# ---- block 1 ----
Fig. 1: block 1, local utilization
Drawn at 3 px/um. The die is cut into 11 by 11 equal tiles; dark blue is low, red is high, 0 to 100% covered.
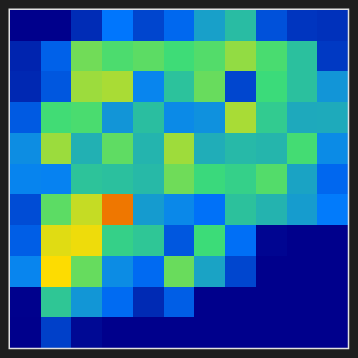

<file path="src/rtl/key_led_ctrl.sv">
// Multi-channel key-to-LED controller: sync, tick-based debounce, per-channel follow/toggle/blink/off LED drive.
// Latency: key edge to stable is 2 sync cycles + up to DB_N*DIV cycles; stable to led/press is 1 cycle.
// Backpressure: none; free-running single-clock datapath, outputs are always valid.
module key_led_ctrl #(
    parameter int CH          = 4,
    parameter int DIV         = 5000,
    parameter int DIV_W       = 17,
    parameter int DB_N        = 4,
    parameter int BLINK_TICKS = 50
) (
    input  logic              sys_clk,
    input  logic              sys_rst_n,
    input  logic [CH-1:0]     key,
    input  logic [2*CH-1:0]   mode,
    output logic [CH-1:0]     led,
    output logic [CH-1:0]     press,
    output logic              tick
);

    localparam int DBW = $clog2(DB_N + 1);
    localparam int BW  = $clog2(BLINK_TICKS + 1);

    localparam logic [DIV_W-1:0] CNT_MAX = DIV_W'(DIV - 1);
    localparam logic [DBW-1:0]   DB_MAX  = DBW'(DB_N - 1);
    localparam logic [BW-1:0]    B_MAX   = BW'(BLINK_TICKS - 1);

    logic [DIV_W-1:0] r_cnt;
    logic [CH-1:0]    r_sync1;
    logic [CH-1:0]    r_sync2;
    logic [CH-1:0]    r_stable;
    logic [CH-1:0]    r_stable_d;
    logic [DBW-1:0]   r_db_cnt [CH];
    logic [CH-1:0]    r_press;
    logic [CH-1:0]    r_tog;
    logic [BW-1:0]    r_bcnt;
    logic             r_blink;
    logic [CH-1:0]    r_led;

    logic             w_tick;
    logic [CH-1:0]    w_tog_nxt;
    logic [CH-1:0]    w_led_nxt;

    // Tick is decoded from the counter so its period is exactly DIV cycles.
    assign w_tick    = (r_cnt == CNT_MAX);
    // A toggle-mode LED reflects a press in the same edge that flips the toggle state.
    assign w_tog_nxt = r_tog ^ r_press;

    assign tick  = w_tick;
    assign press = r_press;
    assign led   = r_led;

    // Prescaler: free-running 0..DIV-1 counter.
    always_ff @(posedge sys_clk or negedge sys_rst_n) begin
        if (!sys_rst_n) begin
            r_cnt <= '0;
        end else if (w_tick) begin
            r_cnt <= '0;
        end else begin
            r_cnt <= r_cnt + DIV_W'(1);
        end
    end

    // Two-flop synchroniser; resets to released so no false press after reset.
    always_ff @(posedge sys_clk or negedge sys_rst_n) begin
        if (!sys_rst_n) begin
            r_sync1 <= '1;
            r_sync2 <= '1;
        end else begin
            r_sync1 <= key;
            r_sync2 <= r_sync1;
        end
    end

    // Debounce: accept a change only after DB_N consecutive disagreeing ticks.
    always_ff @(posedge sys_clk or negedge sys_rst_n) begin
        if (!sys_rst_n) begin
            r_stable <= '1;
            for (int i = 0; i < CH; i++) begin
                r_db_cnt[i] <= '0;
            end
        end else if (w_tick) begin
            for (int i = 0; i < CH; i++) begin
                if (r_sync2[i] == r_stable[i]) begin
                    r_db_cnt[i] <= '0;
                end else if (r_db_cnt[i] == DB_MAX) begin
                    r_stable[i] <= r_sync2[i];
                    r_db_cnt[i] <= '0;
                end else begin
                    r_db_cnt[i] <= r_db_cnt[i] + DBW'(1);
                end
            end
        end
    end

    // Press pulse one cycle after stable falls; toggle state follows the pulse.
    always_ff @(posedge sys_clk or negedge sys_rst_n) begin
        if (!sys_rst_n) begin
            r_stable_d <= '1;
            r_press    <= '0;
            r_tog      <= '0;
        end else begin
            r_stable_d <= r_stable;
            r_press    <= r_stable_d & ~r_stable;
            r_tog      <= w_tog_nxt;
        end
    end

    // Shared blink phase: inverts every BLINK_TICKS ticks.
    always_ff @(posedge sys_clk or negedge sys_rst_n) begin
        if (!sys_rst_n) begin
            r_bcnt  <= '0;
            r_blink <= 1'b0;
        end else if (w_tick) begin
            if (r_bcnt == B_MAX) begin
                r_bcnt  <= '0;
                r_blink <= ~r_blink;
            end else begin
                r_bcnt <= r_bcnt + BW'(1);
            end
        end
    end

    // Per-channel LED mode select.
    always_comb begin
        w_led_nxt = '0;
        for (int i = 0; i < CH; i++) begin
            case (mode[2*i +: 2])
                2'b00:   w_led_nxt[i] = ~r_stable[i];
                2'b01:   w_led_nxt[i] = w_tog_nxt[i];
                2'b10:   w_led_nxt[i] = ~r_stable[i] & r_blink;
                default: w_led_nxt[i] = 1'b0;
            endcase
        end
    end

    // Registered LED drive.
    always_ff @(posedge sys_clk or negedge sys_rst_n) begin
        if (!sys_rst_n) begin
            r_led <= '0;
        end else begin
            r_led <= w_led_nxt;
        end
    end

endmodule

</file>
<file path="config.mk">
export PLATFORM = sky130hd
export DESIGN_NAME = key_led_ctrl
export DESIGN_NICKNAME = d
export VERILOG_FILES = /design/src/rtl/key_led_ctrl.sv
export SDC_FILE = /design/constraint.sdc
export NUM_CORES = 1
export LEC_CHECK = 0
export ABC_AREA = 1
export ABC_CLOCK_PERIOD_IN_PS = 1800
export CAP_MARGIN = 40
export CORE_MARGIN = 1.5
export CORE_UTILIZATION = 25
export CTS_CLUSTER_SIZE = 12
export DETAILED_ROUTE_END_ITERATION = 10
export GPL_TIMING_DRIVEN = 0
export HOLD_SLACK_MARGIN = 0.05
export PLACE_DENSITY_LB_ADDON = 0.12
export SLEW_MARGIN = 20
export SYNTH_ARGS = -nofsm -noshare
export SYNTH_HDL_FRONTEND = slang
export SYNTH_SLANG_ARGS = --single-unit
</file>
<file path="constraint.sdc">
create_clock -name sys_clk -period 1.8 [get_ports sys_clk]
set_clock_uncertainty 0.15 [all_clocks]
set_input_delay 0.36 -clock sys_clk [delete_from_list [all_inputs] [get_ports sys_clk]]
set_output_delay 0.36 -clock sys_clk [all_outputs]
set_load 0.1 [all_outputs]
</file>
# ---- block 2 ----
`src/rtl/cpu_types_pkg.sv`:
```
// Shared types for the fetch stage: machine word, fetch FSM states and
// the sequential instruction step.
package cpu_types_pkg;

    typedef logic [31:0] word_t;

    typedef enum logic [1:0] {
        FETCH,
        HOLD,
        DRAIN,
        HALTED
    } fetch_state_t;

    localparam word_t PC_STEP = 32'd4;

endpackage

```
`src/rtl/fetch_decode_if.sv`:
```
// Boundary between instruction fetch and the IF/ID pipeline register.
// The master side is the fetch unit: it receives the hazard/redirect
// controls and drives the instruction, its address and the IF/ID
// valid/flush controls. The slave side is the decode stage.
interface fetch_decode_if;
    import cpu_types_pkg::*;

    // Controls flowing back into fetch.
    logic  stall;
    logic  redirect;
    word_t redirect_addr;
    logic  halt;

    // Fetched instruction and IF/ID controls.
    logic  fd_valid;
    logic  fd_flush;
    word_t fd_instr;
    word_t fd_pc;
    word_t fd_next_addr;

    modport master (
        input  stall,
        input  redirect,
        input  redirect_addr,
        input  halt,
        output fd_valid,
        output fd_flush,
        output fd_instr,
        output fd_pc,
        output fd_next_addr
    );

    modport slave (
        output stall,
        output redirect,
        output redirect_addr,
        output halt,
        input  fd_valid,
        input  fd_flush,
        input  fd_instr,
        input  fd_pc,
        input  fd_next_addr
    );

endinterface

```
`src/rtl/fetch_unit.sv`:
```
// Instruction-fetch stage: owns the pc, requests words from the icache,
// buffers a returned word while decode is stalled, and applies redirects.
// A redirect that arrives while an icache access is outstanding is parked
// in redir_pc so the request address stays stable until the access ends.
module fetch_unit
    import cpu_types_pkg::*;
#(
    parameter word_t PC_INIT = 32'h0000_0000
) (
    input  logic            CLK,
    input  logic            RST,
    input  logic            ihit,
    input  word_t           imemload,
    output logic            imemREN,
    output word_t           imemaddr,
    fetch_decode_if.master  fd
);

    fetch_state_t state_reg, state_next;
    word_t        pc_reg, pc_next;
    word_t        redir_pc_reg, redir_pc_next;
    word_t        buf_reg, buf_next;

    logic         ren_raw;
    logic         valid_raw;
    word_t        instr_sel;

    // State and datapath registers; reset loads the start address.
    always_ff @(posedge CLK or posedge RST) begin
        if (RST) begin
            state_reg    <= FETCH;
            pc_reg       <= PC_INIT;
            redir_pc_reg <= '0;
            buf_reg      <= '0;
        end else begin
            state_reg    <= state_next;
            pc_reg       <= pc_next;
            redir_pc_reg <= redir_pc_next;
            buf_reg      <= buf_next;
        end
    end

    // Next-state and output decode; halt overrides everything, then redirect.
    always_comb begin
        state_next    = state_reg;
        pc_next       = pc_reg;
        redir_pc_next = redir_pc_reg;
        buf_next      = buf_reg;
        ren_raw       = 1'b0;
        valid_raw     = 1'b0;
        instr_sel     = imemload;

        case (state_reg)
            FETCH: begin
                ren_raw   = 1'b1;
                valid_raw = ihit & ~fd.redirect;
                if (fd.redirect) begin
                    if (ihit) begin
                        // Word for the wrong path is dropped; restart at once.
                        pc_next = fd.redirect_addr;
                    end else begin
                        // Access in flight: keep the address until it lands.
                        redir_pc_next = fd.redirect_addr;
                        state_next    = DRAIN;
                    end
                end else if (ihit) begin
                    if (fd.stall) begin
                        buf_next   = imemload;
                        state_next = HOLD;
                    end else begin
                        pc_next = pc_reg + PC_STEP;
                    end
                end
            end

            HOLD: begin
                valid_raw = 1'b1;
                instr_sel = buf_reg;
                if (fd.redirect) begin
                    pc_next    = fd.redirect_addr;
                    state_next = FETCH;
                end else if (!fd.stall) begin
                    pc_next    = pc_reg + PC_STEP;
                    state_next = FETCH;
                end
            end

            DRAIN: begin
                ren_raw = 1'b1;
                if (ihit) begin
                    // The latest redirect target wins, even one arriving now.
                    pc_next    = fd.redirect ? fd.redirect_addr : redir_pc_reg;
                    state_next = FETCH;
                end else if (fd.redirect) begin
                    redir_pc_next = fd.redirect_addr;
                end
            end

            HALTED: begin
                ren_raw = 1'b0;
            end

            default: begin
                state_next = FETCH;
            end
        endcase

        if (fd.halt) begin
            state_next    = HALTED;
            pc_next       = pc_reg;
            redir_pc_next = redir_pc_reg;
            buf_next      = buf_reg;
            valid_raw     = 1'b0;
        end
    end

    // Handshake outputs are forced inactive while reset is held.
    assign imemREN         = ren_raw & ~RST;
    assign imemaddr        = pc_reg;
    assign fd.fd_valid     = valid_raw & ~RST;
    assign fd.fd_instr     = instr_sel;
    assign fd.fd_pc        = pc_reg;
    assign fd.fd_next_addr = pc_reg + PC_STEP;
    assign fd.fd_flush     = fd.redirect & (state_reg != HALTED) & ~RST;

endmodule

```
`src/flat_wrapper.sv`:
```
// flat-port wrapper written by rule: the top's interface ports become plain ports
module fetch_unit_flat import cpu_types_pkg::*;
#(
    parameter word_t PC_INIT = 32'h0000_0000
)
  (CLK, RST, ihit, imemload, imemREN, imemaddr, fd_stall, fd_redirect, fd_redirect_addr, fd_halt, fd_fd_valid, fd_fd_flush, fd_fd_instr, fd_fd_pc, fd_fd_next_addr);
  fetch_decode_if fd_i ();
  input  logic CLK;
  input  logic RST;
  input  logic ihit;
  input  word_t imemload;
  output logic imemREN;
  output word_t imemaddr;
  input wire logic [$bits(fd_i.stall)-1:0] fd_stall;
  input wire logic [$bits(fd_i.redirect)-1:0] fd_redirect;
  input wire logic [$bits(fd_i.redirect_addr)-1:0] fd_redirect_addr;
  input wire logic [$bits(fd_i.halt)-1:0] fd_halt;
  output wire logic [$bits(fd_i.fd_valid)-1:0] fd_fd_valid;
  output wire logic [$bits(fd_i.fd_flush)-1:0] fd_fd_flush;
  output wire logic [$bits(fd_i.fd_instr)-1:0] fd_fd_instr;
  output wire logic [$bits(fd_i.fd_pc)-1:0] fd_fd_pc;
  output wire logic [$bits(fd_i.fd_next_addr)-1:0] fd_fd_next_addr;
  assign fd_i.stall = fd_stall;
  assign fd_i.redirect = fd_redirect;
  assign fd_i.redirect_addr = fd_redirect_addr;
  assign fd_i.halt = fd_halt;
  assign fd_fd_valid = fd_i.fd_valid;
  assign fd_fd_flush = fd_i.fd_flush;
  assign fd_fd_instr = fd_i.fd_instr;
  assign fd_fd_pc = fd_i.fd_pc;
  assign fd_fd_next_addr = fd_i.fd_next_addr;
  fetch_unit #(.PC_INIT(PC_INIT)) u_core (.CLK(CLK), .RST(RST), .ihit(ihit), .imemload(imemload), .imemREN(imemREN), .imemaddr(imemaddr), .fd(fd_i));
endmodule
```
`config.mk`:
```
export PLATFORM = sky130hd
export DESIGN_NAME = fetch_unit_flat
export DESIGN_NICKNAME = d
export VERILOG_FILES = /design/src/rtl/cpu_types_pkg.sv /design/src/rtl/fetch_decode_if.sv /design/src/rtl/fetch_unit.sv /design/src/flat_wrapper.sv
export SDC_FILE = /design/constraint.sdc
export NUM_CORES = 1
export LEC_CHECK = 0
export CAP_MARGIN = 20
export CORE_AREA = 4 4 116 118
export CTS_BUF_LIST = sky130_fd_sc_hd__clkbuf_4
export DETAILED_ROUTE_END_ITERATION = 7
export DIE_AREA = 0 0 120 122
export PLACE_DENSITY = 0.93
export SLEW_MARGIN = 0
export SYNTH_ARGS = -nofsm -noshare
export SYNTH_HDL_FRONTEND = slang
export SYNTH_SLANG_ARGS = --single-unit
```
`constraint.sdc`:
```
create_clock -name CLK -period 3.6 [get_ports CLK]
set_input_delay 0.54 -clock CLK [delete_from_list [all_inputs] [get_ports CLK]]
set_output_delay 0.54 -clock CLK [all_outputs]
set_load 0.1 [all_outputs]
```
# ---- block 3 ----
## src/rtl/constants.sv

```systemverilog
// Global datapath widths shared by the fetch path.
//   INSTR_SIZE : instruction word width in bits
//   PC_SIZE    : program counter width in bits
// Guarded so that a project-wide definition takes precedence.
`ifndef INSTR_SIZE
`define INSTR_SIZE 32
`endif
`ifndef PC_SIZE
`define PC_SIZE 32
`endif

```

## src/rtl/fetch_pkg.sv

```systemverilog
// fetch_pkg: types and constants for the instruction fetch queue.
//   fq_entry_t : one buffered fetch {instr, pc, pcplf}
//   NOP_INS    : encoding substituted for a killed instruction (addi x0,x0,0)
// Widths come from constants.sv; fallbacks keep this file standalone.
`ifndef INSTR_SIZE
`define INSTR_SIZE 32
`endif
`ifndef PC_SIZE
`define PC_SIZE 32
`endif

package fetch_pkg;

    typedef struct packed {
        logic [`INSTR_SIZE-1:0] instr;
        logic [`PC_SIZE-1:0]    pc;
        logic [`PC_SIZE-1:0]    pcplf;
    } fq_entry_t;

    localparam logic [`INSTR_SIZE-1:0] NOP_INS = `INSTR_SIZE'(32'h0000_0013);

endpackage

```

## src/rtl/fetch_queue.sv

```systemverilog
// fetch_queue: instruction fetch queue between the instruction RAM / PC mux
// and the decode stage.
//
// Ports
//   clk, nrst                     clock, asynchronous active-low reset
//   in_valid/in_instr/in_pc/in_pcplf  fetched word from RAM
//   pc_en                         ready to accept; PC register and predictor advance on 1
//   chng2nop                      kill the word enqueued in the previous cycle
//   flush                         drop all entries and any same-cycle enqueue
//   out_valid/out_ready           handshake to decode
//   out_instr/out_pc/out_pcplf    head entry
//   count                         occupied entries
//
// Configuration macro
//   IFQ_BYPASS_EN  when defined, an empty queue forwards in_* straight to out_*.
//
// A generic FIFO is not reused because the kill needs an indexed write into
// the youngest resident entry.
module fetch_queue
    import fetch_pkg::*;
#(
    parameter int                     DEPTH   = 4,
    parameter logic [`INSTR_SIZE-1:0] NOP_INS = fetch_pkg::NOP_INS
) (
    input  logic                         clk,
    input  logic                         nrst,
    input  logic                         in_valid,
    input  logic [`INSTR_SIZE-1:0]       in_instr,
    input  logic [`PC_SIZE-1:0]          in_pc,
    input  logic [`PC_SIZE-1:0]          in_pcplf,
    output logic                         pc_en,
    input  logic                         chng2nop,
    input  logic                         flush,
    output logic                         out_valid,
    input  logic                         out_ready,
    output logic [`INSTR_SIZE-1:0]       out_instr,
    output logic [`PC_SIZE-1:0]          out_pc,
    output logic [`PC_SIZE-1:0]          out_pcplf,
    output logic [$clog2(DEPTH+1)-1:0]   count
);

    localparam int PW = $clog2(DEPTH);
    localparam int CW = $clog2(DEPTH + 1);

    fq_entry_t         mem [DEPTH];
    logic [PW-1:0]     rd_ptr_reg;
    logic [PW-1:0]     wr_ptr_reg;
    logic [PW-1:0]     last_idx_reg;
    logic [CW-1:0]     count_reg;
    logic              last_valid_reg;

    logic              empty;
    logic              full;
    logic              bypass;
    logic              enq;
    logic              deq;
    logic              wr;
    logic              kill;
    fq_entry_t         head;

    assign empty = (count_reg == '0);
    assign full  = (count_reg == CW'(DEPTH));

`ifdef IFQ_BYPASS_EN
    assign bypass = empty & in_valid & ~flush;
`else
    assign bypass = 1'b0;
`endif

    assign out_valid = ~empty | bypass;
    assign pc_en     = ~full | (out_valid & out_ready);

    // enq covers bypassed words too (they still arm last_valid);
    // wr is the subset that actually lands in storage.
    assign enq  = in_valid & pc_en & ~flush;
    assign deq  = ~empty & out_ready & ~flush;
    assign wr   = enq & ~(bypass & out_ready);

    // The word enqueued last cycle is the tail, so it is resident exactly
    // when storage is non-empty. A bypassed word never reaches storage,
    // leaving count at zero and the kill ignored.
    assign kill = chng2nop & last_valid_reg & ~empty & ~flush;

    assign head  = mem[rd_ptr_reg];
    assign count = count_reg;

    always_comb begin
        out_instr = head.instr;
        out_pc    = head.pc;
        out_pcplf = head.pcplf;
        if (bypass) begin
            out_instr = in_instr;
            out_pc    = in_pc;
            out_pcplf = in_pcplf;
        end else if (kill && (last_idx_reg == rd_ptr_reg)) begin
            // Kill lands on the head this cycle: show the NOP now so a
            // same-cycle dequeue never leaks the killed word.
            out_instr = NOP_INS;
        end
    end

    always_ff @(posedge clk or negedge nrst) begin
        if (!nrst) begin
            rd_ptr_reg     <= '0;
            wr_ptr_reg     <= '0;
            last_idx_reg   <= '0;
            count_reg      <= '0;
            last_valid_reg <= 1'b0;
        end else if (flush) begin
            rd_ptr_reg     <= wr_ptr_reg;
            count_reg      <= '0;
            last_valid_reg <= 1'b0;
        end else begin
            if (wr) begin
                wr_ptr_reg <= wr_ptr_reg + PW'(1);
            end
            if (deq) begin
                rd_ptr_reg <= rd_ptr_reg + PW'(1);
            end
            if (wr && !deq) begin
                count_reg <= count_reg + CW'(1);
            end else if (!wr && deq) begin
                count_reg <= count_reg - CW'(1);
            end
            last_valid_reg <= enq;
            if (enq) begin
                last_idx_reg <= wr_ptr_reg;
            end
        end
    end

    // Entry storage is not reset; count alone qualifies its contents.
    always_ff @(posedge clk) begin
        if (wr) begin
            mem[wr_ptr_reg] <= '{instr: in_instr, pc: in_pc, pcplf: in_pcplf};
        end
        if (kill) begin
            mem[last_idx_reg].instr <= NOP_INS;
        end
    end

endmodule
```

## config.mk

```make
export PLATFORM = sky130hd
export DESIGN_NAME = fetch_queue
export DESIGN_NICKNAME = d
export VERILOG_FILES = /design/src/rtl/constants.sv /design/src/rtl/fetch_pkg.sv /design/src/rtl/fetch_queue.sv
export SDC_FILE = /design/constraint.sdc
export NUM_CORES = 1
export LEC_CHECK = 0
export CORE_ASPECT_RATIO = 1.4
export CORE_MARGIN = 4
export CORE_UTILIZATION = 35
export DETAILED_ROUTE_END_ITERATION = 10
export GPL_TIMING_DRIVEN = 0
export SLEW_MARGIN = 5
export SYNTH_ARGS = -nofsm -noshare
export SYNTH_HDL_FRONTEND = slang
export SYNTH_SLANG_ARGS = --single-unit
```

## constraint.sdc

```tcl
create_clock -name clk -period 7.1 [get_ports clk]
set_input_delay 1.42 -clock clk [delete_from_list [all_inputs] [get_ports clk]]
set_output_delay 1.42 -clock clk [all_outputs]
set_load 0.03 [all_outputs]
```

# ---- block 4 ----
===== src/rtl/swu_rd_arbiter_if.sv =====
// Read-port bundle between the sliding-window read requesters, the arbiter and RAM port B.
// slave: arbiter view. master: requesters + RAM view.
interface swu_rd_arbiter_if #(
    parameter int unsigned NREQ       = 2,
    parameter int unsigned ADDR_WIDTH = 8,
    parameter int unsigned DATA_WIDTH = 8
);
    logic [NREQ-1:0]            req_valid;
    logic [NREQ*ADDR_WIDTH-1:0] req_addr;
    logic [NREQ-1:0]            req_ready;
    logic [NREQ-1:0]            rsp_valid;
    logic [DATA_WIDTH-1:0]      rsp_data;
    logic [NREQ-1:0]            rsp_ready;
    logic                       ram_en;
    logic                       ram_enq;
    logic [ADDR_WIDTH-1:0]      ram_addr;
    logic [DATA_WIDTH-1:0]      ram_do;

    modport slave (
        input  req_valid, req_addr, rsp_ready, ram_do,
        output req_ready, rsp_valid, rsp_data, ram_en, ram_enq, ram_addr
    );

    modport master (
        output req_valid, req_addr, rsp_ready, ram_do,
        input  req_ready, rsp_valid, rsp_data, ram_en, ram_enq, ram_addr
    );
endinterface


===== src/rtl/swu_rd_arbiter.sv =====
// Round-robin arbiter for the sliding-window buffer RAM read port (B side).
// Grants one requester per cycle, drives the 2-cycle RAM read pipeline and returns read
// words in issue order through a tagged response FIFO. Issue is credit-limited so the
// FIFO can never overflow.
// Optional: define SWU_RDARB_STATS_EN to add grant_cnt / conflict_cnt statistic outputs.
module swu_rd_arbiter #(
    parameter int unsigned NREQ       = 2,
    parameter int unsigned ADDR_WIDTH = 8,
    parameter int unsigned DATA_WIDTH = 8,
    parameter int unsigned FIFO_DEPTH = 4
) (
    input  logic                  aclk,
    input  logic                  areset,
    swu_rd_arbiter_if.slave       bus
`ifdef SWU_RDARB_STATS_EN
    ,
    output logic [NREQ*32-1:0]    grant_cnt,
    output logic [31:0]           conflict_cnt
`endif
);

    localparam int unsigned TAG_W = (NREQ > 1) ? $clog2(NREQ) : 1;
    localparam int unsigned PTR_W = $clog2(FIFO_DEPTH);
    localparam int unsigned CNT_W = PTR_W + 1;

    logic [TAG_W-1:0]      ptr_q;
    logic [TAG_W-1:0]      grant_idx;
    logic [TAG_W-1:0]      cand;
    logic                  grant_any;
    logic [ADDR_WIDTH-1:0] grant_addr;
    logic [ADDR_WIDTH-1:0] addr_q;
    logic                  issue_ok;
    logic [1:0]            inflight;

    logic                  s1_v_q, s2_v_q;
    logic [TAG_W-1:0]      s1_tag_q, s2_tag_q;

    logic [DATA_WIDTH-1:0] fifo_data_q [FIFO_DEPTH];
    logic [TAG_W-1:0]      fifo_tag_q  [FIFO_DEPTH];
    logic [PTR_W-1:0]      wr_ptr_q, rd_ptr_q;
    logic [CNT_W-1:0]      count_q;
    logic                  push, pop, empty, full;

    // Credit: reads already issued but not yet in the FIFO still reserve an entry.
    assign inflight = {1'b0, s1_v_q} + {1'b0, s2_v_q};
    assign issue_ok = (32'(count_q) + 32'(inflight)) < FIFO_DEPTH;

    // Round-robin search starting after the last granted requester.
    always_comb begin
        grant_any = 1'b0;
        grant_idx = '0;
        cand      = '0;
        for (int unsigned k = 1; k <= NREQ; k++) begin
            cand = TAG_W'((32'(ptr_q) + k) % NREQ);
            if (!grant_any && issue_ok && bus.req_valid[cand]) begin
                grant_any = 1'b1;
                grant_idx = cand;
            end
        end
    end

    // One-hot ready and address mux; address holds its last value when idle.
    always_comb begin
        bus.req_ready = '0;
        grant_addr    = addr_q;
        for (int unsigned i = 0; i < NREQ; i++) begin
            if (grant_any && grant_idx == TAG_W'(i)) begin
                bus.req_ready[i] = 1'b1;
                grant_addr       = bus.req_addr[i*ADDR_WIDTH +: ADDR_WIDTH];
            end
        end
        bus.ram_en   = grant_any;
        bus.ram_addr = grant_addr;
        bus.ram_enq  = s1_v_q;
    end

    // Arbiter pointer, held address and the two read-pipeline tag stages.
    always_ff @(posedge aclk or posedge areset) begin
        if (areset) begin
            ptr_q    <= TAG_W'(NREQ - 1);
            addr_q   <= '0;
            s1_v_q   <= 1'b0;
            s1_tag_q <= '0;
            s2_v_q   <= 1'b0;
            s2_tag_q <= '0;
        end else begin
            if (grant_any) begin
                ptr_q  <= grant_idx;
                addr_q <= grant_addr;
            end
            s1_v_q   <= grant_any;
            s1_tag_q <= grant_idx;
            s2_v_q   <= s1_v_q;
            s2_tag_q <= s1_tag_q;
        end
    end

    assign push  = s2_v_q;
    assign empty = (count_q == '0);
    assign full  = (count_q == CNT_W'(FIFO_DEPTH));
    assign pop   = !empty && (|(bus.rsp_valid & bus.rsp_ready));

    // FIFO head drives the response; only the head's tag sees rsp_valid.
    always_comb begin
        bus.rsp_valid = '0;
        if (!empty) begin
            bus.rsp_valid[fifo_tag_q[rd_ptr_q]] = 1'b1;
        end
        bus.rsp_data = fifo_data_q[rd_ptr_q];
    end

    // Response FIFO storage, pointers and occupancy.
    always_ff @(posedge aclk or posedge areset) begin
        if (areset) begin
            for (int unsigned i = 0; i < FIFO_DEPTH; i++) begin
                fifo_data_q[i] <= '0;
                fifo_tag_q[i]  <= '0;
            end
            wr_ptr_q <= '0;
            rd_ptr_q <= '0;
            count_q  <= '0;
        end else begin
            if (push) begin
                fifo_data_q[wr_ptr_q] <= bus.ram_do;
                fifo_tag_q[wr_ptr_q]  <= s2_tag_q;
                wr_ptr_q              <= wr_ptr_q + PTR_W'(1);
            end
            if (pop) begin
                rd_ptr_q <= rd_ptr_q + PTR_W'(1);
            end
            if (push && !pop) begin
                count_q <= count_q + CNT_W'(1);
            end else if (pop && !push) begin
                count_q <= count_q - CNT_W'(1);
            end
        end
    end

`ifndef SYNTHESIS
    no_push_when_full: assert property (@(posedge aclk) disable iff (areset) !(push && full));
`endif

`ifdef SWU_RDARB_STATS_EN
    logic [31:0]  grant_cnt_q [NREQ];
    logic [31:0]  conflict_cnt_q;
    int unsigned  nvalid;
    logic         multi_req;

    // Cycles with two or more simultaneous requests count as conflicts.
    always_comb begin
        nvalid = 0;
        for (int unsigned i = 0; i < NREQ; i++) begin
            nvalid = nvalid + 32'(bus.req_valid[i]);
        end
        multi_req = (nvalid >= 2);
    end

    // Saturating statistic counters.
    always_ff @(posedge aclk or posedge areset) begin
        if (areset) begin
            for (int unsigned i = 0; i < NREQ; i++) begin
                grant_cnt_q[i] <= '0;
            end
            conflict_cnt_q <= '0;
        end else begin
            for (int unsigned i = 0; i < NREQ; i++) begin
                if (grant_any && grant_idx == TAG_W'(i) && grant_cnt_q[i] != '1) begin
                    grant_cnt_q[i] <= grant_cnt_q[i] + 32'd1;
                end
            end
            if (multi_req && conflict_cnt_q != '1) begin
                conflict_cnt_q <= conflict_cnt_q + 32'd1;
            end
        end
    end

    // Flatten the per-requester counters onto the output bus.
    always_comb begin
        for (int unsigned i = 0; i < NREQ; i++) begin
            grant_cnt[i*32 +: 32] = grant_cnt_q[i];
        end
        conflict_cnt = conflict_cnt_q;
    end
`endif

endmodule


===== src/flat_wrapper.sv =====
// flat-port wrapper written by rule: the top's interface ports become plain ports
module swu_rd_arbiter_flat 
#(
    parameter int unsigned NREQ       = 2,
    parameter int unsigned ADDR_WIDTH = 8,
    parameter int unsigned DATA_WIDTH = 8,
    parameter int unsigned FIFO_DEPTH = 4
)
  (aclk, areset, bus_req_valid, bus_req_addr, bus_rsp_ready, bus_ram_do, bus_req_ready, bus_rsp_valid, bus_rsp_data, bus_ram_en, bus_ram_enq, bus_ram_addr);
  swu_rd_arbiter_if #(.NREQ(NREQ), .ADDR_WIDTH(ADDR_WIDTH), .DATA_WIDTH(DATA_WIDTH)) bus_i ();
  input  logic aclk;
  input  logic areset;
  input wire logic [$bits(bus_i.req_valid)-1:0] bus_req_valid;
  input wire logic [$bits(bus_i.req_addr)-1:0] bus_req_addr;
  input wire logic [$bits(bus_i.rsp_ready)-1:0] bus_rsp_ready;
  input wire logic [$bits(bus_i.ram_do)-1:0] bus_ram_do;
  output wire logic [$bits(bus_i.req_ready)-1:0] bus_req_ready;
  output wire logic [$bits(bus_i.rsp_valid)-1:0] bus_rsp_valid;
  output wire logic [$bits(bus_i.rsp_data)-1:0] bus_rsp_data;
  output wire logic [$bits(bus_i.ram_en)-1:0] bus_ram_en;
  output wire logic [$bits(bus_i.ram_enq)-1:0] bus_ram_enq;
  output wire logic [$bits(bus_i.ram_addr)-1:0] bus_ram_addr;
  assign bus_i.req_valid = bus_req_valid;
  assign bus_i.req_addr = bus_req_addr;
  assign bus_i.rsp_ready = bus_rsp_ready;
  assign bus_i.ram_do = bus_ram_do;
  assign bus_req_ready = bus_i.req_ready;
  assign bus_rsp_valid = bus_i.rsp_valid;
  assign bus_rsp_data = bus_i.rsp_data;
  assign bus_ram_en = bus_i.ram_en;
  assign bus_ram_enq = bus_i.ram_enq;
  assign bus_ram_addr = bus_i.ram_addr;
  swu_rd_arbiter #(.NREQ(NREQ), .ADDR_WIDTH(ADDR_WIDTH), .DATA_WIDTH(DATA_WIDTH), .FIFO_DEPTH(FIFO_DEPTH)) u_core (.aclk(aclk), .areset(areset), .bus(bus_i));
endmodule

===== config.mk =====
export PLATFORM = sky130hd
export DESIGN_NAME = swu_rd_arbiter_flat
export DESIGN_NICKNAME = d
export VERILOG_FILES = /design/src/rtl/swu_rd_arbiter_if.sv /design/src/rtl/swu_rd_arbiter.sv /design/src/flat_wrapper.sv
export SDC_FILE = /design/constraint.sdc
export NUM_CORES = 1
export LEC_CHECK = 0
export CORE_ASPECT_RATIO = 0.5
export CORE_UTILIZATION = 32
export DETAILED_ROUTE_END_ITERATION = 7
export PLACE_DENSITY_LB_ADDON = 0.25
export SLEW_MARGIN = 15
export SYNTH_ARGS = -nofsm -noshare
export SYNTH_HDL_FRONTEND = slang
export SYNTH_SLANG_ARGS = --single-unit

===== constraint.sdc =====
create_clock -name aclk -period 5.2 [get_ports aclk]
set_input_delay 1.04 -clock aclk [delete_from_list [all_inputs] [get_ports aclk]]
set_output_delay 1.04 -clock aclk [all_outputs]
set_load 0.01 [all_outputs]


## Gallery

Cell classes on the final placement.
picture 1
Drawn at 3 px/um.
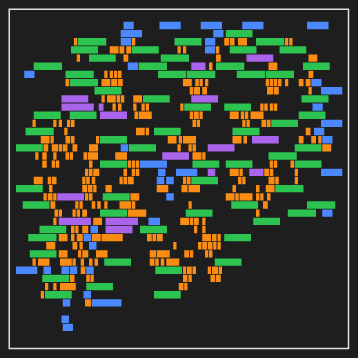
picture 2
Drawn at 1.5 px/um.
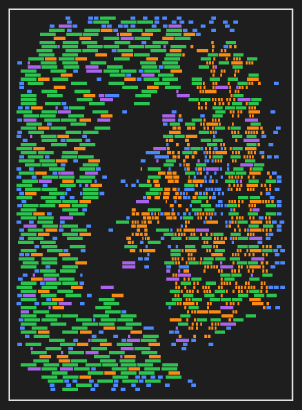
picture 3
Drawn at 4 px/um.
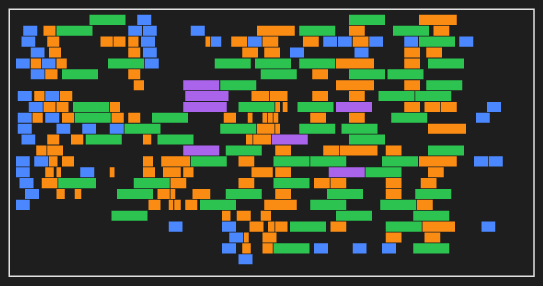
picture 4
Drawn at 3 px/um.
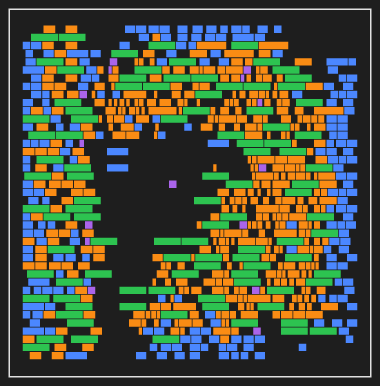
Of these, fewest cells: picture 3
Of these, lowest utilization: picture 1
For block 2, see picture 4.
For block 3, see picture 2.
For block 4, see picture 3.
For block 1, see picture 1.

Fig. 2: block 2, signal wires on met1
Drawn at 4 px/um. Supply wires on this layer in gray.
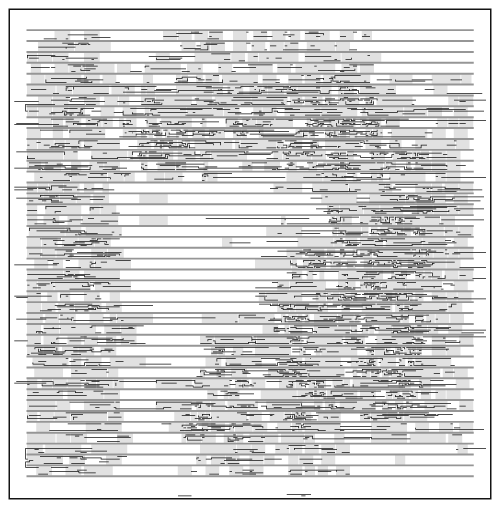
The layer carries 6440 um of wire. The longest straight run is 31.7 um. The layer holds 37% of the routed length.

==> run_results.csv, block 2 <==
group,metric,value,unit
place,placed_area,7885,um2
pwr,seq_power_share,0.464,
routing,via_per_inst,5.849,
sta,setup_ws,0.2316,ns
pwr,power,2.513,mW
worst_setup_path,crit_arrival,2.83,ns
logic_synthesis,ys_sh_simple,0.1181,
worst_setup_path,cp_slowest_cell,"nor3_1",
routing,met1Wirelength,6435,um
global_routing,antenna_found_initial,0,
logic_synthesis,synth_top_area_share,0.4262,
sta,fin_crit_sh,0.9357,
logic_synthesis,synth_nets,616,
cts,cts_tree,"yes",
logic_synthesis,netlist_top_cells_count,"dfrtp_1, mux2_2, buf_4",
cts,clk_pin_slew,0.14,ns
run_status,outcome,"finished clean",
pwr,p_leak,3.542,nW
==> block 2: critical path: cells and delay by family, from the launching register on <==
family | cells | cell delay (ns)
adders and majority gates | 1 | 0.24
buffers and inverters | 1 | 0.19
xor gates and xnor gates | 1 | 0.19
DFF | 1 | 0.50
and+or+nand+nor | 3 | 1.25
==> block 2: path summary, 6_finish.rpt <==
check                                                        to  cells past startpoint  slack (ns)
worst max-delay path                        fd_fd_next_addr[30]                      6        0.23
worst min-delay path             u_core.buf_reg[31]$_DFFE_PP0P_                      1        0.50
worst max register to register  u_core.fd.fd_pc[21]$_DFFE_PP0P_                      7        0.95
worst min register to register   u_core.buf_reg[31]$_DFFE_PP0P_                      1        0.50
max in group asynchronous        u_core.buf_reg[31]$_DFFE_PP0P_                      3        2.28
min in group asynchronous        u_core.fd.fd_pc[0]$_DFFE_PP0P_                      2        0.61
==> block 2: layout make-up <==
cell class / count / area (um2) / area share
Timing Repair Buffer: 209 / 2047 / 0.2564
Tap cell: 172 / 215.2 / 0.02696
Clock inverter: 5 / 22.52 / 0.002821
Multi-Input combinational cell: 364 / 3112 / 0.3898
Sequential cell: 98 / 2452 / 0.3072
Inverter: 15 / 58.81 / 0.007367
Clock buffer: 10 / 75.07 / 0.009404
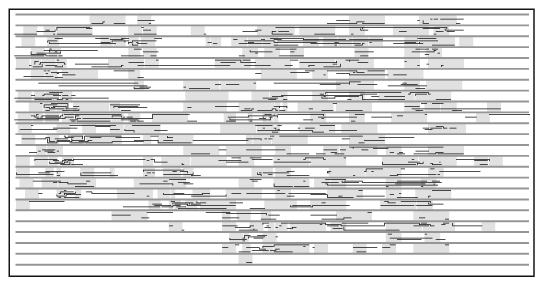
Fig. 3. Signal wires on met1 (block 4).
Drawn at 4 px/um. Supply wires on this layer in gray.
The layer carries 2360 um of wire. The longest straight run is 42.8 um. 228 nets have wire on it. The layer holds 45% of the routed length.

==> run_results.csv, block 4 <==
group,metric,value,unit
worst_setup_path,crit_path_cell_trace,"clkdlybuf4s50_1 > a21boi_2 > a22oi_1 > o2bb2ai_1 > clkdlybuf4s50_1",
logic_synthesis,ys_sh_adder,0.03583,
pwr,clockPowerShare,0.182,
logic_synthesis,yosysCellCount,179,
logic_synthesis,yosysMostFrequentCell,"dfrtp_1",
layout,non_clock_buffer_area_share,0.1496,
pwr,p_comb_frac,0.454,
logic_synthesis,syn_area_per_cell,14.83,um2
routing,met1Wirelength,2360,um
place,place_congestion,0.6524,
worst_setup_path,cpLargestDelayFamily,"buffers and inverters",
logic_synthesis,ff_type,"dfrtp_1",
die,pin_count,52,
die,dieArea,8683,um2
logic_synthesis,synthTopCellsByArea,"dfrtp_1, mux2_2, mux4_1, o2bb2ai_1, ha_1",
sta,rsz0062_at_grt,"false",
run_status,outcome,"finished clean",
layout,largest_register,"u_core.fifo_data_q",
routing,met3_length,247,um
global_routing,use_met1,0.1600,
==> block 4: stage by stage <==
step	instances	power (mW)	hold WS, ns	util
after floorplan	179	1.475	0.3312	-
after global placement	338	1.849	0.3447	0.4083
after detailed placement	338	1.897	0.3475	0.4083
after CTS	345	2.328	0.3736	0.4314
after global routing	345	2.446	0.3692	0.4314
final	345	2.286	0.3618	0.4314
==> block 4: how the worst min path moves through the flow <==
stage | start | endpoint | slack (ns)
final | u_core.s1_tag_q$_DFF_PP0_ | u_core.s2_tag_q$_DFF_PP0_ | 0.36
after global routing | u_core.s1_tag_q$_DFF_PP0_ | u_core.s2_tag_q$_DFF_PP0_ | 0.37
after CTS | u_core.s1_tag_q$_DFF_PP0_ | u_core.s2_tag_q$_DFF_PP0_ | 0.37
after detailed placement | u_core.s1_tag_q$_DFF_PP0_ | u_core.s2_tag_q$_DFF_PP0_ | 0.35
after global placement | u_core.s1_tag_q$_DFF_PP0_ | u_core.s2_tag_q$_DFF_PP0_ | 0.34
after floorplan | u_core.s1_tag_q$_DFF_PP0_ | u_core.s2_tag_q$_DFF_PP0_ | 0.33
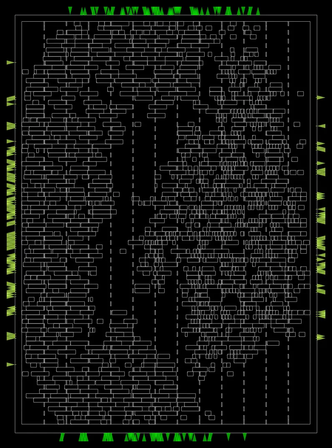
Fig. 4. Cell outlines without signal wires (block 3).
FFs & Latches: 394
Util after Layout: 0.4472
Tap Cells: 564
Core Box Area: 44890 um2

==> run_results.csv, block 3 <==
group,metric,value,unit
routing,wirelength,42100,um
logic_synthesis,syn-instance-count,1063,
layout,largest_reg_flops,384,
run_status,outcome,"finished clean",
logic_synthesis,ff_type,"edfxtp_1",
logic_synthesis,synth_area,15840,um2
worst_setup_path,r2r_setup_slack,4.38,ns
worst_setup_path,r2r-end,"mem[1][60]$_DFFE_PP_",
layout,clock_buffers,54,
logic_synthesis,synth_flops,394,
layout,seq_area,10500,um2
place,port_buffers,202,
logic_synthesis,yosysMostFrequentCell,"edfxtp_1",
global_routing,grt_max_degree,53,
worst_setup_path,worstReg2RegStart,"wr_ptr_reg[1]$_DFFE_PN0P_",
cts,cts_resized,0,
logic_synthesis,async_flop_share,0.02538,
global_routing,grt_pass1_vias,10790,
sta,rsz0062_at_grt,"false",
[block 3: metal layers]
metal	share of wire	global-route usage
met3	0.073	0.05209
met2	0.52	0.3040
met1	0.37	0.1886
met4	0.035	0.06161
met5	0.00095	0
[block 3: how the worst max path moves through the flow]
stage / start / to / slack (ns) / cells past startpoint
after floorplan: flush / mem[0][0]$_DFFE_PP_ / 2.06 / 3
after global routing: flush / out_instr[1] / 1.17 / 6
final: flush / out_instr[1] / 1.26 / 6
after global placement: flush / mem[0][26]$_DFFE_PP_ / -1.65 / 4
after CTS: flush / out_instr[1] / 1.31 / 6
after detailed placement: flush / out_instr[1] / 1.32 / 6
[block 3: per-stage QoR]
| stage | cells | util | total power, mW | instance area [um2] |
|---|---|---|---|---|
| after floorplan | 1063 | - | 5.707 | 15840 |
| after global placement | 1829 | 0.4135 | 7.109 | 18560 |
| after detailed placement | 1835 | 0.4170 | 7.167 | 18720 |
| after CTS | 1912 | 0.4471 | 9.341 | 20070 |
| after global routing | 1913 | 0.4471 | 9.696 | 20070 |
| final | 1915 | 0.4472 | 9.218 | 20080 |
[block 3: worst max-delay path: cells and delay by family]
family,cells,cell delay (ns)
buffers and inverters,3,1.68
and+or+nand+nor,3,1.31
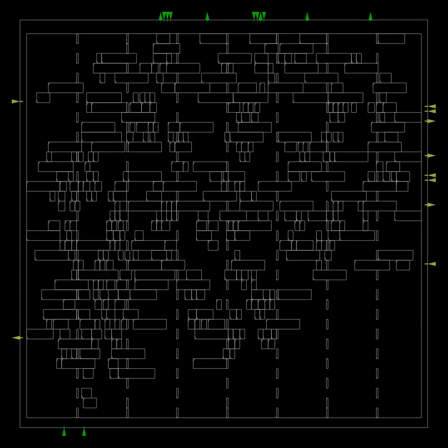
Fig. 5. Cell outlines without signal wires (block 1).
# fillers: 1171
Core Box Area: 11560 um2
FFs & Latches: 64
Seq area share: 0.4002
Tap Cells: 143

Notes on Fig. 1 above:
The emptiest ninth of the die: lower right. 0.80% of the tiles are over 75% full. The mean over all tiles is 31%. 20% of the tiles are nearly empty. The fullest tile reaches 87%.

==> run_results.csv, block 1 <==
group,metric,value,unit
run_status,failed_checks,"negative setup slack",
pwr,ir_drop,0.5961,mV
sta,finalSetupViolations,1,
layout,layout_top_cells,"nand2_1, inv_1, nor2_1, dfrtp_1, nand3_1",
logic_synthesis,top_area_cell,"dfrtp_1",
global_routing,grt_pass1_wl,10290,um
sta,setup_ws,-0.1981,ns
routing,remaining_drc_errors,0,
worst_setup_path,cpLargestDelayFamily,"flip-flops",
layout,fin_util,0.3509,
global_routing,use_met2,0.1715,
run_status,outcome,"finished with violations",
logic_synthesis,ff_type,"dfrtp_1",
sta,relSlewSlack,0.8219,
min_path,holdCritPathClass,"reg2reg",
[block 1: how the worst max path moves through the flow]
stage | slack, ns | depth (start not counted) | endpoint | startpoint
global placement | -2.12 | 1 | press[3]$_DFF_PN0_ | sys_rst_n
detailed placement | -0.77 | 10 | tick | r_cnt[0]$_DFF_PN0_
global route | -0.26 | 8 | tick | r_cnt[1]$_DFF_PN0_
finish | -0.20 | 8 | tick | r_cnt[0]$_DFF_PN0_
CTS | -0.32 | 9 | tick | r_cnt[1]$_DFF_PN0_
floorplan | 0.01 | 8 | tick | r_cnt[0]$_DFF_PN0_
[block 1: registers in the layout (all words and copies together), names as in the netlist]
signal and cells:
r_stable 4, r_stable_d 4, r_bcnt 6, r_cnt 17, press 4, r_blink 1, r_sync1 4, led 4
r_db_cnt 12, r_sync2 4, r_tog 4
[block 1: timing repair]
item / 4_1_cts / 5_1_grt
hold buffers: 1 / 0
gates cloned: 0 / 1
endpoints found under the hold margin: 18 / 0
pin swaps: 5 / 5
buffers inserted: 8 / 7
endpoints found under the setup margin: 9 / 7
resized: 16 / 11
[block 1: power breakdown]
part	switching, mW	internal, mW	leakage (nW)
logic	0.0824	0.0575	1.03
clock network	0.623	1.42	0.172
registers	0.00799	1.46	0.817

# ---- block 5 ----
Fig. 6: block 5, cell outlines without signal wires
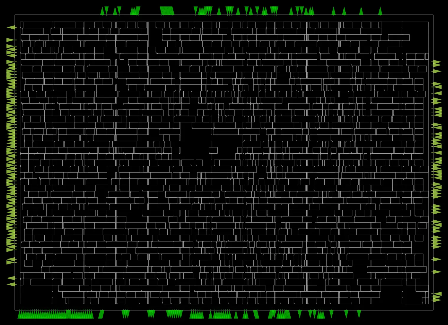

### config.mk
export PLATFORM = sky130hd
export DESIGN_NAME = ifetch_flat
export DESIGN_NICKNAME = d
export VERILOG_FILES = /design/src/rtl/ifetch_if.sv /design/src/rtl/ifetch.sv /design/src/flat_wrapper.sv
export SDC_FILE = /design/constraint.sdc
export NUM_CORES = 1
export LEC_CHECK = 0
export ABC_AREA = 0
export CORE_ASPECT_RATIO = 0.7
export CORE_MARGIN = 2
export CORE_UTILIZATION = 56
export CTS_CLUSTER_DIAMETER = 100
export DETAILED_ROUTE_END_ITERATION = 6
export PLACE_DENSITY_LB_ADDON = 0.2
export SYNTH_ARGS = -nofsm -noshare
export SYNTH_HDL_FRONTEND = slang
export SYNTH_SLANG_ARGS = --single-unit
### constraint.sdc
create_clock -name clk -period 6.45 [get_ports clk]
set_input_delay 1.29 -clock clk [delete_from_list [all_inputs] [get_ports clk]]
set_output_delay 1.29 -clock clk [all_outputs]
set_load 0.005 [all_outputs]
### src/rtl/ifetch_if.sv
// ifetch_if: bundle of the fetch-stage bus signals.
//
// Groups the instruction-memory port, the redirect input and the downstream
// output handshake of the ifetch stage.
//   master : the ifetch stage itself
//   slave  : the environment (imem, redirect source, decode stage)
//
// Handshake semantics (out_* channel): an entry transfers on every rising
// clk edge where out_valid && out_ready are both 1. out_valid depends only
// on stage state, never on out_ready. While out_valid=1 and out_ready=0 the
// head (out_inst/out_pc/out_misalign) holds steady. The only exception is
// redirect_valid, which flushes the buffer at the edge whether or not the
// head was accepted.
//
// Signals:
//   imem_addr      word index into imem (pc[11:2])
//   imem_word      access size, constant 2 (32-bit)
//   imem_data      combinational imem read data, instruction in [31:0]
//   redirect_valid load redirect_pc and flush this cycle
//   redirect_pc    redirect target
//   out_valid      head entry valid
//   out_ready      downstream accepts head entry
//   out_inst       head instruction
//   out_pc         PC of head instruction
//   out_misalign   head entry is a misaligned-target fault
//   dbg_count      debug view of the buffer occupancy
interface ifetch_if;
  logic [9:0]  imem_addr;
  logic [1:0]  imem_word;
  logic [63:0] imem_data;
  logic        redirect_valid;
  logic [63:0] redirect_pc;
  logic        out_valid;
  logic        out_ready;
  logic [31:0] out_inst;
  logic [63:0] out_pc;
  logic        out_misalign;
  logic [7:0]  dbg_count;

  modport master (
    output imem_addr, imem_word,
    input  imem_data,
    input  redirect_valid, redirect_pc,
    output out_valid,
    input  out_ready,
    output out_inst, out_pc, out_misalign,
    output dbg_count
  );

  modport slave (
    input  imem_addr, imem_word,
    output imem_data,
    output redirect_valid, redirect_pc,
    input  out_valid,
    output out_ready,
    input  out_inst, out_pc, out_misalign,
    input  dbg_count
  );
endinterface

### src/rtl/ifetch.sv
// ifetch: instruction fetch stage.
//
// Holds the fetch PC, addresses imem every cycle with pc[11:2], and buffers
// fetched instructions with their PCs in a DEPTH-entry FIFO that drives the
// downstream valid/ready channel. A redirect flushes the FIFO and restarts
// fetch at the target on the following cycle.
//
// Ports:
//   clk    rising-edge clock
//   reset  asynchronous, active-low reset
//   bus    ifetch_if.master (imem port, redirect, output handshake, debug)
//
// Parameters:
//   RESET_PC  fetch PC loaded on reset
//   DEPTH     FIFO entries (power of two, >= 2)
//
// Build option:
//   IFETCH_MISALIGN_EN  when defined, a redirect target with nonzero [1:0]
//   produces a single fault entry (out_misalign=1) and halts fetch until the
//   next aligned redirect. When undefined, targets are aligned down and
//   out_misalign is tied 0.
module ifetch #(
  parameter logic [63:0] RESET_PC = 64'h0,
  parameter int          DEPTH    = 2
) (
  input logic      clk,
  input logic      reset,
  ifetch_if.master bus
);
  localparam int PW = $clog2(DEPTH);
  localparam int CW = $clog2(DEPTH + 1);

  logic [63:0]   pc;
  logic [63:0]   fifo_pc   [DEPTH];
  logic [31:0]   fifo_inst [DEPTH];
  logic [PW-1:0] rd_ptr;
  logic [PW-1:0] wr_ptr;
  logic [CW-1:0] count;

  logic          full;
  logic          push;
  logic          pop;
  logic [31:0]   push_inst;
  logic [63:0]   next_pc;
  logic [63:0]   redir_pc;

  // Room is judged on the start-of-cycle count; a same-cycle pop does not
  // free a slot. With DEPTH=2 this still streams one instruction per cycle.
  assign full = (count == CW'(DEPTH));
  assign pop  = (count != '0) && bus.out_ready;

`ifdef IFETCH_MISALIGN_EN
  logic halt;
  logic fault;
  logic fifo_mis [DEPTH];

  // pc can only be misaligned right after a misaligned redirect; that cycle
  // enqueues the fault entry instead of an imem read and then halts.
  assign fault     = (pc[1:0] != 2'b00);
  assign push      = !bus.redirect_valid && !full && !halt;
  assign push_inst = fault ? 32'h0 : bus.imem_data[31:0];
  assign next_pc   = fault ? pc : pc + 64'd4;
  assign redir_pc  = bus.redirect_pc;

  always_ff @(posedge clk or negedge reset) begin
    if (!reset) begin
      halt <= 1'b0;
      for (int i = 0; i < DEPTH; i++) fifo_mis[i] <= 1'b0;
    end else if (bus.redirect_valid) begin
      halt <= 1'b0;
    end else if (push) begin
      fifo_mis[wr_ptr] <= fault;
      halt             <= fault;
    end
  end

  assign bus.out_misalign = fifo_mis[rd_ptr];
`else
  assign push      = !bus.redirect_valid && !full;
  assign push_inst = bus.imem_data[31:0];
  assign next_pc   = pc + 64'd4;
  assign redir_pc  = {bus.redirect_pc[63:2], 2'b00};

  assign bus.out_misalign = 1'b0;
`endif

  always_ff @(posedge clk or negedge reset) begin
    if (!reset) begin
      pc     <= RESET_PC;
      rd_ptr <= '0;
      wr_ptr <= '0;
      count  <= '0;
      for (int i = 0; i < DEPTH; i++) begin
        fifo_pc[i]   <= '0;
        fifo_inst[i] <= '0;
      end
    end else if (bus.redirect_valid) begin
      // A same-cycle handshake still completes downstream; the buffer is
      // cleared regardless.
      pc     <= redir_pc;
      rd_ptr <= '0;
      wr_ptr <= '0;
      count  <= '0;
    end else begin
      if (push) begin
        fifo_pc[wr_ptr]   <= pc;
        fifo_inst[wr_ptr] <= push_inst;
        wr_ptr            <= wr_ptr + 1'b1;
        pc                <= next_pc;
      end
      if (pop) rd_ptr <= rd_ptr + 1'b1;
      count <= count + CW'(push) - CW'(pop);
    end
  end

  assign bus.imem_addr = pc[11:2];
  assign bus.imem_word = 2'd2;
  assign bus.out_valid = (count != '0);
  assign bus.out_inst  = fifo_inst[rd_ptr];
  assign bus.out_pc    = fifo_pc[rd_ptr];
  assign bus.dbg_count = 8'(count);

  logic unused_bits;
  assign unused_bits = ^{bus.imem_data[63:32], bus.redirect_pc[1:0]};
endmodule

### src/flat_wrapper.sv
// flat-port wrapper written by rule: the top's interface ports become plain ports
module ifetch_flat 
#(
  parameter logic [63:0] RESET_PC = 64'h0,
  parameter int          DEPTH    = 2
)
  (clk, reset, bus_imem_addr, bus_imem_word, bus_imem_data, bus_redirect_valid, bus_redirect_pc, bus_out_valid, bus_out_ready, bus_out_inst, bus_out_pc, bus_out_misalign, bus_dbg_count);
  ifetch_if bus_i ();
  input logic clk;
  input logic reset;
  output wire logic [$bits(bus_i.imem_addr)-1:0] bus_imem_addr;
  output wire logic [$bits(bus_i.imem_word)-1:0] bus_imem_word;
  input wire logic [$bits(bus_i.imem_data)-1:0] bus_imem_data;
  input wire logic [$bits(bus_i.redirect_valid)-1:0] bus_redirect_valid;
  input wire logic [$bits(bus_i.redirect_pc)-1:0] bus_redirect_pc;
  output wire logic [$bits(bus_i.out_valid)-1:0] bus_out_valid;
  input wire logic [$bits(bus_i.out_ready)-1:0] bus_out_ready;
  output wire logic [$bits(bus_i.out_inst)-1:0] bus_out_inst;
  output wire logic [$bits(bus_i.out_pc)-1:0] bus_out_pc;
  output wire logic [$bits(bus_i.out_misalign)-1:0] bus_out_misalign;
  output wire logic [$bits(bus_i.dbg_count)-1:0] bus_dbg_count;
  assign bus_imem_addr = bus_i.imem_addr;
  assign bus_imem_word = bus_i.imem_word;
  assign bus_i.imem_data = bus_imem_data;
  assign bus_i.redirect_valid = bus_redirect_valid;
  assign bus_i.redirect_pc = bus_redirect_pc;
  assign bus_out_valid = bus_i.out_valid;
  assign bus_i.out_ready = bus_out_ready;
  assign bus_out_inst = bus_i.out_inst;
  assign bus_out_pc = bus_i.out_pc;
  assign bus_out_misalign = bus_i.out_misalign;
  assign bus_dbg_count = bus_i.dbg_count;
  ifetch #(.RESET_PC(RESET_PC), .DEPTH(DEPTH)) u_core (.clk(clk), .reset(reset), .bus(bus_i));
endmodule
# ---- block 6 ----
<file path="src/rtl/ex_muldiv_if.sv">
// ID/EX-side bundle for the iterative multiply/divide unit.
// The pipeline side is the master and drives the request, the unit is the slave.
// Clock and reset are plain ports of the unit, not members of this bundle.
interface ex_muldiv_if #(parameter int WIDTH = 16);
  logic             start;
  logic             op;
  logic [WIDTH-1:0] opA;
  logic [WIDTH-1:0] opB;
  logic [3:0]       destIn;
  logic             wbIn;
  logic             flush;
  logic             busy;
  logic             stall;
  logic             done;
  logic [WIDTH-1:0] resLo;
  logic [WIDTH-1:0] resHi;
  logic [3:0]       outDest;
  logic             outWB;

  modport master (
    output start, op, opA, opB, destIn, wbIn, flush,
    input  busy, stall, done, resLo, resHi, outDest, outWB
  );

  modport slave (
    input  start, op, opA, opB, destIn, wbIn, flush,
    output busy, stall, done, resLo, resHi, outDest, outWB
  );
endinterface

</file>
<file path="src/rtl/ex_muldiv.sv">
// EX-stage iterative unsigned multiply (shift-add) / restoring divide, one bit per clock.
// Latency: done pulses WIDTH edges after accept; throughput one op per WIDTH+2 cycles.
// Backpressure: stall freezes upstream from accept through the last RUN cycle; divide only with MULDIV_DIV_EN.
module ex_muldiv #(
  parameter int WIDTH = 16
) (
  input logic       clk,
  input logic       rst,
  ex_muldiv_if.slave bus
);

  typedef enum logic [1:0] {IDLE, RUN, DONE} state_t;

  localparam logic [4:0] LAST = 5'(WIDTH - 1);

  state_t           state_q, state_d;
  logic [4:0]       cnt_q, cnt_d;
  // Product high half for multiply, remainder for divide. The remainder only
  // needs WIDTH bits between steps because it is always below the divisor;
  // the extra bit exists only in the shifted trial value r_sh.
  logic [WIDTH-1:0] acc_q, acc_d;
  logic [WIDTH-1:0] lo_q, lo_d;
  logic [WIDTH-1:0] b_q, b_d;
  logic [3:0]       dest_q, dest_d;
  logic             wb_q, wb_d;
  logic [WIDTH-1:0] res_lo_q, res_lo_d;
  logic [WIDTH-1:0] res_hi_q, res_hi_d;
  logic [3:0]       out_dest_q, out_dest_d;

  logic [WIDTH:0]   mul_sum;
  logic [WIDTH-1:0] step_acc;
  logic [WIDTH-1:0] step_lo;

`ifdef MULDIV_DIV_EN
  logic             op_q, op_d;
  logic [WIDTH:0]   r_sh;
  logic             r_ge;
`else
  logic             unused_op;
  assign unused_op = bus.op;
`endif

  // One iteration of the selected algorithm from the current registers.
  always_comb begin
    mul_sum  = {1'b0, acc_q} + (lo_q[0] ? {1'b0, b_q} : '0);
    step_acc = mul_sum[WIDTH:1];
    step_lo  = {mul_sum[0], lo_q[WIDTH-1:1]};
`ifdef MULDIV_DIV_EN
    r_sh = {acc_q, lo_q[WIDTH-1]};
    r_ge = (r_sh >= {1'b0, b_q});
    if (op_q) begin
      // A zero divisor always "fits": quotient becomes all ones and the
      // dividend bits simply accumulate into the remainder.
      step_acc = r_ge ? WIDTH'(r_sh - {1'b0, b_q}) : r_sh[WIDTH-1:0];
      step_lo  = {lo_q[WIDTH-2:0], r_ge};
    end
`endif
  end

  // Next-state and datapath-load decisions for the IDLE/RUN/DONE sequencer.
  always_comb begin
    state_d    = state_q;
    cnt_d      = cnt_q;
    acc_d      = acc_q;
    lo_d       = lo_q;
    b_d        = b_q;
    dest_d     = dest_q;
    wb_d       = wb_q;
    res_lo_d   = res_lo_q;
    res_hi_d   = res_hi_q;
    out_dest_d = out_dest_q;
`ifdef MULDIV_DIV_EN
    op_d       = op_q;
`endif
    case (state_q)
      IDLE: begin
        if (bus.start && !bus.flush) begin
          state_d = RUN;
          cnt_d   = '0;
          acc_d   = '0;
          lo_d    = bus.opA;
          b_d     = bus.opB;
          dest_d  = bus.destIn;
          wb_d    = bus.wbIn;
`ifdef MULDIV_DIV_EN
          op_d    = bus.op;
`endif
        end
      end
      RUN: begin
        if (bus.flush) begin
          state_d = IDLE;
        end else begin
          acc_d = step_acc;
          lo_d  = step_lo;
          cnt_d = cnt_q + 5'd1;
          if (cnt_q == LAST) begin
            state_d    = DONE;
            res_lo_d   = step_lo;
            res_hi_d   = step_acc;
            out_dest_d = dest_q;
          end
        end
      end
      DONE:    state_d = IDLE;
      default: state_d = IDLE;
    endcase
  end

  // State and datapath registers; reset clears everything asynchronously.
  always_ff @(posedge clk or negedge rst) begin
    if (!rst) begin
      state_q    <= IDLE;
      cnt_q      <= '0;
      acc_q      <= '0;
      lo_q       <= '0;
      b_q        <= '0;
      dest_q     <= '0;
      wb_q       <= 1'b0;
      res_lo_q   <= '0;
      res_hi_q   <= '0;
      out_dest_q <= '0;
`ifdef MULDIV_DIV_EN
      op_q       <= 1'b0;
`endif
    end else begin
      state_q    <= state_d;
      cnt_q      <= cnt_d;
      acc_q      <= acc_d;
      lo_q       <= lo_d;
      b_q        <= b_d;
      dest_q     <= dest_d;
      wb_q       <= wb_d;
      res_lo_q   <= res_lo_d;
      res_hi_q   <= res_hi_d;
      out_dest_q <= out_dest_d;
`ifdef MULDIV_DIV_EN
      op_q       <= op_d;
`endif
    end
  end

  // stall is gated by rst so it stays low while reset is held even if start is up.
  assign bus.busy    = (state_q != IDLE);
  assign bus.stall   = rst & ((state_q == RUN) ||
                              ((state_q == IDLE) && bus.start && !bus.flush));
  assign bus.done    = (state_q == DONE) && !bus.flush;
  assign bus.outWB   = bus.done && wb_q;
  assign bus.resLo   = res_lo_q;
  assign bus.resHi   = res_hi_q;
  assign bus.outDest = out_dest_q;

endmodule

</file>
<file path="src/flat_wrapper.sv">
// flat-port wrapper written by rule: the top's interface ports become plain ports
module ex_muldiv_flat 
#(
  parameter int WIDTH = 16
)
  (clk, rst, bus_start, bus_op, bus_opA, bus_opB, bus_destIn, bus_wbIn, bus_flush, bus_busy, bus_stall, bus_done, bus_resLo, bus_resHi, bus_outDest, bus_outWB);
  ex_muldiv_if #(.WIDTH(WIDTH)) bus_i ();
  input logic clk;
  input logic rst;
  input wire logic [$bits(bus_i.start)-1:0] bus_start;
  input wire logic [$bits(bus_i.op)-1:0] bus_op;
  input wire logic [$bits(bus_i.opA)-1:0] bus_opA;
  input wire logic [$bits(bus_i.opB)-1:0] bus_opB;
  input wire logic [$bits(bus_i.destIn)-1:0] bus_destIn;
  input wire logic [$bits(bus_i.wbIn)-1:0] bus_wbIn;
  input wire logic [$bits(bus_i.flush)-1:0] bus_flush;
  output wire logic [$bits(bus_i.busy)-1:0] bus_busy;
  output wire logic [$bits(bus_i.stall)-1:0] bus_stall;
  output wire logic [$bits(bus_i.done)-1:0] bus_done;
  output wire logic [$bits(bus_i.resLo)-1:0] bus_resLo;
  output wire logic [$bits(bus_i.resHi)-1:0] bus_resHi;
  output wire logic [$bits(bus_i.outDest)-1:0] bus_outDest;
  output wire logic [$bits(bus_i.outWB)-1:0] bus_outWB;
  assign bus_i.start = bus_start;
  assign bus_i.op = bus_op;
  assign bus_i.opA = bus_opA;
  assign bus_i.opB = bus_opB;
  assign bus_i.destIn = bus_destIn;
  assign bus_i.wbIn = bus_wbIn;
  assign bus_i.flush = bus_flush;
  assign bus_busy = bus_i.busy;
  assign bus_stall = bus_i.stall;
  assign bus_done = bus_i.done;
  assign bus_resLo = bus_i.resLo;
  assign bus_resHi = bus_i.resHi;
  assign bus_outDest = bus_i.outDest;
  assign bus_outWB = bus_i.outWB;
  ex_muldiv #(.WIDTH(WIDTH)) u_core (.clk(clk), .rst(rst), .bus(bus_i));
endmodule
</file>
<file path="config.mk">
export PLATFORM = sky130hd
export DESIGN_NAME = ex_muldiv_flat
export DESIGN_NICKNAME = d
export VERILOG_FILES = /design/src/rtl/ex_muldiv_if.sv /design/src/rtl/ex_muldiv.sv /design/src/flat_wrapper.sv
export SDC_FILE = /design/constraint.sdc
export NUM_CORES = 1
export LEC_CHECK = 0
export ABC_AREA = 1
export CORE_ASPECT_RATIO = 1.75
export CORE_UTILIZATION = 35
export CTS_BUF_LIST = sky130_fd_sc_hd__clkbuf_4
export CTS_CLUSTER_SIZE = 28
export DETAILED_ROUTE_END_ITERATION = 8
export PLACE_DENSITY = 0.7
export SYNTH_ARGS = -nofsm -noshare
export SYNTH_HDL_FRONTEND = slang
export SYNTH_SLANG_ARGS = --single-unit
export TNS_END_PERCENT = 20
</file>
<file path="constraint.sdc">
create_clock -name clk -period 2.25 [get_ports clk]
set_input_delay 0.3375 -clock clk [delete_from_list [all_inputs] [get_ports clk]]
set_output_delay 0.3375 -clock clk [all_outputs]
set_load 0.01 [all_outputs]
</file>
# ---- block 7 ----
--- src/rtl/count_rate_pkg.sv ---
// Shared types and helpers for the count rate meter.
package count_rate_pkg;

  typedef enum logic {
    IDLE = 1'b0,
    RUN  = 1'b1
  } state_e;

  // Width of a counter that must reach window-1 (window >= 2).
  function automatic int win_cnt_width(input int window);
    return (window <= 2) ? 1 : $clog2(window);
  endfunction

endpackage

--- src/rtl/count_rate_meter_if.sv ---
// Count input / rate result bundle for count_rate_meter.
// slave: the meter; master: whoever drives the count and reads the rate.
interface count_rate_meter_if #(
  parameter int WIDTH = 32
);
  logic [WIDTH-1:0] count_i;
  logic             enable_i;
  logic [WIDTH-1:0] rate_o;
  logic             rate_valid_o;
  logic             overrange_o;
  logic             stall_o;

  modport slave (
    input  count_i, enable_i,
    output rate_o, rate_valid_o, overrange_o, stall_o
  );

  modport master (
    output count_i, enable_i,
    input  rate_o, rate_valid_o, overrange_o, stall_o
  );
endinterface

--- src/rtl/count_rate_window_timer.sv ---
// Measurement window counter: counts 0..WINDOW-1 while enabled and wraps,
// flagging the last cycle of each window on tc_o.
import count_rate_pkg::*;

module count_rate_window_timer #(
  parameter int WINDOW = 1000000
) (
  input  logic clk,
  input  logic rst,
  input  logic clr_i,
  input  logic en_i,
  output logic tc_o
);
  localparam int CW = win_cnt_width(WINDOW);
  localparam logic [CW-1:0] LAST = CW'(WINDOW - 1);

  logic [CW-1:0] cnt_q, cnt_d;

  assign tc_o = (cnt_q == LAST);

  // Next count: clear wins, otherwise step and wrap at the terminal count.
  always_comb begin
    cnt_d = cnt_q;
    if (clr_i) begin
      cnt_d = '0;
    end else if (en_i) begin
      cnt_d = tc_o ? '0 : cnt_q + CW'(1);
    end
  end

  // Counter register.
  always_ff @(posedge clk) begin
    if (rst) cnt_q <= '0;
    else     cnt_q <= cnt_d;
  end
endmodule

--- src/rtl/count_rate_meter.sv ---
// count_rate_meter: samples a free-running count once per WINDOW clocks and
// reports the modular delta with a one-cycle valid strobe; deltas above
// MAX_DELTA (backward steps, jumps) raise overrange_o.
// Optional stall detection is built when COUNT_RATE_STALL_DETECT_EN is
// defined; otherwise stall_o is tied low.
import count_rate_pkg::*;

module count_rate_meter #(
  parameter int               WIDTH         = 32,
  parameter int               WINDOW        = 1000000,
  parameter logic [WIDTH-1:0] MAX_DELTA     = {1'b0, {(WIDTH-1){1'b1}}},
  parameter int               STALL_WINDOWS = 4
) (
  input logic               clk,
  input logic               rst,
  count_rate_meter_if.slave bus
);
  state_e           state_q;
  logic [WIDTH-1:0] prev_q;
  logic [WIDTH-1:0] rate_q;
  logic             valid_q;
  logic             over_q;
  logic [WIDTH-1:0] delta_d;
  logic             tc;

  // Unsigned modular difference: forward wraps come out small.
  assign delta_d = bus.count_i - prev_q;

  count_rate_window_timer #(.WINDOW(WINDOW)) u_timer (
    .clk   (clk),
    .rst   (rst),
    .clr_i (state_q == IDLE),
    .en_i  (state_q == RUN),
    .tc_o  (tc)
  );

  // Control FSM and registered rate outputs.
  always_ff @(posedge clk) begin
    if (rst) begin
      state_q <= IDLE;
      prev_q  <= '0;
      rate_q  <= '0;
      valid_q <= 1'b0;
      over_q  <= 1'b0;
    end else begin
      valid_q <= 1'b0;
      case (state_q)
        IDLE: begin
          if (bus.enable_i) begin
            prev_q  <= bus.count_i;
            state_q <= RUN;
          end
        end
        RUN: begin
          // A window ending on the same cycle enable drops is still reported.
          if (tc) begin
            prev_q  <= bus.count_i;
            rate_q  <= delta_d;
            valid_q <= 1'b1;
            over_q  <= (delta_d > MAX_DELTA);
          end
          if (!bus.enable_i) state_q <= IDLE;
        end
        default: state_q <= IDLE;
      endcase
    end
  end

  assign bus.rate_o       = rate_q;
  assign bus.rate_valid_o = valid_q;
  assign bus.overrange_o  = over_q;

`ifdef COUNT_RATE_STALL_DETECT_EN
  localparam int ZW = $clog2(STALL_WINDOWS + 1);
  localparam logic [ZW-1:0] ZMAX = ZW'(STALL_WINDOWS);

  logic [ZW-1:0] zero_cnt_q;
  logic [ZW-1:0] zero_cnt_d;
  logic          stall_q;

  assign zero_cnt_d = (zero_cnt_q == ZMAX) ? zero_cnt_q : zero_cnt_q + ZW'(1);

  // Saturating run of zero-delta windows; leaving RUN clears it.
  always_ff @(posedge clk) begin
    if (rst || state_q == IDLE) begin
      zero_cnt_q <= '0;
      stall_q    <= 1'b0;
    end else begin
      if (tc) begin
        if (delta_d == '0) begin
          zero_cnt_q <= zero_cnt_d;
          stall_q    <= (zero_cnt_d == ZMAX);
        end else begin
          zero_cnt_q <= '0;
          stall_q    <= 1'b0;
        end
      end
      if (!bus.enable_i) begin
        zero_cnt_q <= '0;
        stall_q    <= 1'b0;
      end
    end
  end

  assign bus.stall_o = stall_q;
`else
  assign bus.stall_o = 1'b0;
`endif
endmodule

--- src/flat_wrapper.sv ---
// flat-port wrapper written by rule: the top's interface ports become plain ports
module count_rate_meter_flat 
#(
  parameter int               WIDTH         = 32,
  parameter int               WINDOW        = 1000000,
  parameter logic [WIDTH-1:0] MAX_DELTA     = {1'b0, {(WIDTH-1){1'b1}}},
  parameter int               STALL_WINDOWS = 4
)
  (clk, rst, bus_count_i, bus_enable_i, bus_rate_o, bus_rate_valid_o, bus_overrange_o, bus_stall_o);
  count_rate_meter_if #(.WIDTH(WIDTH)) bus_i ();
  input logic clk;
  input logic rst;
  input wire logic [$bits(bus_i.count_i)-1:0] bus_count_i;
  input wire logic [$bits(bus_i.enable_i)-1:0] bus_enable_i;
  output wire logic [$bits(bus_i.rate_o)-1:0] bus_rate_o;
  output wire logic [$bits(bus_i.rate_valid_o)-1:0] bus_rate_valid_o;
  output wire logic [$bits(bus_i.overrange_o)-1:0] bus_overrange_o;
  output wire logic [$bits(bus_i.stall_o)-1:0] bus_stall_o;
  assign bus_i.count_i = bus_count_i;
  assign bus_i.enable_i = bus_enable_i;
  assign bus_rate_o = bus_i.rate_o;
  assign bus_rate_valid_o = bus_i.rate_valid_o;
  assign bus_overrange_o = bus_i.overrange_o;
  assign bus_stall_o = bus_i.stall_o;
  count_rate_meter #(.WIDTH(WIDTH), .WINDOW(WINDOW), .MAX_DELTA(MAX_DELTA), .STALL_WINDOWS(STALL_WINDOWS)) u_core (.clk(clk), .rst(rst), .bus(bus_i));
endmodule
--- config.mk ---
export PLATFORM = sky130hd
export DESIGN_NAME = count_rate_meter_flat
export DESIGN_NICKNAME = d
export VERILOG_FILES = /design/src/rtl/count_rate_pkg.sv /design/src/rtl/count_rate_meter_if.sv /design/src/rtl/count_rate_window_timer.sv /design/src/rtl/count_rate_meter.sv /design/src/flat_wrapper.sv
export SDC_FILE = /design/constraint.sdc
export NUM_CORES = 1
export LEC_CHECK = 0
export ABC_CLOCK_PERIOD_IN_PS = 4800
export CAP_MARGIN = 0
export CORE_UTILIZATION = 55
export DETAILED_ROUTE_END_ITERATION = 10
export MAX_ROUTING_LAYER = met4
export PLACE_DENSITY = 0.8
export SLEW_MARGIN = 25
export SYNTH_ARGS = -nofsm -noshare
export SYNTH_HDL_FRONTEND = slang
export SYNTH_HIERARCHICAL = 1
export SYNTH_SLANG_ARGS = --single-unit
--- constraint.sdc ---
create_clock -name clk -period 4.8 [get_ports clk]
set_input_delay 1.2 -clock clk [delete_from_list [all_inputs] [get_ports clk]]
set_output_delay 1.2 -clock clk [all_outputs]
set_load 0.02 [all_outputs]
# ---- block 8 ----
<file path="src/rtl/serial_pkg.sv">
// Shared serial-link definitions used by both the SIPO receiver and PISO side.
package serial_pkg;

    localparam int DEFAULT_WIDTH = 4;

    typedef enum logic {
        IDLE  = 1'b0,
        SHIFT = 1'b1
    } state_t;

endpackage

</file>
<file path="src/rtl/sipo_hold_reg.sv">
// Output holding register: valid/ready handshake plus sticky overrun flag.
module sipo_hold_reg
    import serial_pkg::*;
#(
    parameter int WIDTH = DEFAULT_WIDTH
) (
    input  logic             clk,
    input  logic             reset_n,
    input  logic             load_i,
    input  logic [WIDTH-1:0] word_i,
    input  logic             ready_i,
    input  logic             clear_ovr_i,
    output logic [WIDTH-1:0] data_o,
    output logic             valid_o,
    output logic             overrun_o
);

    logic [WIDTH-1:0] data_q, data_d;
    logic             valid_q, valid_d;
    logic             ovr_q, ovr_d;
    logic             can_load;

    // A slot frees up on the same edge the held word is accepted.
    assign can_load = !valid_q || ready_i;

    always_comb begin
        data_d  = data_q;
        valid_d = valid_q;
        ovr_d   = ovr_q;
        if (clear_ovr_i) begin
            ovr_d = 1'b0;
        end
        if (load_i) begin
            if (can_load) begin
                data_d  = word_i;
                valid_d = 1'b1;
            end else begin
                ovr_d = 1'b1;
            end
        end else if (valid_q && ready_i) begin
            valid_d = 1'b0;
        end
    end

    always_ff @(posedge clk or negedge reset_n) begin
        if (!reset_n) begin
            data_q  <= '0;
            valid_q <= 1'b0;
            ovr_q   <= 1'b0;
        end else begin
            data_q  <= data_d;
            valid_q <= valid_d;
            ovr_q   <= ovr_d;
        end
    end

    assign data_o    = data_q;
    assign valid_o   = valid_q;
    assign overrun_o = ovr_q;

endmodule

</file>
<file path="src/rtl/sipo_rx.sv">
// Serial-in parallel-out receiver, LSB first, with start-of-frame marker.
module sipo_rx
    import serial_pkg::*;
#(
    parameter int WIDTH = DEFAULT_WIDTH
) (
    input  logic             clk,
    input  logic             reset_n,
    input  logic             serial_in,
    input  logic             shift_en,
    input  logic             start,
    input  logic             out_ready,
    input  logic             clear_ovr,
    output logic [WIDTH-1:0] parallel_out,
    output logic             out_valid,
    output logic             busy,
    output logic             overrun
);

    localparam int CW = $clog2(WIDTH + 1);
    localparam logic [CW-1:0] LAST = CW'(WIDTH - 1);

    state_t           state_q;
    logic [CW-1:0]    cnt_q;
    logic [WIDTH-1:0] shreg_q;
    logic [WIDTH-1:0] ins_d;
    logic             done_d;

    // Current shift contents with the incoming bit placed at position cnt_q.
    always_comb begin
        ins_d = shreg_q;
        for (int i = 0; i < WIDTH; i++) begin
            if (cnt_q == CW'(i)) begin
                ins_d[i] = serial_in;
            end
        end
    end

    assign done_d = (state_q == SHIFT) && shift_en && !start && (cnt_q == LAST);

    always_ff @(posedge clk or negedge reset_n) begin
        if (!reset_n) begin
            state_q <= IDLE;
            cnt_q   <= '0;
            shreg_q <= '0;
        end else if (shift_en) begin
            if (start) begin
                state_q <= SHIFT;
                cnt_q   <= CW'(1);
                shreg_q <= {{(WIDTH-1){1'b0}}, serial_in};
            end else if (state_q == SHIFT) begin
                if (cnt_q == LAST) begin
                    state_q <= IDLE;
                    cnt_q   <= '0;
                    shreg_q <= '0;
                end else begin
                    cnt_q   <= cnt_q + CW'(1);
                    shreg_q <= ins_d;
                end
            end
        end
    end

    sipo_hold_reg #(
        .WIDTH(WIDTH)
    ) u_hold (
        .clk        (clk),
        .reset_n    (reset_n),
        .load_i     (done_d),
        .word_i     (ins_d),
        .ready_i    (out_ready),
        .clear_ovr_i(clear_ovr),
        .data_o     (parallel_out),
        .valid_o    (out_valid),
        .overrun_o  (overrun)
    );

    assign busy = (state_q == SHIFT);

endmodule

</file>
<file path="config.mk">
export PLATFORM = sky130hd
export DESIGN_NAME = sipo_rx
export DESIGN_NICKNAME = d
export VERILOG_FILES = /design/src/rtl/serial_pkg.sv /design/src/rtl/sipo_hold_reg.sv /design/src/rtl/sipo_rx.sv
export SDC_FILE = /design/constraint.sdc
export NUM_CORES = 1
export LEC_CHECK = 0
export CAP_MARGIN = 5
export CORE_MARGIN = 1
export CORE_UTILIZATION = 47
export CTS_BUF_LIST = sky130_fd_sc_hd__clkbuf_8 sky130_fd_sc_hd__clkbuf_16
export DETAILED_ROUTE_END_ITERATION = 6
export GPL_TIMING_DRIVEN = 0
export PLACE_DENSITY = 0.75
export SLEW_MARGIN = 10
export SYNTH_ARGS = -nofsm -noshare
export SYNTH_HDL_FRONTEND = slang
export SYNTH_SLANG_ARGS = --single-unit
</file>
<file path="constraint.sdc">
create_clock -name clk -period 1.9 [get_ports clk]
set_clock_uncertainty 0.15 [all_clocks]
set_input_delay 0.38 -clock clk [delete_from_list [all_inputs] [get_ports clk]]
set_output_delay 0.38 -clock clk [all_outputs]
set_load 0.02 [all_outputs]
</file>
Fig. 7: block 5, wires at chosen ports, followed through buffers
Drawn at 1.5 px/um.
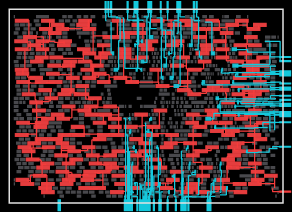
Red marks reset, bits 1, direction input, edge right, end cells 254, buffers 2, wire 1740 um. Cyan marks bus_redirect_pc, bits 64, direction input, edge 30 bottom, 17 right, 17 top, end cells 62, buffers 62, wire 2240 um.

About Fig. 6:
# fillers: 1593
row cnt: 45
Core Box Area: 21680 um2
Tap Cells: 282

==> run_results.csv, block 5 <==
group,metric,value,unit
layout,logic_gates,684,
die,dieHeight,128.2,um
pwr,seq_power_share,0.398,
pwr,top_power_group,"sequential cells",
global_routing,busiest_layer,"met2",
layout,clk_share,0.05293,
cts,root_buffer,"clkbuf_16",
worst_setup_path,slowest_delay,1.10,ns
logic_synthesis,synthXorXnorAreaFrac,0.02412,
cts,htreeDepth,1,
logic_synthesis,synth_top_area_share,0.5149,
layout,largest_class,"registers",
worst_setup_path,crit_fanout,67,
cts,hold_buffers,0,
logic_synthesis,ys_warn_count,0,
run_status,outcome,"finished clean",
layout,reg_top3,"u_core.fifo_pc (124), u_core.fifo_inst (64), u_core.pc (62)",
global_routing,antenna_found_initial,0,
[block 5: critical path: cells and delay by family (launching register included)]
kind / cells / cell delay (ns)
flip-flops: 1 / 1.10
multiplexers: 1 / 0.39
buffers and inverters: 2 / 1.03
[block 5: cell usage after synthesis (2+ instances only)]
master and instances:
o31a_1 3, nand2b_1 3, buf_1 10, and2_1 3, nand4_1 26, nor4_1 22
dfrtp_1 254, a31oi_1 19, or4_1 9, and4_1 7, or3_1 16, o21ai_0 45
nor3_1 13, buf_2 12, ha_1 3, clkbuf_1 39, conb_1 2, nor2b_1 9
buf_4 21, nor2_1 37, nand2_1 66, nand3_1 31, mux2i_1 7, a22oi_1 6
mux2_2 283, and3_1 10, or4_4 2, o211ai_1 2, o31ai_1 4, xor2_1 13
a221o_1 2, xnor2_1 21, clkbuf_2 3, inv_1 11
[block 5: worst max path at each step]
stage / to / depth (start not counted)
after floorplan: u_core.count[0]$_DFF_PN0_ / 7
after global placement: u_core.fifo_pc[20]$_DFFE_PN0P_ / 5
after detailed placement: u_core.fifo_pc[16]$_DFFE_PN0P_ / 5
after CTS: bus_out_pc[24] / 3
after global routing: bus_out_pc[25] / 3
final: bus_out_pc[24] / 3
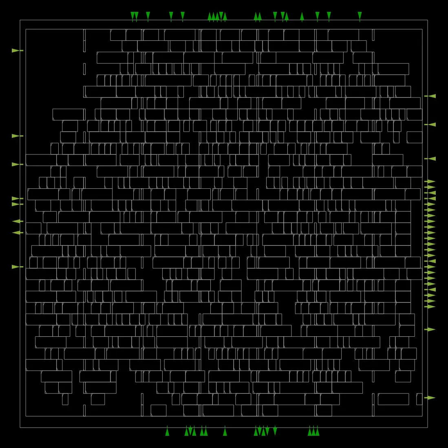
Fig. 8. Cell outlines without signal wires (block 7).
post-route insts no fill: 815
Tap Cells: 108
# fillers: 729
row cnt: 34
Seq area share: 0.2944

==> run_results.csv, block 7 <==
group,metric,value,unit
logic_synthesis,synth_area,5006,um2
layout,buffers,73,
worst_setup_path,critPathLaunchType,"input port",
min_path,min_from,"u_core/bus.rate_o[31]$_SDFFE_PP0P_",
cts,htreeDepth,3,
worst_setup_path,r2r-end,"u_core/bus.rate_o[30]$_SDFFE_PP0P_",
layout,n_antenna_cell,0,
pwr,ir_drop,0.1682,mV
routing,drt_iter0_markers,180,
global_routing,track_usage,0.2612,
cts,cts_buffer_depth,2,
sta,rsz0062_at_grt,"false",
layout,clock_buffers,11,
place,place_congestion,0.8993,
global_routing,grt_pass1_vias,4410,
layout,logic_area,2983,um2
logic_synthesis,synth_top_area_share,0.3479,
logic_synthesis,ys_area,5006,um2
logic_synthesis,yosys.area_share.aoi,0.2134,
logic_synthesis,syn-instance-count,646,
run_status,outcome,"finished clean",
block 7: synthesized netlist by cell type (11+ instances only):
cell,count
nand2_1,136
dfxtp_1,87
a21oi_1,82
inv_1,44
nor2_1,37
ha_1,32
xnor2_1,25
o21ai_0,24
a21o_1,18
clkbuf_1,17
xor2_1,15
and3_1,12
nand4_1,11
block 7: registers in the layout, indices dropped and copies added, names as in the netlist:
signal and cells:
u_core/state_q 1, u_core/bus.rate_valid_o 1, u_core/bus.overrange_o 1, u_core/u_timer/cnt_q 20, u_core/bus.rate_o 32, u_core/prev_q 32
block 7: worst max-delay path: cells and delay by family:
kind,cells,cell delay [ns]
buffers and inverters,2,0.53
AOI/OAI and AO/OA,7,1.22
and+or+nand+nor,1,0.15
adders and majority gates,2,0.65
xor gates and xnor gates,1,0.16
block 7: metal layers:
metal,vias up,global-route usage,part of all wire
met3,12,0.06043,0.055
met5,-,-,0
met4,0,0.06674,0.011
li1,2312,-,-
met1,2148,0.3017,0.43
met2,146,0.4556,0.51
block 7: power breakdown:
group | internal [mW] | switching (mW) | leakage, nW
logic | 0.153 | 0.201 | 1.42
registers | 0.737 | 0.00923 | 0.706
clock network | 0.236 | 0.251 | 0.0892
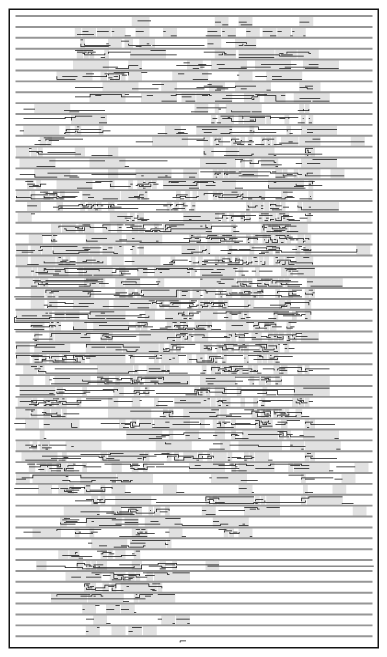
Fig. 9. Signal wires on met1 (block 6).
Drawn at 4 px/um. Supply wires on this layer in gray.
The layer carries 4810 um of wire. 667 nets have wire on it. The longest straight run is 41.4 um. The wires run mostly horizontal. The layer holds 40% of the routed length.

==> run_results.csv, block 6 <==
group,metric,value,unit
layout,largest_class,"registers",
run,max_cap_violations,0,
logic_synthesis,yosys.stat.seqShare,0.4856,
layout,design_area,6210,um2
cts,hold_buffers,1,
logic_synthesis,yosysMostFrequentCell,"nand2_1",
sta,worst_pin_slew,0.5344,ns
layout,non_clock_buffer_area_share,0.1515,
global_routing,grt_overflow_total,0,
worst_setup_path,crit_fanout,12,
pwr,p_int,3.241,mW
sta,fin_crit_sh,0.9326,
layout,final.fill_count,1418,
run_status,outcome,"finished clean",
global_routing,track_usage,0.1723,
pwr,powerClk,1.07,mW
worst_setup_path,worstReg2RegStart,"u_core.lo_q[0]$_DFFE_PN0P_",
die,tapCellCount,177,
==> block 6: worst reg2reg max path, delay by kind of cell, from the launching register on <==
family | cells | cell delay, ns
flops | 1 | 0.47
simple gates | 9 | 0.82
buf+inv | 3 | 0.32
fa+ha+maj | 1 | 0.38
==> block 6: layer usage <==
metal  GRT usage  part of all wire
met4     0.08665             0.048
met3     0.03009             0.028
met1      0.2000              0.40
met2      0.3005              0.53
met5           0                 0
==> block 6: final timing paths <==
path | endpoint | slack, ns | depth (start not counted)
worst min-delay path | u_core.lo_q[0]$_DFFE_PN0P_ | 0.44 | 3
min in group asynchronous | u_core.bus.resLo[11]$_DFFE_PN0P_ | 0.56 | 3
worst min register to register | u_core.bus.resHi[7]$_DFFE_PN0P_ | 0.49 | 2
worst max-delay path | u_core.bus.resHi[14]$_DFFE_PN0P_ | 0.15 | 13
max in group asynchronous | u_core.lo_q[0]$_DFFE_PN0P_ | 1.26 | 3
worst max register to register | u_core.bus.resHi[14]$_DFFE_PN0P_ | 0.15 | 13
==> block 6: metrics by stage <==
step,util,hold slack (ns)
floorplan,-,0.04191
finish,0.4488,0.4416
global placement,0.4315,0.4640
CTS,0.4446,0.4046
global route,0.4488,0.4324
detailed placement,0.4315,0.4645
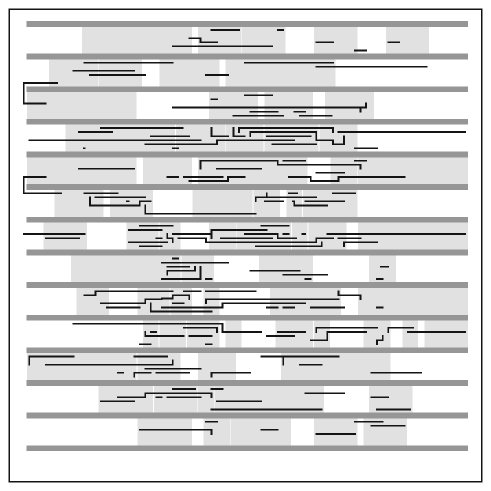
Fig. 10. Signal wires on met1 (block 8).
Drawn at 12 px/um. Supply wires on this layer in gray.
The longest straight run is 16.1 um. The layer carries 576 um of wire. 69 nets have wire on it. The layer holds 51% of the routed length. The wires run mostly horizontal.

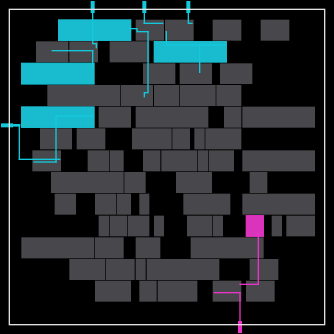
Fig. 11. Wires at chosen ports, followed through buffers (block 8).
Drawn at 8 px/um.
Magenta marks clear_ovr, bits 1, direction input, edge bottom, end cells 1, buffers 1, wire 15.6 um. Cyan marks parallel_out, bits 4, direction output, edge 3 top, 1 left, end cells 4, buffers 4, wire 64.5 um.

==> run_results.csv, block 8 <==
group,metric,value,unit
run_status,outcome,"finished clean",
die,initCoreUtil,0.5010,
sta,hold-worst-slack,0.3520,ns
cts,clk_pin_slew,0.05,ns
pwr,p_sw,356.4,uW
logic_synthesis,synth_top_area_share,0.4990,
routing,drt_iter0_markers,7,
cts,cts_setup_buffers,0,
worst_setup_path,slowest_delay,0.49,ns
worst_setup_path,cpLargestDelayFamily,"simple AND/OR/NAND/NOR gates",
layout,layout_top_cells,"dfrtp_1, clkdlybuf4s50_1, mux2_2",
worst_setup_path,critPathCaptureType,"flip-flop",
die,rows,13,
sta,finalSetupViolations,0,
worst_setup_path,critPathLaunchType,"input port",
sta,rsz0062_at_grt,"false",
die,tapCellCount,15,
pwr,powerClk,240,uW
worst_setup_path,crit_fanout,6,
## block 8: routing by layer
metal	up-vias	GRT usage	part of all wire
met5	-	0	0
met4	0	0.1293	0.026
met3	4	0.05202	0.020
met2	7	0.2833	0.45
met1	221	0.2618	0.51
li1	223	-	-
## block 8: how the worst min path moves through the flow
stage	from	end	slack, ns	cells after the start
2_1_floorplan	reset_n	busy$_DFFE_PN0P_	-0.07	0
3_3_place_gp	shreg_q[1]$_DFFE_PN0P_	shreg_q[1]$_DFFE_PN0P_	0.33	1
3_5_place_dp	shreg_q[1]$_DFFE_PN0P_	shreg_q[1]$_DFFE_PN0P_	0.34	1
4_1_cts	shreg_q[1]$_DFFE_PN0P_	shreg_q[1]$_DFFE_PN0P_	0.36	1
5_1_grt	u_hold.data_o[3]$_DFFE_PN0P_	u_hold.data_o[3]$_DFFE_PN0P_	0.38	1
6_report	shreg_q[2]$_DFFE_PN0P_	shreg_q[2]$_DFFE_PN0P_	0.35	1
## block 8: worst register-to-register path, cell delays in order, from the launching register on
cell	delay, ns
dfrtp_1	0.43
inv_1	0.11
ha_1	0.14
nor2b_1	0.13
mux2_2	0.35
mux2_2	0.26

==> gallery <==
Local utilization.
image #1
Drawn at 2 px/um. The die is cut into 18 by 13 equal tiles; dark blue is low, red is high, 0 to 100% covered.
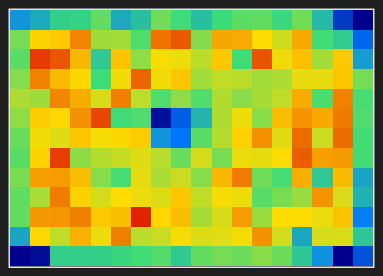
image #2
Drawn at 4 px/um. The die is cut into 10 by 10 equal tiles; dark blue is low, red is high, 0 to 100% covered.
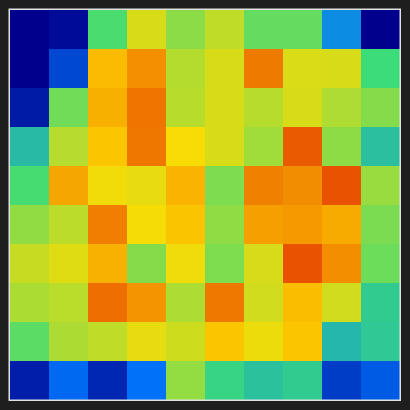
image #3
Drawn at 10 px/um. The die is cut into 8 by 8 equal tiles; dark blue is low, red is high, 0 to 100% covered.
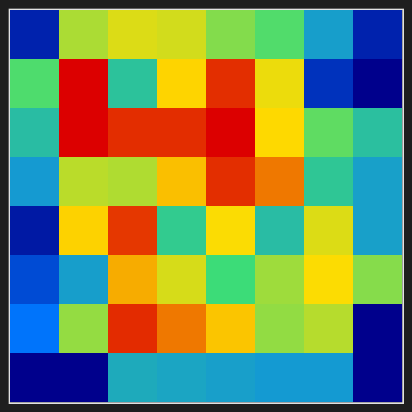
image #4
Drawn at 3 px/um. The die is cut into 9 by 16 equal tiles; dark blue is low, red is high, 0 to 100% covered.
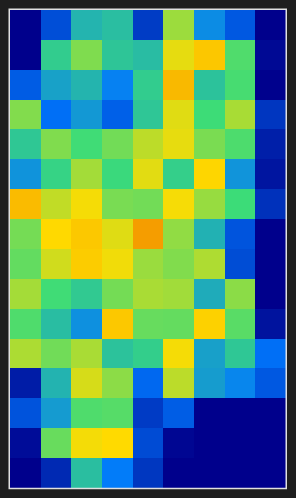
The one with the smallest die is image #3.
The one with the largest die is image #1.
- block 7 = image #2
- block 8 = image #3
- block 6 = image #4
- block 5 = image #1

Key to image #3:
7.8% of the tiles are nearly empty. 27% of the tiles are over 75% full. The mean over all tiles is 54%. The fullest tile reaches 100%.


# ---- block 9 ----
==> src/rtl/bcd_time_counter.sv <==
// bcd_time_counter: 24 h BCD time-of-day counter with tick prescaler, validated load,
// set-mode increments, 12/24 h display conversion and a midnight rollover strobe.
module bcd_time_counter #(
  parameter bit HAS_SECONDS = 1'b1,
  parameter int DIV = 1
) (
  input  logic       clk,
  input  logic       reset,
  input  logic       tick,
  input  logic       load_new_c,
  input  logic [3:0] new_ms_hr,
  input  logic [3:0] new_ls_hr,
  input  logic [3:0] new_ms_min,
  input  logic [3:0] new_ls_min,
  input  logic [3:0] new_ms_sec,
  input  logic [3:0] new_ls_sec,
  input  logic       inc_hr,
  input  logic       inc_min,
  input  logic       mode_12h,
  output logic [3:0] ms_hr,
  output logic [3:0] ls_hr,
  output logic [3:0] ms_min,
  output logic [3:0] ls_min,
  output logic [3:0] ms_sec,
  output logic [3:0] ls_sec,
  output logic       pm,
  output logic       day_rollover,
  output logic       load_err
);
  localparam int PW = DIV > 1 ? $clog2(DIV) : 1;
  localparam logic [PW-1:0] PMAX = PW'(DIV - 1);
  logic [3:0] h1_q, h0_q, m1_q, m0_q, s1_q, s0_q;
  logic [3:0] h1_d, h0_d, m1_d, m0_d, s1_d, s0_d;
  logic [PW-1:0] pre_q, pre_d;
  logic roll_q, roll_d, err_q, err_d;
  logic ld_ok, hr_max, min_max, sec_max, adv;
  logic [7:0] hr_nx, min_nx, sec_nx;
  logic [4:0] hb, dh;
  assign ld_ok = new_ms_hr <= 4'd2 && new_ls_hr <= 4'd9 && (new_ms_hr < 4'd2 || new_ls_hr <= 4'd3)
              && new_ms_min <= 4'd5 && new_ls_min <= 4'd9
              && (!HAS_SECONDS || (new_ms_sec <= 4'd5 && new_ls_sec <= 4'd9));
  assign hr_max  = h1_q == 4'd2 && h0_q == 4'd3;
  assign min_max = m1_q == 4'd5 && m0_q == 4'd9;
  assign sec_max = !HAS_SECONDS || (s1_q == 4'd5 && s0_q == 4'd9);
  assign adv     = tick && pre_q == PMAX;
  assign hr_nx  = hr_max ? 8'h00 : h0_q == 4'd9 ? {h1_q + 4'd1, 4'd0} : {h1_q, h0_q + 4'd1};
  assign min_nx = min_max ? 8'h00 : m0_q == 4'd9 ? {m1_q + 4'd1, 4'd0} : {m1_q, m0_q + 4'd1};
  assign sec_nx = (s1_q == 4'd5 && s0_q == 4'd9) ? 8'h00 : s0_q == 4'd9 ? {s1_q + 4'd1, 4'd0} : {s1_q, s0_q + 4'd1};
  always_comb begin
    {h1_d, h0_d, m1_d, m0_d, s1_d, s0_d} = {h1_q, h0_q, m1_q, m0_q, s1_q, s0_q};
    pre_d  = pre_q;
    roll_d = 1'b0;
    err_d  = 1'b0;
    if (load_new_c) begin
      if (ld_ok) begin
        {h1_d, h0_d, m1_d, m0_d} = {new_ms_hr, new_ls_hr, new_ms_min, new_ls_min};
        {s1_d, s0_d} = HAS_SECONDS ? {new_ms_sec, new_ls_sec} : 8'h00;
        pre_d = '0;
      end else err_d = 1'b1;
    end else if (inc_hr || inc_min) begin
      if (inc_hr) {h1_d, h0_d} = hr_nx;
      if (inc_min) begin
        {m1_d, m0_d} = min_nx;
        {s1_d, s0_d} = 8'h00;
        pre_d = '0;
      end
    end else if (tick) begin
      pre_d = adv ? '0 : pre_q + PW'(1);
      // ripple carry resolved combinationally so every digit moves on one edge
      if (adv) begin
        {s1_d, s0_d} = HAS_SECONDS ? sec_nx : 8'h00;
        if (sec_max) {m1_d, m0_d} = min_nx;
        if (sec_max && min_max) {h1_d, h0_d} = hr_nx;
        roll_d = sec_max && min_max && hr_max;
      end
    end
  end
  always_ff @(posedge clk or posedge reset) begin
    if (reset) begin
      {h1_q, h0_q, m1_q, m0_q, s1_q, s0_q} <= '0;
      pre_q  <= '0;
      roll_q <= 1'b0;
      err_q  <= 1'b0;
    end else begin
      {h1_q, h0_q, m1_q, m0_q, s1_q, s0_q} <= {h1_d, h0_d, m1_d, m0_d, s1_d, s0_d};
      pre_q  <= pre_d;
      roll_q <= roll_d;
      err_q  <= err_d;
    end
  end
  assign hb = 5'(h1_q) * 5'd10 + 5'(h0_q);
  assign dh = hb == 5'd0 ? 5'd12 : hb > 5'd12 ? hb - 5'd12 : hb;
  assign ms_hr  = mode_12h ? {3'd0, dh >= 5'd10} : h1_q;
  assign ls_hr  = mode_12h ? (dh >= 5'd10 ? 4'(dh - 5'd10) : dh[3:0]) : h0_q;
  assign ms_min = m1_q;
  assign ls_min = m0_q;
  assign ms_sec = HAS_SECONDS ? s1_q : 4'd0;
  assign ls_sec = HAS_SECONDS ? s0_q : 4'd0;
  assign pm = hb >= 5'd12;
  assign day_rollover = roll_q;
  assign load_err = err_q;
endmodule

==> config.mk <==
export PLATFORM = sky130hd
export DESIGN_NAME = bcd_time_counter
export DESIGN_NICKNAME = d
export VERILOG_FILES = /design/src/rtl/bcd_time_counter.sv
export SDC_FILE = /design/constraint.sdc
export NUM_CORES = 1
export LEC_CHECK = 0
export CAP_MARGIN = 20
export CORE_MARGIN = 4
export CORE_UTILIZATION = 53
export CTS_CLUSTER_DIAMETER = 60
export DETAILED_ROUTE_END_ITERATION = 8
export GPL_ROUTABILITY_DRIVEN = 0
export PLACE_DENSITY = 0.95
export SLEW_MARGIN = 30
export SYNTH_ARGS = -nofsm -noshare
export SYNTH_HDL_FRONTEND = slang
export SYNTH_SLANG_ARGS = --single-unit
==> constraint.sdc <==
create_clock -name clk -period 5.2 [get_ports clk]
set_clock_uncertainty 0.1 [all_clocks]
set_input_delay 1.04 -clock clk [delete_from_list [all_inputs] [get_ports clk]]
set_output_delay 1.04 -clock clk [all_outputs]
set_load 0.005 [all_outputs]
# ---- block 10 ----
## src/rtl/dfii_csr_responder.sv

```systemverilog
// DFII software-control CSR bank on a Wishbone classic slave port.
// Lets a bus master drive CKE/ODT/RESET_N and fire single-cycle DFI phase-0 commands.
module dfii_csr_responder #(
  parameter int                      WB_ADR_WIDTH = 30,
  parameter logic [WB_ADR_WIDTH-1:0] BASE_WORD    = 30'h2400,
  parameter int                      A_WIDTH      = 14,
  parameter int                      BA_WIDTH     = 3
) (
  input  logic                    clk,
  input  logic                    rst_n,
  input  logic [WB_ADR_WIDTH-1:0] wb_adr,
  input  logic [31:0]             wb_dat_w,
  output logic [31:0]             wb_dat_r,
  input  logic [3:0]              wb_sel,
  input  logic                    wb_cyc,
  input  logic                    wb_stb,
  input  logic                    wb_we,
  output logic                    wb_ack,
  output logic                    dfi_cs_n,
  output logic                    dfi_ras_n,
  output logic                    dfi_cas_n,
  output logic                    dfi_we_n,
  output logic [A_WIDTH-1:0]      dfi_address,
  output logic [BA_WIDTH-1:0]     dfi_bank,
  output logic                    dfi_cke,
  output logic                    dfi_odt,
  output logic                    dfi_reset_n,
  output logic                    dfi_wrdata_en,
  output logic                    dfi_rddata_en,
  output logic [31:0]             dfi_wrdata,
  input  logic [31:0]             dfi_rddata,
  input  logic                    dfi_rddata_valid,
  output logic                    hw_sel
);

  typedef enum logic {S_IDLE = 1'b0, S_ACK = 1'b1} state_t;

  localparam logic [2:0] OFF_CONTROL  = 3'd0;
  localparam logic [2:0] OFF_COMMAND  = 3'd1;
  localparam logic [2:0] OFF_ISSUE    = 3'd2;
  localparam logic [2:0] OFF_ADDRESS  = 3'd3;
  localparam logic [2:0] OFF_BADDRESS = 3'd4;
  localparam logic [2:0] OFF_WRDATA   = 3'd5;
  localparam logic [2:0] OFF_RDDATA   = 3'd6;
  localparam logic [2:0] OFF_STATUS   = 3'd7;

  function automatic logic [31:0] expand_sel(input logic [3:0] sel);
    logic [31:0] mask;
    for (int i = 0; i < 4; i++) begin
      mask[8*i +: 8] = {8{sel[i]}};
    end
    return mask;
  endfunction

  state_t               state_r;
  state_t               state_nxt_s;
  logic                 access_s;
  logic                 hit_s;
  logic                 wr_s;
  logic                 issue_s;
  logic [31:0]          wmask_s;
  logic [31:0]          rd_val_s;

  logic                 wb_ack_r;
  logic [31:0]          wb_dat_r_r;
  logic [3:0]           control_r;
  logic [5:0]           command_r;
  logic [A_WIDTH-1:0]   address_r;
  logic [BA_WIDTH-1:0]  baddress_r;
  logic [31:0]          wrdata_r;
  logic [31:0]          rddata_r;
  logic                 rd_captured_r;
  logic                 issue_pend_r;
  logic [3:0]           cmd_n_r;
  logic                 wrdata_en_r;
  logic                 rddata_en_r;

  assign hit_s   = (wb_adr[WB_ADR_WIDTH-1:3] == BASE_WORD[WB_ADR_WIDTH-1:3]);
  assign wr_s    = access_s & wb_we & hit_s;
  // An ISSUE write only fires while software (not the hardware controller) owns the DFI.
  assign issue_s = wr_s & (wb_adr[2:0] == OFF_ISSUE) & wb_sel[0] & wb_dat_w[0] & ~control_r[0];
  assign wmask_s = expand_sel(wb_sel);

  // Bus FSM state register.
  always_ff @(posedge clk or negedge rst_n) begin
    if (!rst_n) begin
      state_r <= S_IDLE;
    end else begin
      state_r <= state_nxt_s;
    end
  end

  // Bus FSM next-state logic.
  always_comb begin
    state_nxt_s = S_IDLE;
    case (state_r)
      S_IDLE:  state_nxt_s = (wb_cyc & wb_stb) ? S_ACK : S_IDLE;
      S_ACK:   state_nxt_s = S_IDLE;
      default: state_nxt_s = S_IDLE;
    endcase
  end

  // Bus FSM output decode: a transfer is accepted on the IDLE->ACK edge.
  always_comb begin
    access_s = 1'b0;
    case (state_r)
      S_IDLE:  access_s = wb_cyc & wb_stb;
      S_ACK:   access_s = 1'b0;
      default: access_s = 1'b0;
    endcase
  end

  // Read multiplexer; unused register bits read as zero.
  always_comb begin
    rd_val_s = 32'd0;
    if (hit_s) begin
      case (wb_adr[2:0])
        OFF_CONTROL:  rd_val_s = {28'd0, control_r};
        OFF_COMMAND:  rd_val_s = {26'd0, command_r};
        OFF_ISSUE:    rd_val_s = 32'd0;
        OFF_ADDRESS:  rd_val_s = {{(32-A_WIDTH){1'b0}}, address_r};
        OFF_BADDRESS: rd_val_s = {{(32-BA_WIDTH){1'b0}}, baddress_r};
        OFF_WRDATA:   rd_val_s = wrdata_r;
        OFF_RDDATA:   rd_val_s = rddata_r;
        OFF_STATUS:   rd_val_s = {31'd0, rd_captured_r};
        default:      rd_val_s = 32'd0;
      endcase
    end else begin
      rd_val_s = 32'd0;
    end
  end

  // Bus response registers.
  always_ff @(posedge clk or negedge rst_n) begin
    if (!rst_n) begin
      wb_ack_r   <= 1'b0;
      wb_dat_r_r <= 32'd0;
    end else begin
      wb_ack_r <= (state_nxt_s == S_ACK);
      if (access_s) begin
        wb_dat_r_r <= wb_we ? 32'd0 : rd_val_s;
      end
    end
  end

  // Writable CSRs with per-byte-lane enables.
  always_ff @(posedge clk or negedge rst_n) begin
    if (!rst_n) begin
      control_r  <= 4'd0;
      command_r  <= 6'd0;
      address_r  <= '0;
      baddress_r <= '0;
      wrdata_r   <= 32'd0;
    end else if (wr_s) begin
      case (wb_adr[2:0])
        OFF_CONTROL:  control_r  <= (control_r & ~wmask_s[3:0]) | (wb_dat_w[3:0] & wmask_s[3:0]);
        OFF_COMMAND:  command_r  <= (command_r & ~wmask_s[5:0]) | (wb_dat_w[5:0] & wmask_s[5:0]);
        OFF_ADDRESS:  address_r  <= (address_r & ~wmask_s[A_WIDTH-1:0])
                                    | (wb_dat_w[A_WIDTH-1:0] & wmask_s[A_WIDTH-1:0]);
        OFF_BADDRESS: baddress_r <= (baddress_r & ~wmask_s[BA_WIDTH-1:0])
                                    | (wb_dat_w[BA_WIDTH-1:0] & wmask_s[BA_WIDTH-1:0]);
        OFF_WRDATA:   wrdata_r   <= (wrdata_r & ~wmask_s) | (wb_dat_w & wmask_s);
        default:      ;
      endcase
    end
  end

  // Read-data capture: a new beat outranks the clear from a simultaneous issue.
  always_ff @(posedge clk or negedge rst_n) begin
    if (!rst_n) begin
      rddata_r      <= 32'd0;
      rd_captured_r <= 1'b0;
    end else if (dfi_rddata_valid) begin
      rddata_r      <= dfi_rddata;
      rd_captured_r <= 1'b1;
    end else if (issue_s) begin
      rd_captured_r <= 1'b0;
    end
  end

  // Command pulse: staged on the ack edge, driven for exactly one cycle after it.
  always_ff @(posedge clk or negedge rst_n) begin
    if (!rst_n) begin
      issue_pend_r <= 1'b0;
      cmd_n_r      <= 4'hF;
      wrdata_en_r  <= 1'b0;
      rddata_en_r  <= 1'b0;
    end else begin
      issue_pend_r <= issue_s;
      if (issue_pend_r) begin
        cmd_n_r     <= ~{command_r[0], command_r[3], command_r[2], command_r[1]};
        wrdata_en_r <= command_r[4];
        rddata_en_r <= command_r[5];
      end else begin
        cmd_n_r     <= 4'hF;
        wrdata_en_r <= 1'b0;
        rddata_en_r <= 1'b0;
      end
    end
  end

  assign wb_ack        = wb_ack_r;
  assign wb_dat_r      = wb_dat_r_r;
  assign dfi_cs_n      = cmd_n_r[3];
  assign dfi_ras_n     = cmd_n_r[2];
  assign dfi_cas_n     = cmd_n_r[1];
  assign dfi_we_n      = cmd_n_r[0];
  assign dfi_wrdata_en = wrdata_en_r;
  assign dfi_rddata_en = rddata_en_r;
  assign dfi_address   = address_r;
  assign dfi_bank      = baddress_r;
  assign dfi_wrdata    = wrdata_r;
  assign hw_sel        = control_r[0];
  assign dfi_cke       = control_r[1];
  assign dfi_odt       = control_r[2];
  assign dfi_reset_n   = control_r[3];

endmodule

```

## config.mk

```make
export PLATFORM = sky130hd
export DESIGN_NAME = dfii_csr_responder
export DESIGN_NICKNAME = d
export VERILOG_FILES = /design/src/rtl/dfii_csr_responder.sv
export SDC_FILE = /design/constraint.sdc
export NUM_CORES = 1
export LEC_CHECK = 0
export CAP_MARGIN = 40
export CORE_MARGIN = 2
export CORE_UTILIZATION = 41
export CTS_CLUSTER_DIAMETER = 150
export DETAILED_ROUTE_END_ITERATION = 7
export PLACE_DENSITY_LB_ADDON = 0.3
export SLEW_MARGIN = 20
export SYNTH_ARGS = -nofsm -noshare
export SYNTH_HDL_FRONTEND = slang
export SYNTH_SLANG_ARGS = --single-unit
```

## constraint.sdc

```tcl
create_clock -name clk -period 1.9 [get_ports clk]
set_input_delay 0.38 -clock clk [delete_from_list [all_inputs] [get_ports clk]]
set_output_delay 0.38 -clock clk [all_outputs]
set_load 0.05 [all_outputs]
```

# ---- block 11 ----
### src/rtl/avg_tree.sv
// rtl/avg_tree.sv - pipelined signed adder tree producing a saturated sum or a rounded/floored average of all lanes
module avg_tree #(
  parameter int DATA_WIDTH = 16,
  parameter int N_IN       = 4
) (
  input  logic                             clk,
  input  logic                             rst,
  input  logic                             en,
  input  logic                             in_valid,
  input  logic [N_IN*2*DATA_WIDTH-1:0]     in_data,
  input  logic                             mode_avg,
  input  logic                             round_en,
  output logic                             out_valid,
  output logic [2*DATA_WIDTH-1:0]          out_data,
  output logic                             out_sat
);

  localparam int W      = 2 * DATA_WIDTH;
  localparam int LEVELS = $clog2(N_IN);
  // Every node is held at the final tree width; at level L only the low W+L+1
  // bits carry information and the rest are sign copies, so no level can overflow.
  localparam int WM     = W + LEVELS;
  localparam int HALF   = N_IN / 2;

  localparam logic signed [WM-1:0] SUM_MAX  = {{(LEVELS+1){1'b0}}, {(W-1){1'b1}}};
  localparam logic signed [WM-1:0] SUM_MIN  = {{(LEVELS+1){1'b1}}, {(W-1){1'b0}}};
  localparam logic signed [WM-1:0] RND_BIAS = WM'(1) << (LEVELS - 1);

  logic signed [WM-1:0] lane_ext [N_IN];
  logic signed [WM-1:0] node_q   [LEVELS][HALF];
  logic signed [WM-1:0] node_d   [LEVELS][HALF];
  logic [LEVELS-1:0]    vld_q, vld_d;
  logic [LEVELS-1:0]    avg_q, avg_d;
  logic [LEVELS-1:0]    rnd_q, rnd_d;

  logic                 out_valid_q, out_valid_d;
  logic                 out_sat_q,   out_sat_d;
  logic [W-1:0]         out_data_q,  out_data_d;

  logic signed [WM-1:0] full_sum;
  logic signed [WM-1:0] avg_sum;

  // Sign-extend every lane to the final tree width
  always_comb begin
    for (int k = 0; k < N_IN; k++) begin
      lane_ext[k] = {{LEVELS{in_data[k*W+W-1]}}, in_data[k*W +: W]};
    end
  end

  // Pairwise sums for each tree level plus the sideband shift chain
  always_comb begin
    for (int l = 0; l < LEVELS; l++) begin
      for (int i = 0; i < HALF; i++) begin
        node_d[l][i] = '0;
      end
    end
    for (int i = 0; i < HALF; i++) begin
      node_d[0][i] = lane_ext[2*i] + lane_ext[2*i+1];
    end
    for (int l = 1; l < LEVELS; l++) begin
      for (int i = 0; i < HALF; i++) begin
        if (i < (N_IN >> (l + 1))) begin
          node_d[l][i] = node_q[l-1][(2*i) % HALF] + node_q[l-1][(2*i+1) % HALF];
        end
      end
    end
    vld_d[0] = in_valid;
    avg_d[0] = mode_avg;
    rnd_d[0] = round_en;
    for (int l = 1; l < LEVELS; l++) begin
      vld_d[l] = vld_q[l-1];
      avg_d[l] = avg_q[l-1];
      rnd_d[l] = rnd_q[l-1];
    end
  end

  // Final stage: average (shift with optional half-up bias) or clamp the full sum
  always_comb begin
    full_sum    = node_q[LEVELS-1][0];
    avg_sum     = full_sum + (rnd_q[LEVELS-1] ? RND_BIAS : '0);
    out_valid_d = vld_q[LEVELS-1];
    out_data_d  = out_data_q;
    out_sat_d   = out_sat_q;
    if (vld_q[LEVELS-1]) begin
      if (avg_q[LEVELS-1]) begin
        out_data_d = W'(avg_sum >>> LEVELS);
        out_sat_d  = 1'b0;
      end else if (full_sum > SUM_MAX) begin
        out_data_d = W'(SUM_MAX);
        out_sat_d  = 1'b1;
      end else if (full_sum < SUM_MIN) begin
        out_data_d = W'(SUM_MIN);
        out_sat_d  = 1'b1;
      end else begin
        out_data_d = W'(full_sum);
        out_sat_d  = 1'b0;
      end
    end
  end

  // All state advances only on en; reset wins regardless of en
  always_ff @(posedge clk) begin
    if (rst) begin
      for (int l = 0; l < LEVELS; l++) begin
        for (int i = 0; i < HALF; i++) begin
          node_q[l][i] <= '0;
        end
      end
      vld_q       <= '0;
      avg_q       <= '0;
      rnd_q       <= '0;
      out_valid_q <= 1'b0;
      out_data_q  <= '0;
      out_sat_q   <= 1'b0;
    end else if (en) begin
      node_q      <= node_d;
      vld_q       <= vld_d;
      avg_q       <= avg_d;
      rnd_q       <= rnd_d;
      out_valid_q <= out_valid_d;
      out_data_q  <= out_data_d;
      out_sat_q   <= out_sat_d;
    end
  end

  assign out_valid = out_valid_q;
  assign out_data  = out_data_q;
  assign out_sat   = out_sat_q;

endmodule

### config.mk
export PLATFORM = sky130hd
export DESIGN_NAME = avg_tree
export DESIGN_NICKNAME = d
export VERILOG_FILES = /design/src/rtl/avg_tree.sv
export SDC_FILE = /design/constraint.sdc
export NUM_CORES = 1
export LEC_CHECK = 0
export CAP_MARGIN = 0
export CORE_MARGIN = 3
export CORE_UTILIZATION = 29
export CTS_CLUSTER_SIZE = 24
export DETAILED_ROUTE_END_ITERATION = 10
export PLACE_DENSITY_LB_ADDON = 0.12
export SYNTH_ARGS = -nofsm -noshare
export SYNTH_HDL_FRONTEND = slang
export SYNTH_SLANG_ARGS = --single-unit
### constraint.sdc
create_clock -name clk -period 9.4 [get_ports clk]
set_clock_uncertainty 0.05 [all_clocks]
set_input_delay 1.88 -clock clk [delete_from_list [all_inputs] [get_ports clk]]
set_output_delay 1.88 -clock clk [all_outputs]
set_load 0.02 [all_outputs]
Fig. 12: block 9, local utilization
Drawn at 4 px/um. The die is cut into 7 by 7 equal tiles; dark blue is low, red is high, 0 to 100% covered.
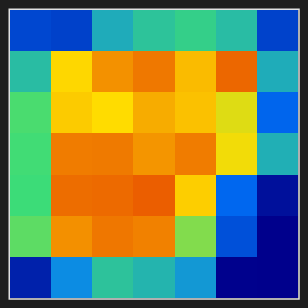
6.1% of the tiles are nearly empty. The emptiest ninth of the die: lower right. 39% of the tiles are over 75% full. The fullest tile reaches 89%. The densest ninth of the die: center.

==> run_results.csv, block 9 <==
group,metric,value,unit
sta,setup_ws,0.2609,ns
layout,stdcell_count,372,
global_routing,grt_max_degree,41,
logic_synthesis,yosysMostFrequentCell,"o21ai_0",
cts,clkLatencyLatePin,0.28,ns
routing,drtPass1Iterations,4,
routing,highest_layer,"met4",
logic_synthesis,syn-instance-count,269,
routing,wl_per_cell,15.70,um
logic_synthesis,ys_warn_count,0,
worst_setup_path,critPathCaptureType,"output pin",
die,dieHeight,72.04,um
pwr,p_leak,1.192,nW
run,warnings,33,
pwr,power_density,367.9,nW/um2
worst_setup_path,crit_buf_inv,2,
worst_setup_path,cpLargestDelayFamily,"adder cells",
layout,fin_util,0.7139,
logic_synthesis,ys_sh_simple,0.2458,
die,pin_count,58,
logic_synthesis,synth_flops,27,
run_status,outcome,"finished clean",
pwr,p_comb_frac,0.599,
global_routing,grt_overflow_total,0,
global_routing,grt_pass1_vias,2212,
logic_synthesis,top_logic_kind,"AND-OR/OR-AND gates",
logic_synthesis,ys_sh_adder,0.1186,
global_routing,use_met3,0.03186,
logic_synthesis,edf_count,0,
cts,cts_buffers,3,
## block 9: layout make-up
cell class | instances | area share
clock inverter | 1 | 0.001765
inverter | 16 | 0.02118
tap | 50 | 0.02207
multi-input combinational | 217 | 0.4978
sequential | 27 | 0.2387
clock buffer | 3 | 0.01456
timing repair buffer | 58 | 0.2039
## block 9: worst max-delay path by stage
| stage | from | end | slack, ns | depth (start not counted) |
|---|---|---|---|---|
| after detailed placement | h1_q[0]$_DFFE_PP0P_ | ls_hr[2] | 0.49 | 12 |
| after global placement | h1_q[0]$_DFFE_PP0P_ | ls_hr[2] | 0.65 | 12 |
| after global routing | h1_q[0]$_DFFE_PP0P_ | ls_hr[2] | -0.008 | 13 |
| after floorplan | h1_q[0]$_DFFE_PP0P_ | ls_hr[2] | 1.25 | 11 |
| after CTS | h1_q[0]$_DFFE_PP0P_ | ls_hr[2] | 0.18 | 12 |
| final | h1_q[0]$_DFFE_PP0P_ | ls_hr[2] | 0.26 | 13 |
## block 9: power groups by stage
stage               registers (mW)  logic (mW)  clock network [mW]
floorplan                    0.288       0.389                   0
global placement             0.296       0.581                   0
detailed placement           0.298       0.603                   0
CTS                          0.295       0.606               0.122
global route                 0.304       0.691               0.132
finish                       0.297       0.625               0.122
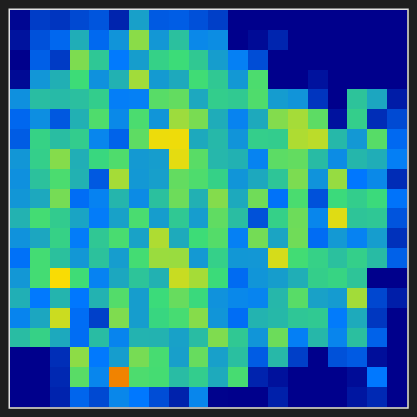
Fig. 13. Local utilization (block 11).
Drawn at 2 px/um. The die is cut into 20 by 20 equal tiles; dark blue is low, red is high, 0 to 100% covered.
The fullest tile reaches 85%. 0.30% of the tiles are over 75% full. The mean over all tiles is 32%.

==> run_results.csv, block 11 <==
group,metric,value,unit
run_status,outcome,"finished clean",
global_routing,grt_pass1_vias,9578,
worst_setup_path,cpLargestDelayFamily,"AND-OR/OR-AND gates",
place,place_inst,1916,
worst_setup_path,r2r-end,"full_sum[30]$_SDFFE_PP0P_",
worst_setup_path,r2r_setup_slack,6.31,ns
layout,logic_area,7547,um2
logic_synthesis,yosys.stat.seqShare,0.2606,
logic_synthesis,top_logic_kind,"AND-OR/OR-AND gates",
place,placed_area,12740,um2
logic_synthesis,yosysMostFrequentCell,"nor2_1",
routing,num_vias,9918,
die,rows,69,
pwr,p_sw,661.4,uW
logic_synthesis,synth_nets,1595,
routing,wirelength,31500,um
worst_setup_path,crit_path_cell_trace,"clkdlybuf4s50_1 > ha_1 > fa_1 > a211oi_1 > o21ai_1 > a221oi_2 > a21oi_2 > o2111ai_2 > a41oi_1 > o41a_1 > nor4b_1 > a311o_1",
run,max_cap_violations,0,
die,die_w,198.6,um
layout,fin_util,0.3682,
block 11: registers in the layout, indices dropped and copies added, names as in the netlist:
signal,cells
full_sum,34
out_data,32
vld_q,2
rnd_q,2
avg_q,2
node_q,66
out_sat,1
out_valid,1
block 11: worst min path at each step:
stage	start	end	slack, ns	cells past startpoint
2_1_floorplan	node_q[131]$_SDFFE_PP0P_	node_q[131]$_SDFFE_PP0P_	0.38	2
3_3_place_gp	node_q[131]$_SDFFE_PP0P_	node_q[131]$_SDFFE_PP0P_	0.40	2
3_5_place_dp	out_data[0]$_SDFFE_PP0P_	out_data[0]$_SDFFE_PP0P_	0.40	2
4_1_cts	out_data[0]$_SDFFE_PP0P_	out_data[0]$_SDFFE_PP0P_	0.41	2
5_1_grt	out_data[0]$_SDFFE_PP0P_	out_data[0]$_SDFFE_PP0P_	0.45	2
6_report	out_data[0]$_SDFFE_PP0P_	out_data[0]$_SDFFE_PP0P_	0.41	2
block 11: layout make-up:
class | instances | share of cell area
well taps | 461 | 0.04340
flip-flops and latches | 140 | 0.2109
repair buffers | 173 | 0.1288
clock buffers | 19 | 0.03258
inverters | 26 | 0.007344
multi-input cells | 1116 | 0.5679
clock inverters | 13 | 0.009039
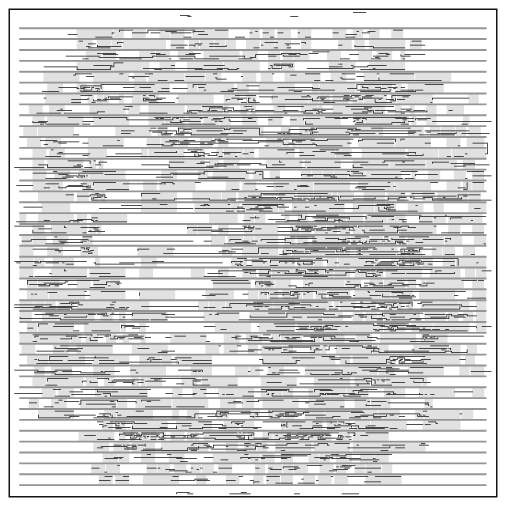
Fig. 14. Signal wires on met1 (block 10).
Drawn at 4 px/um. Supply wires on this layer in gray.
The wires run mostly horizontal. The layer holds 39% of the routed length. 677 nets have wire on it.

==> run_results.csv, block 10 <==
group,metric,value,unit
run_status,outcome,"finished clean",
global_routing,grt_overflow_total,0,
pwr,power_density,757.6,nW/um2
sta,final.min_clock_period,1.898,ns
cts,clkLatencyLatePin,0.42,ns
die,tapCellCount,176,
sta,finalSetupViolations,0,
worst_setup_path,critPathLaunchType,"input port",
layout,logic_gates,272,
global_routing,grt_pass1_wl,26550,um
worst_setup_path,crit_arrival,2.20,ns
logic_synthesis,synth_flops,132,
layout,fin_util,0.6703,
sta,fin_worst_skew,0.004649,ns
global_routing,grt_max_degree,46,
cts,htreeDepth,4,
cts,cts_buffers,17,
layout,design_area,8947,um2
worst_setup_path,worstReg2RegStart,"wb_ack$_DFF_PN0_",
routing,drtPass1Iterations,6,
cts,cts_resized,83,
die,dieArea,14760,um2
logic_synthesis,yosysCellCount,434,
cts,hold_buffers,1,
layout,sh_seq_area,0.3699,
worst_setup_path,path_class,"in2reg",
[block 10: layer usage]
metal  GRT usage  vias up  routed length [um]
met4      0.1185        0                 507
met2      0.3947      193                9030
met1      0.2812     2367                6765
li1            -     2092                   -
met3     0.07237       40                1148
met5           0        -                   0
[block 10: how the worst max path moves through the flow]
stage,start,endpoint,slack (ns),cells after the start
after floorplan,wb_adr[4],flip-flop,-0.14,5
after global placement,wb_adr[15],flip-flop,-0.72,6
after detailed placement,wb_adr[15],flip-flop,-0.77,6
after CTS,wb_adr[13],wb_dat_r[23]$_DFFE_PN0N_,0.001,8
after global routing,wb_adr[11],flip-flop,-0.04,8
final,wb_adr[15],flip-flop,0.002,8
[block 10: power groups by stage]
stage          clock network, mW  logic, mW  registers, mW
3_3_place_gp                   0      0.575           2.97
5_1_grt                     3.46      0.636           2.93
6_report                    3.26      0.593           2.92
4_1_cts                     3.31      0.590           2.92
2_1_floorplan                  0      0.191           2.96
3_5_place_dp                   0      0.589           2.97
[block 10: kinds of logic after synthesis]
kind of cell	synth area share
compound gates	0.09746
buf+inv	0.02077
mux	0.1925
simple gates	0.1050
flops	0.5843


## Gallery

Cell outlines without signal wires.
shot_01.png
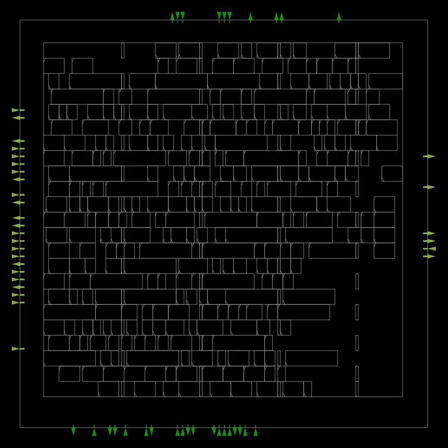
shot_02.png
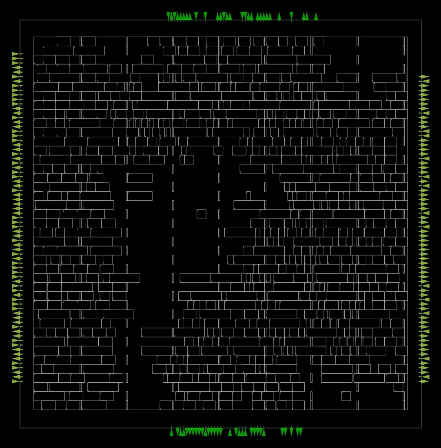
shot_03.png
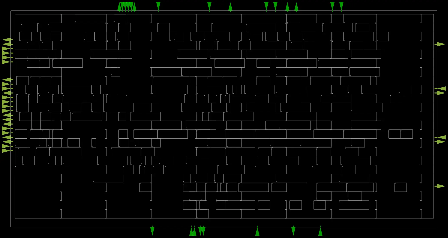
shot_04.png
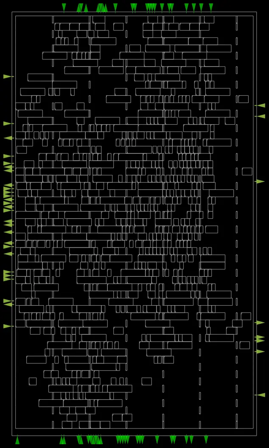
shot_05.png
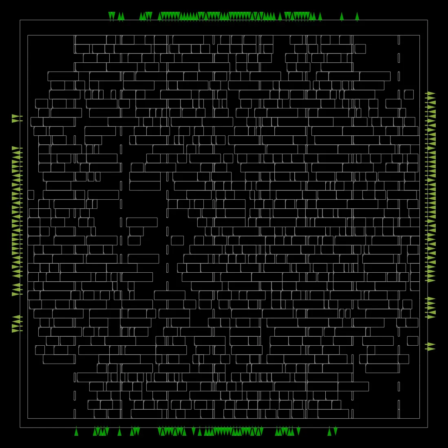
shot_06.png
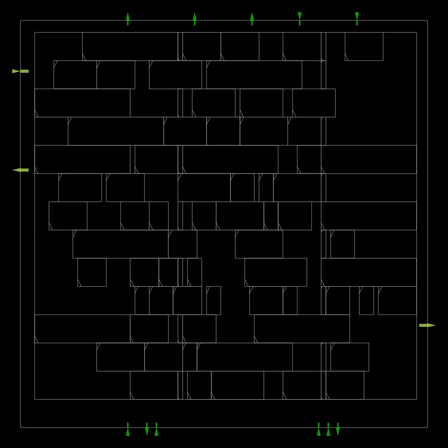
For block 10, see shot_05.png.
For block 8, see shot_06.png.
For block 2, see shot_02.png.
For block 9, see shot_01.png.
For block 4, see shot_03.png.
For block 6, see shot_04.png.
- fewest cells: shot_06.png
- most sequential cells: shot_05.png


==> layout pictures side by side <==
Signal wires on met1.
panel A
Drawn at 6 px/um. Supply wires on this layer in gray.
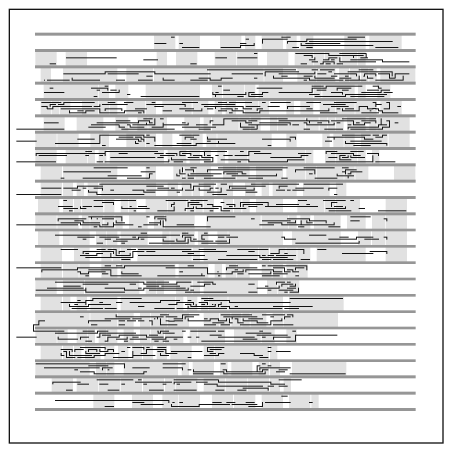
panel B
Drawn at 2 px/um. Supply wires on this layer in gray.
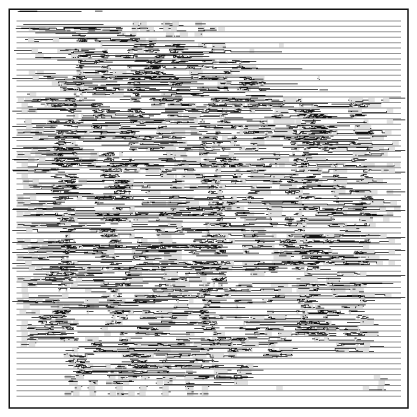
panel C
Drawn at 2 px/um. Supply wires on this layer in gray.
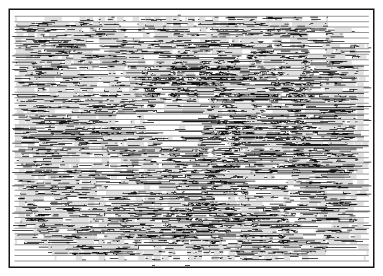
panel D
Drawn at 4 px/um. Supply wires on this layer in gray.
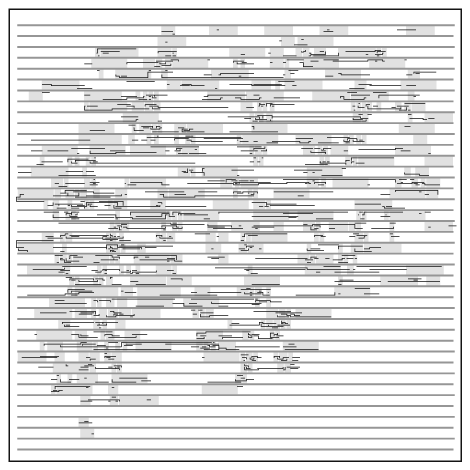
panel E
Drawn at 2 px/um. Supply wires on this layer in gray.
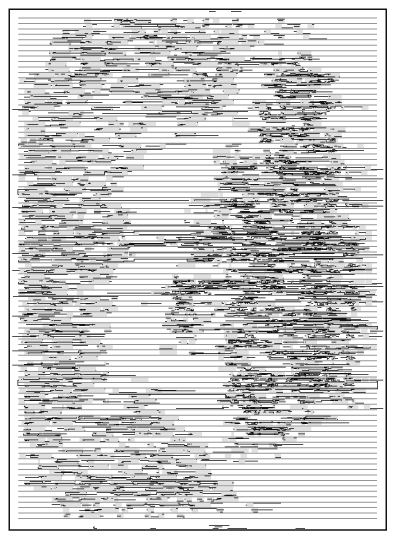
panel F
Drawn at 4 px/um. Supply wires on this layer in gray.
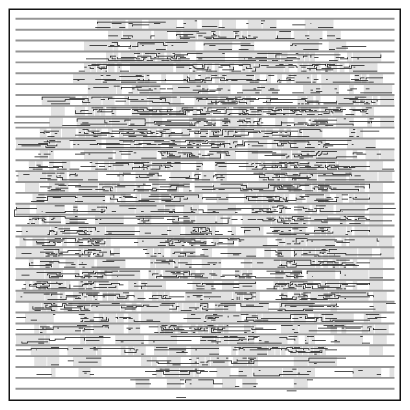
- panel D = block 1
- panel B = block 11
- panel F = block 7
- panel E = block 3
- panel C = block 5
- panel A = block 9
Of these, largest die: panel E

Power and IR drop assume default switching activity.
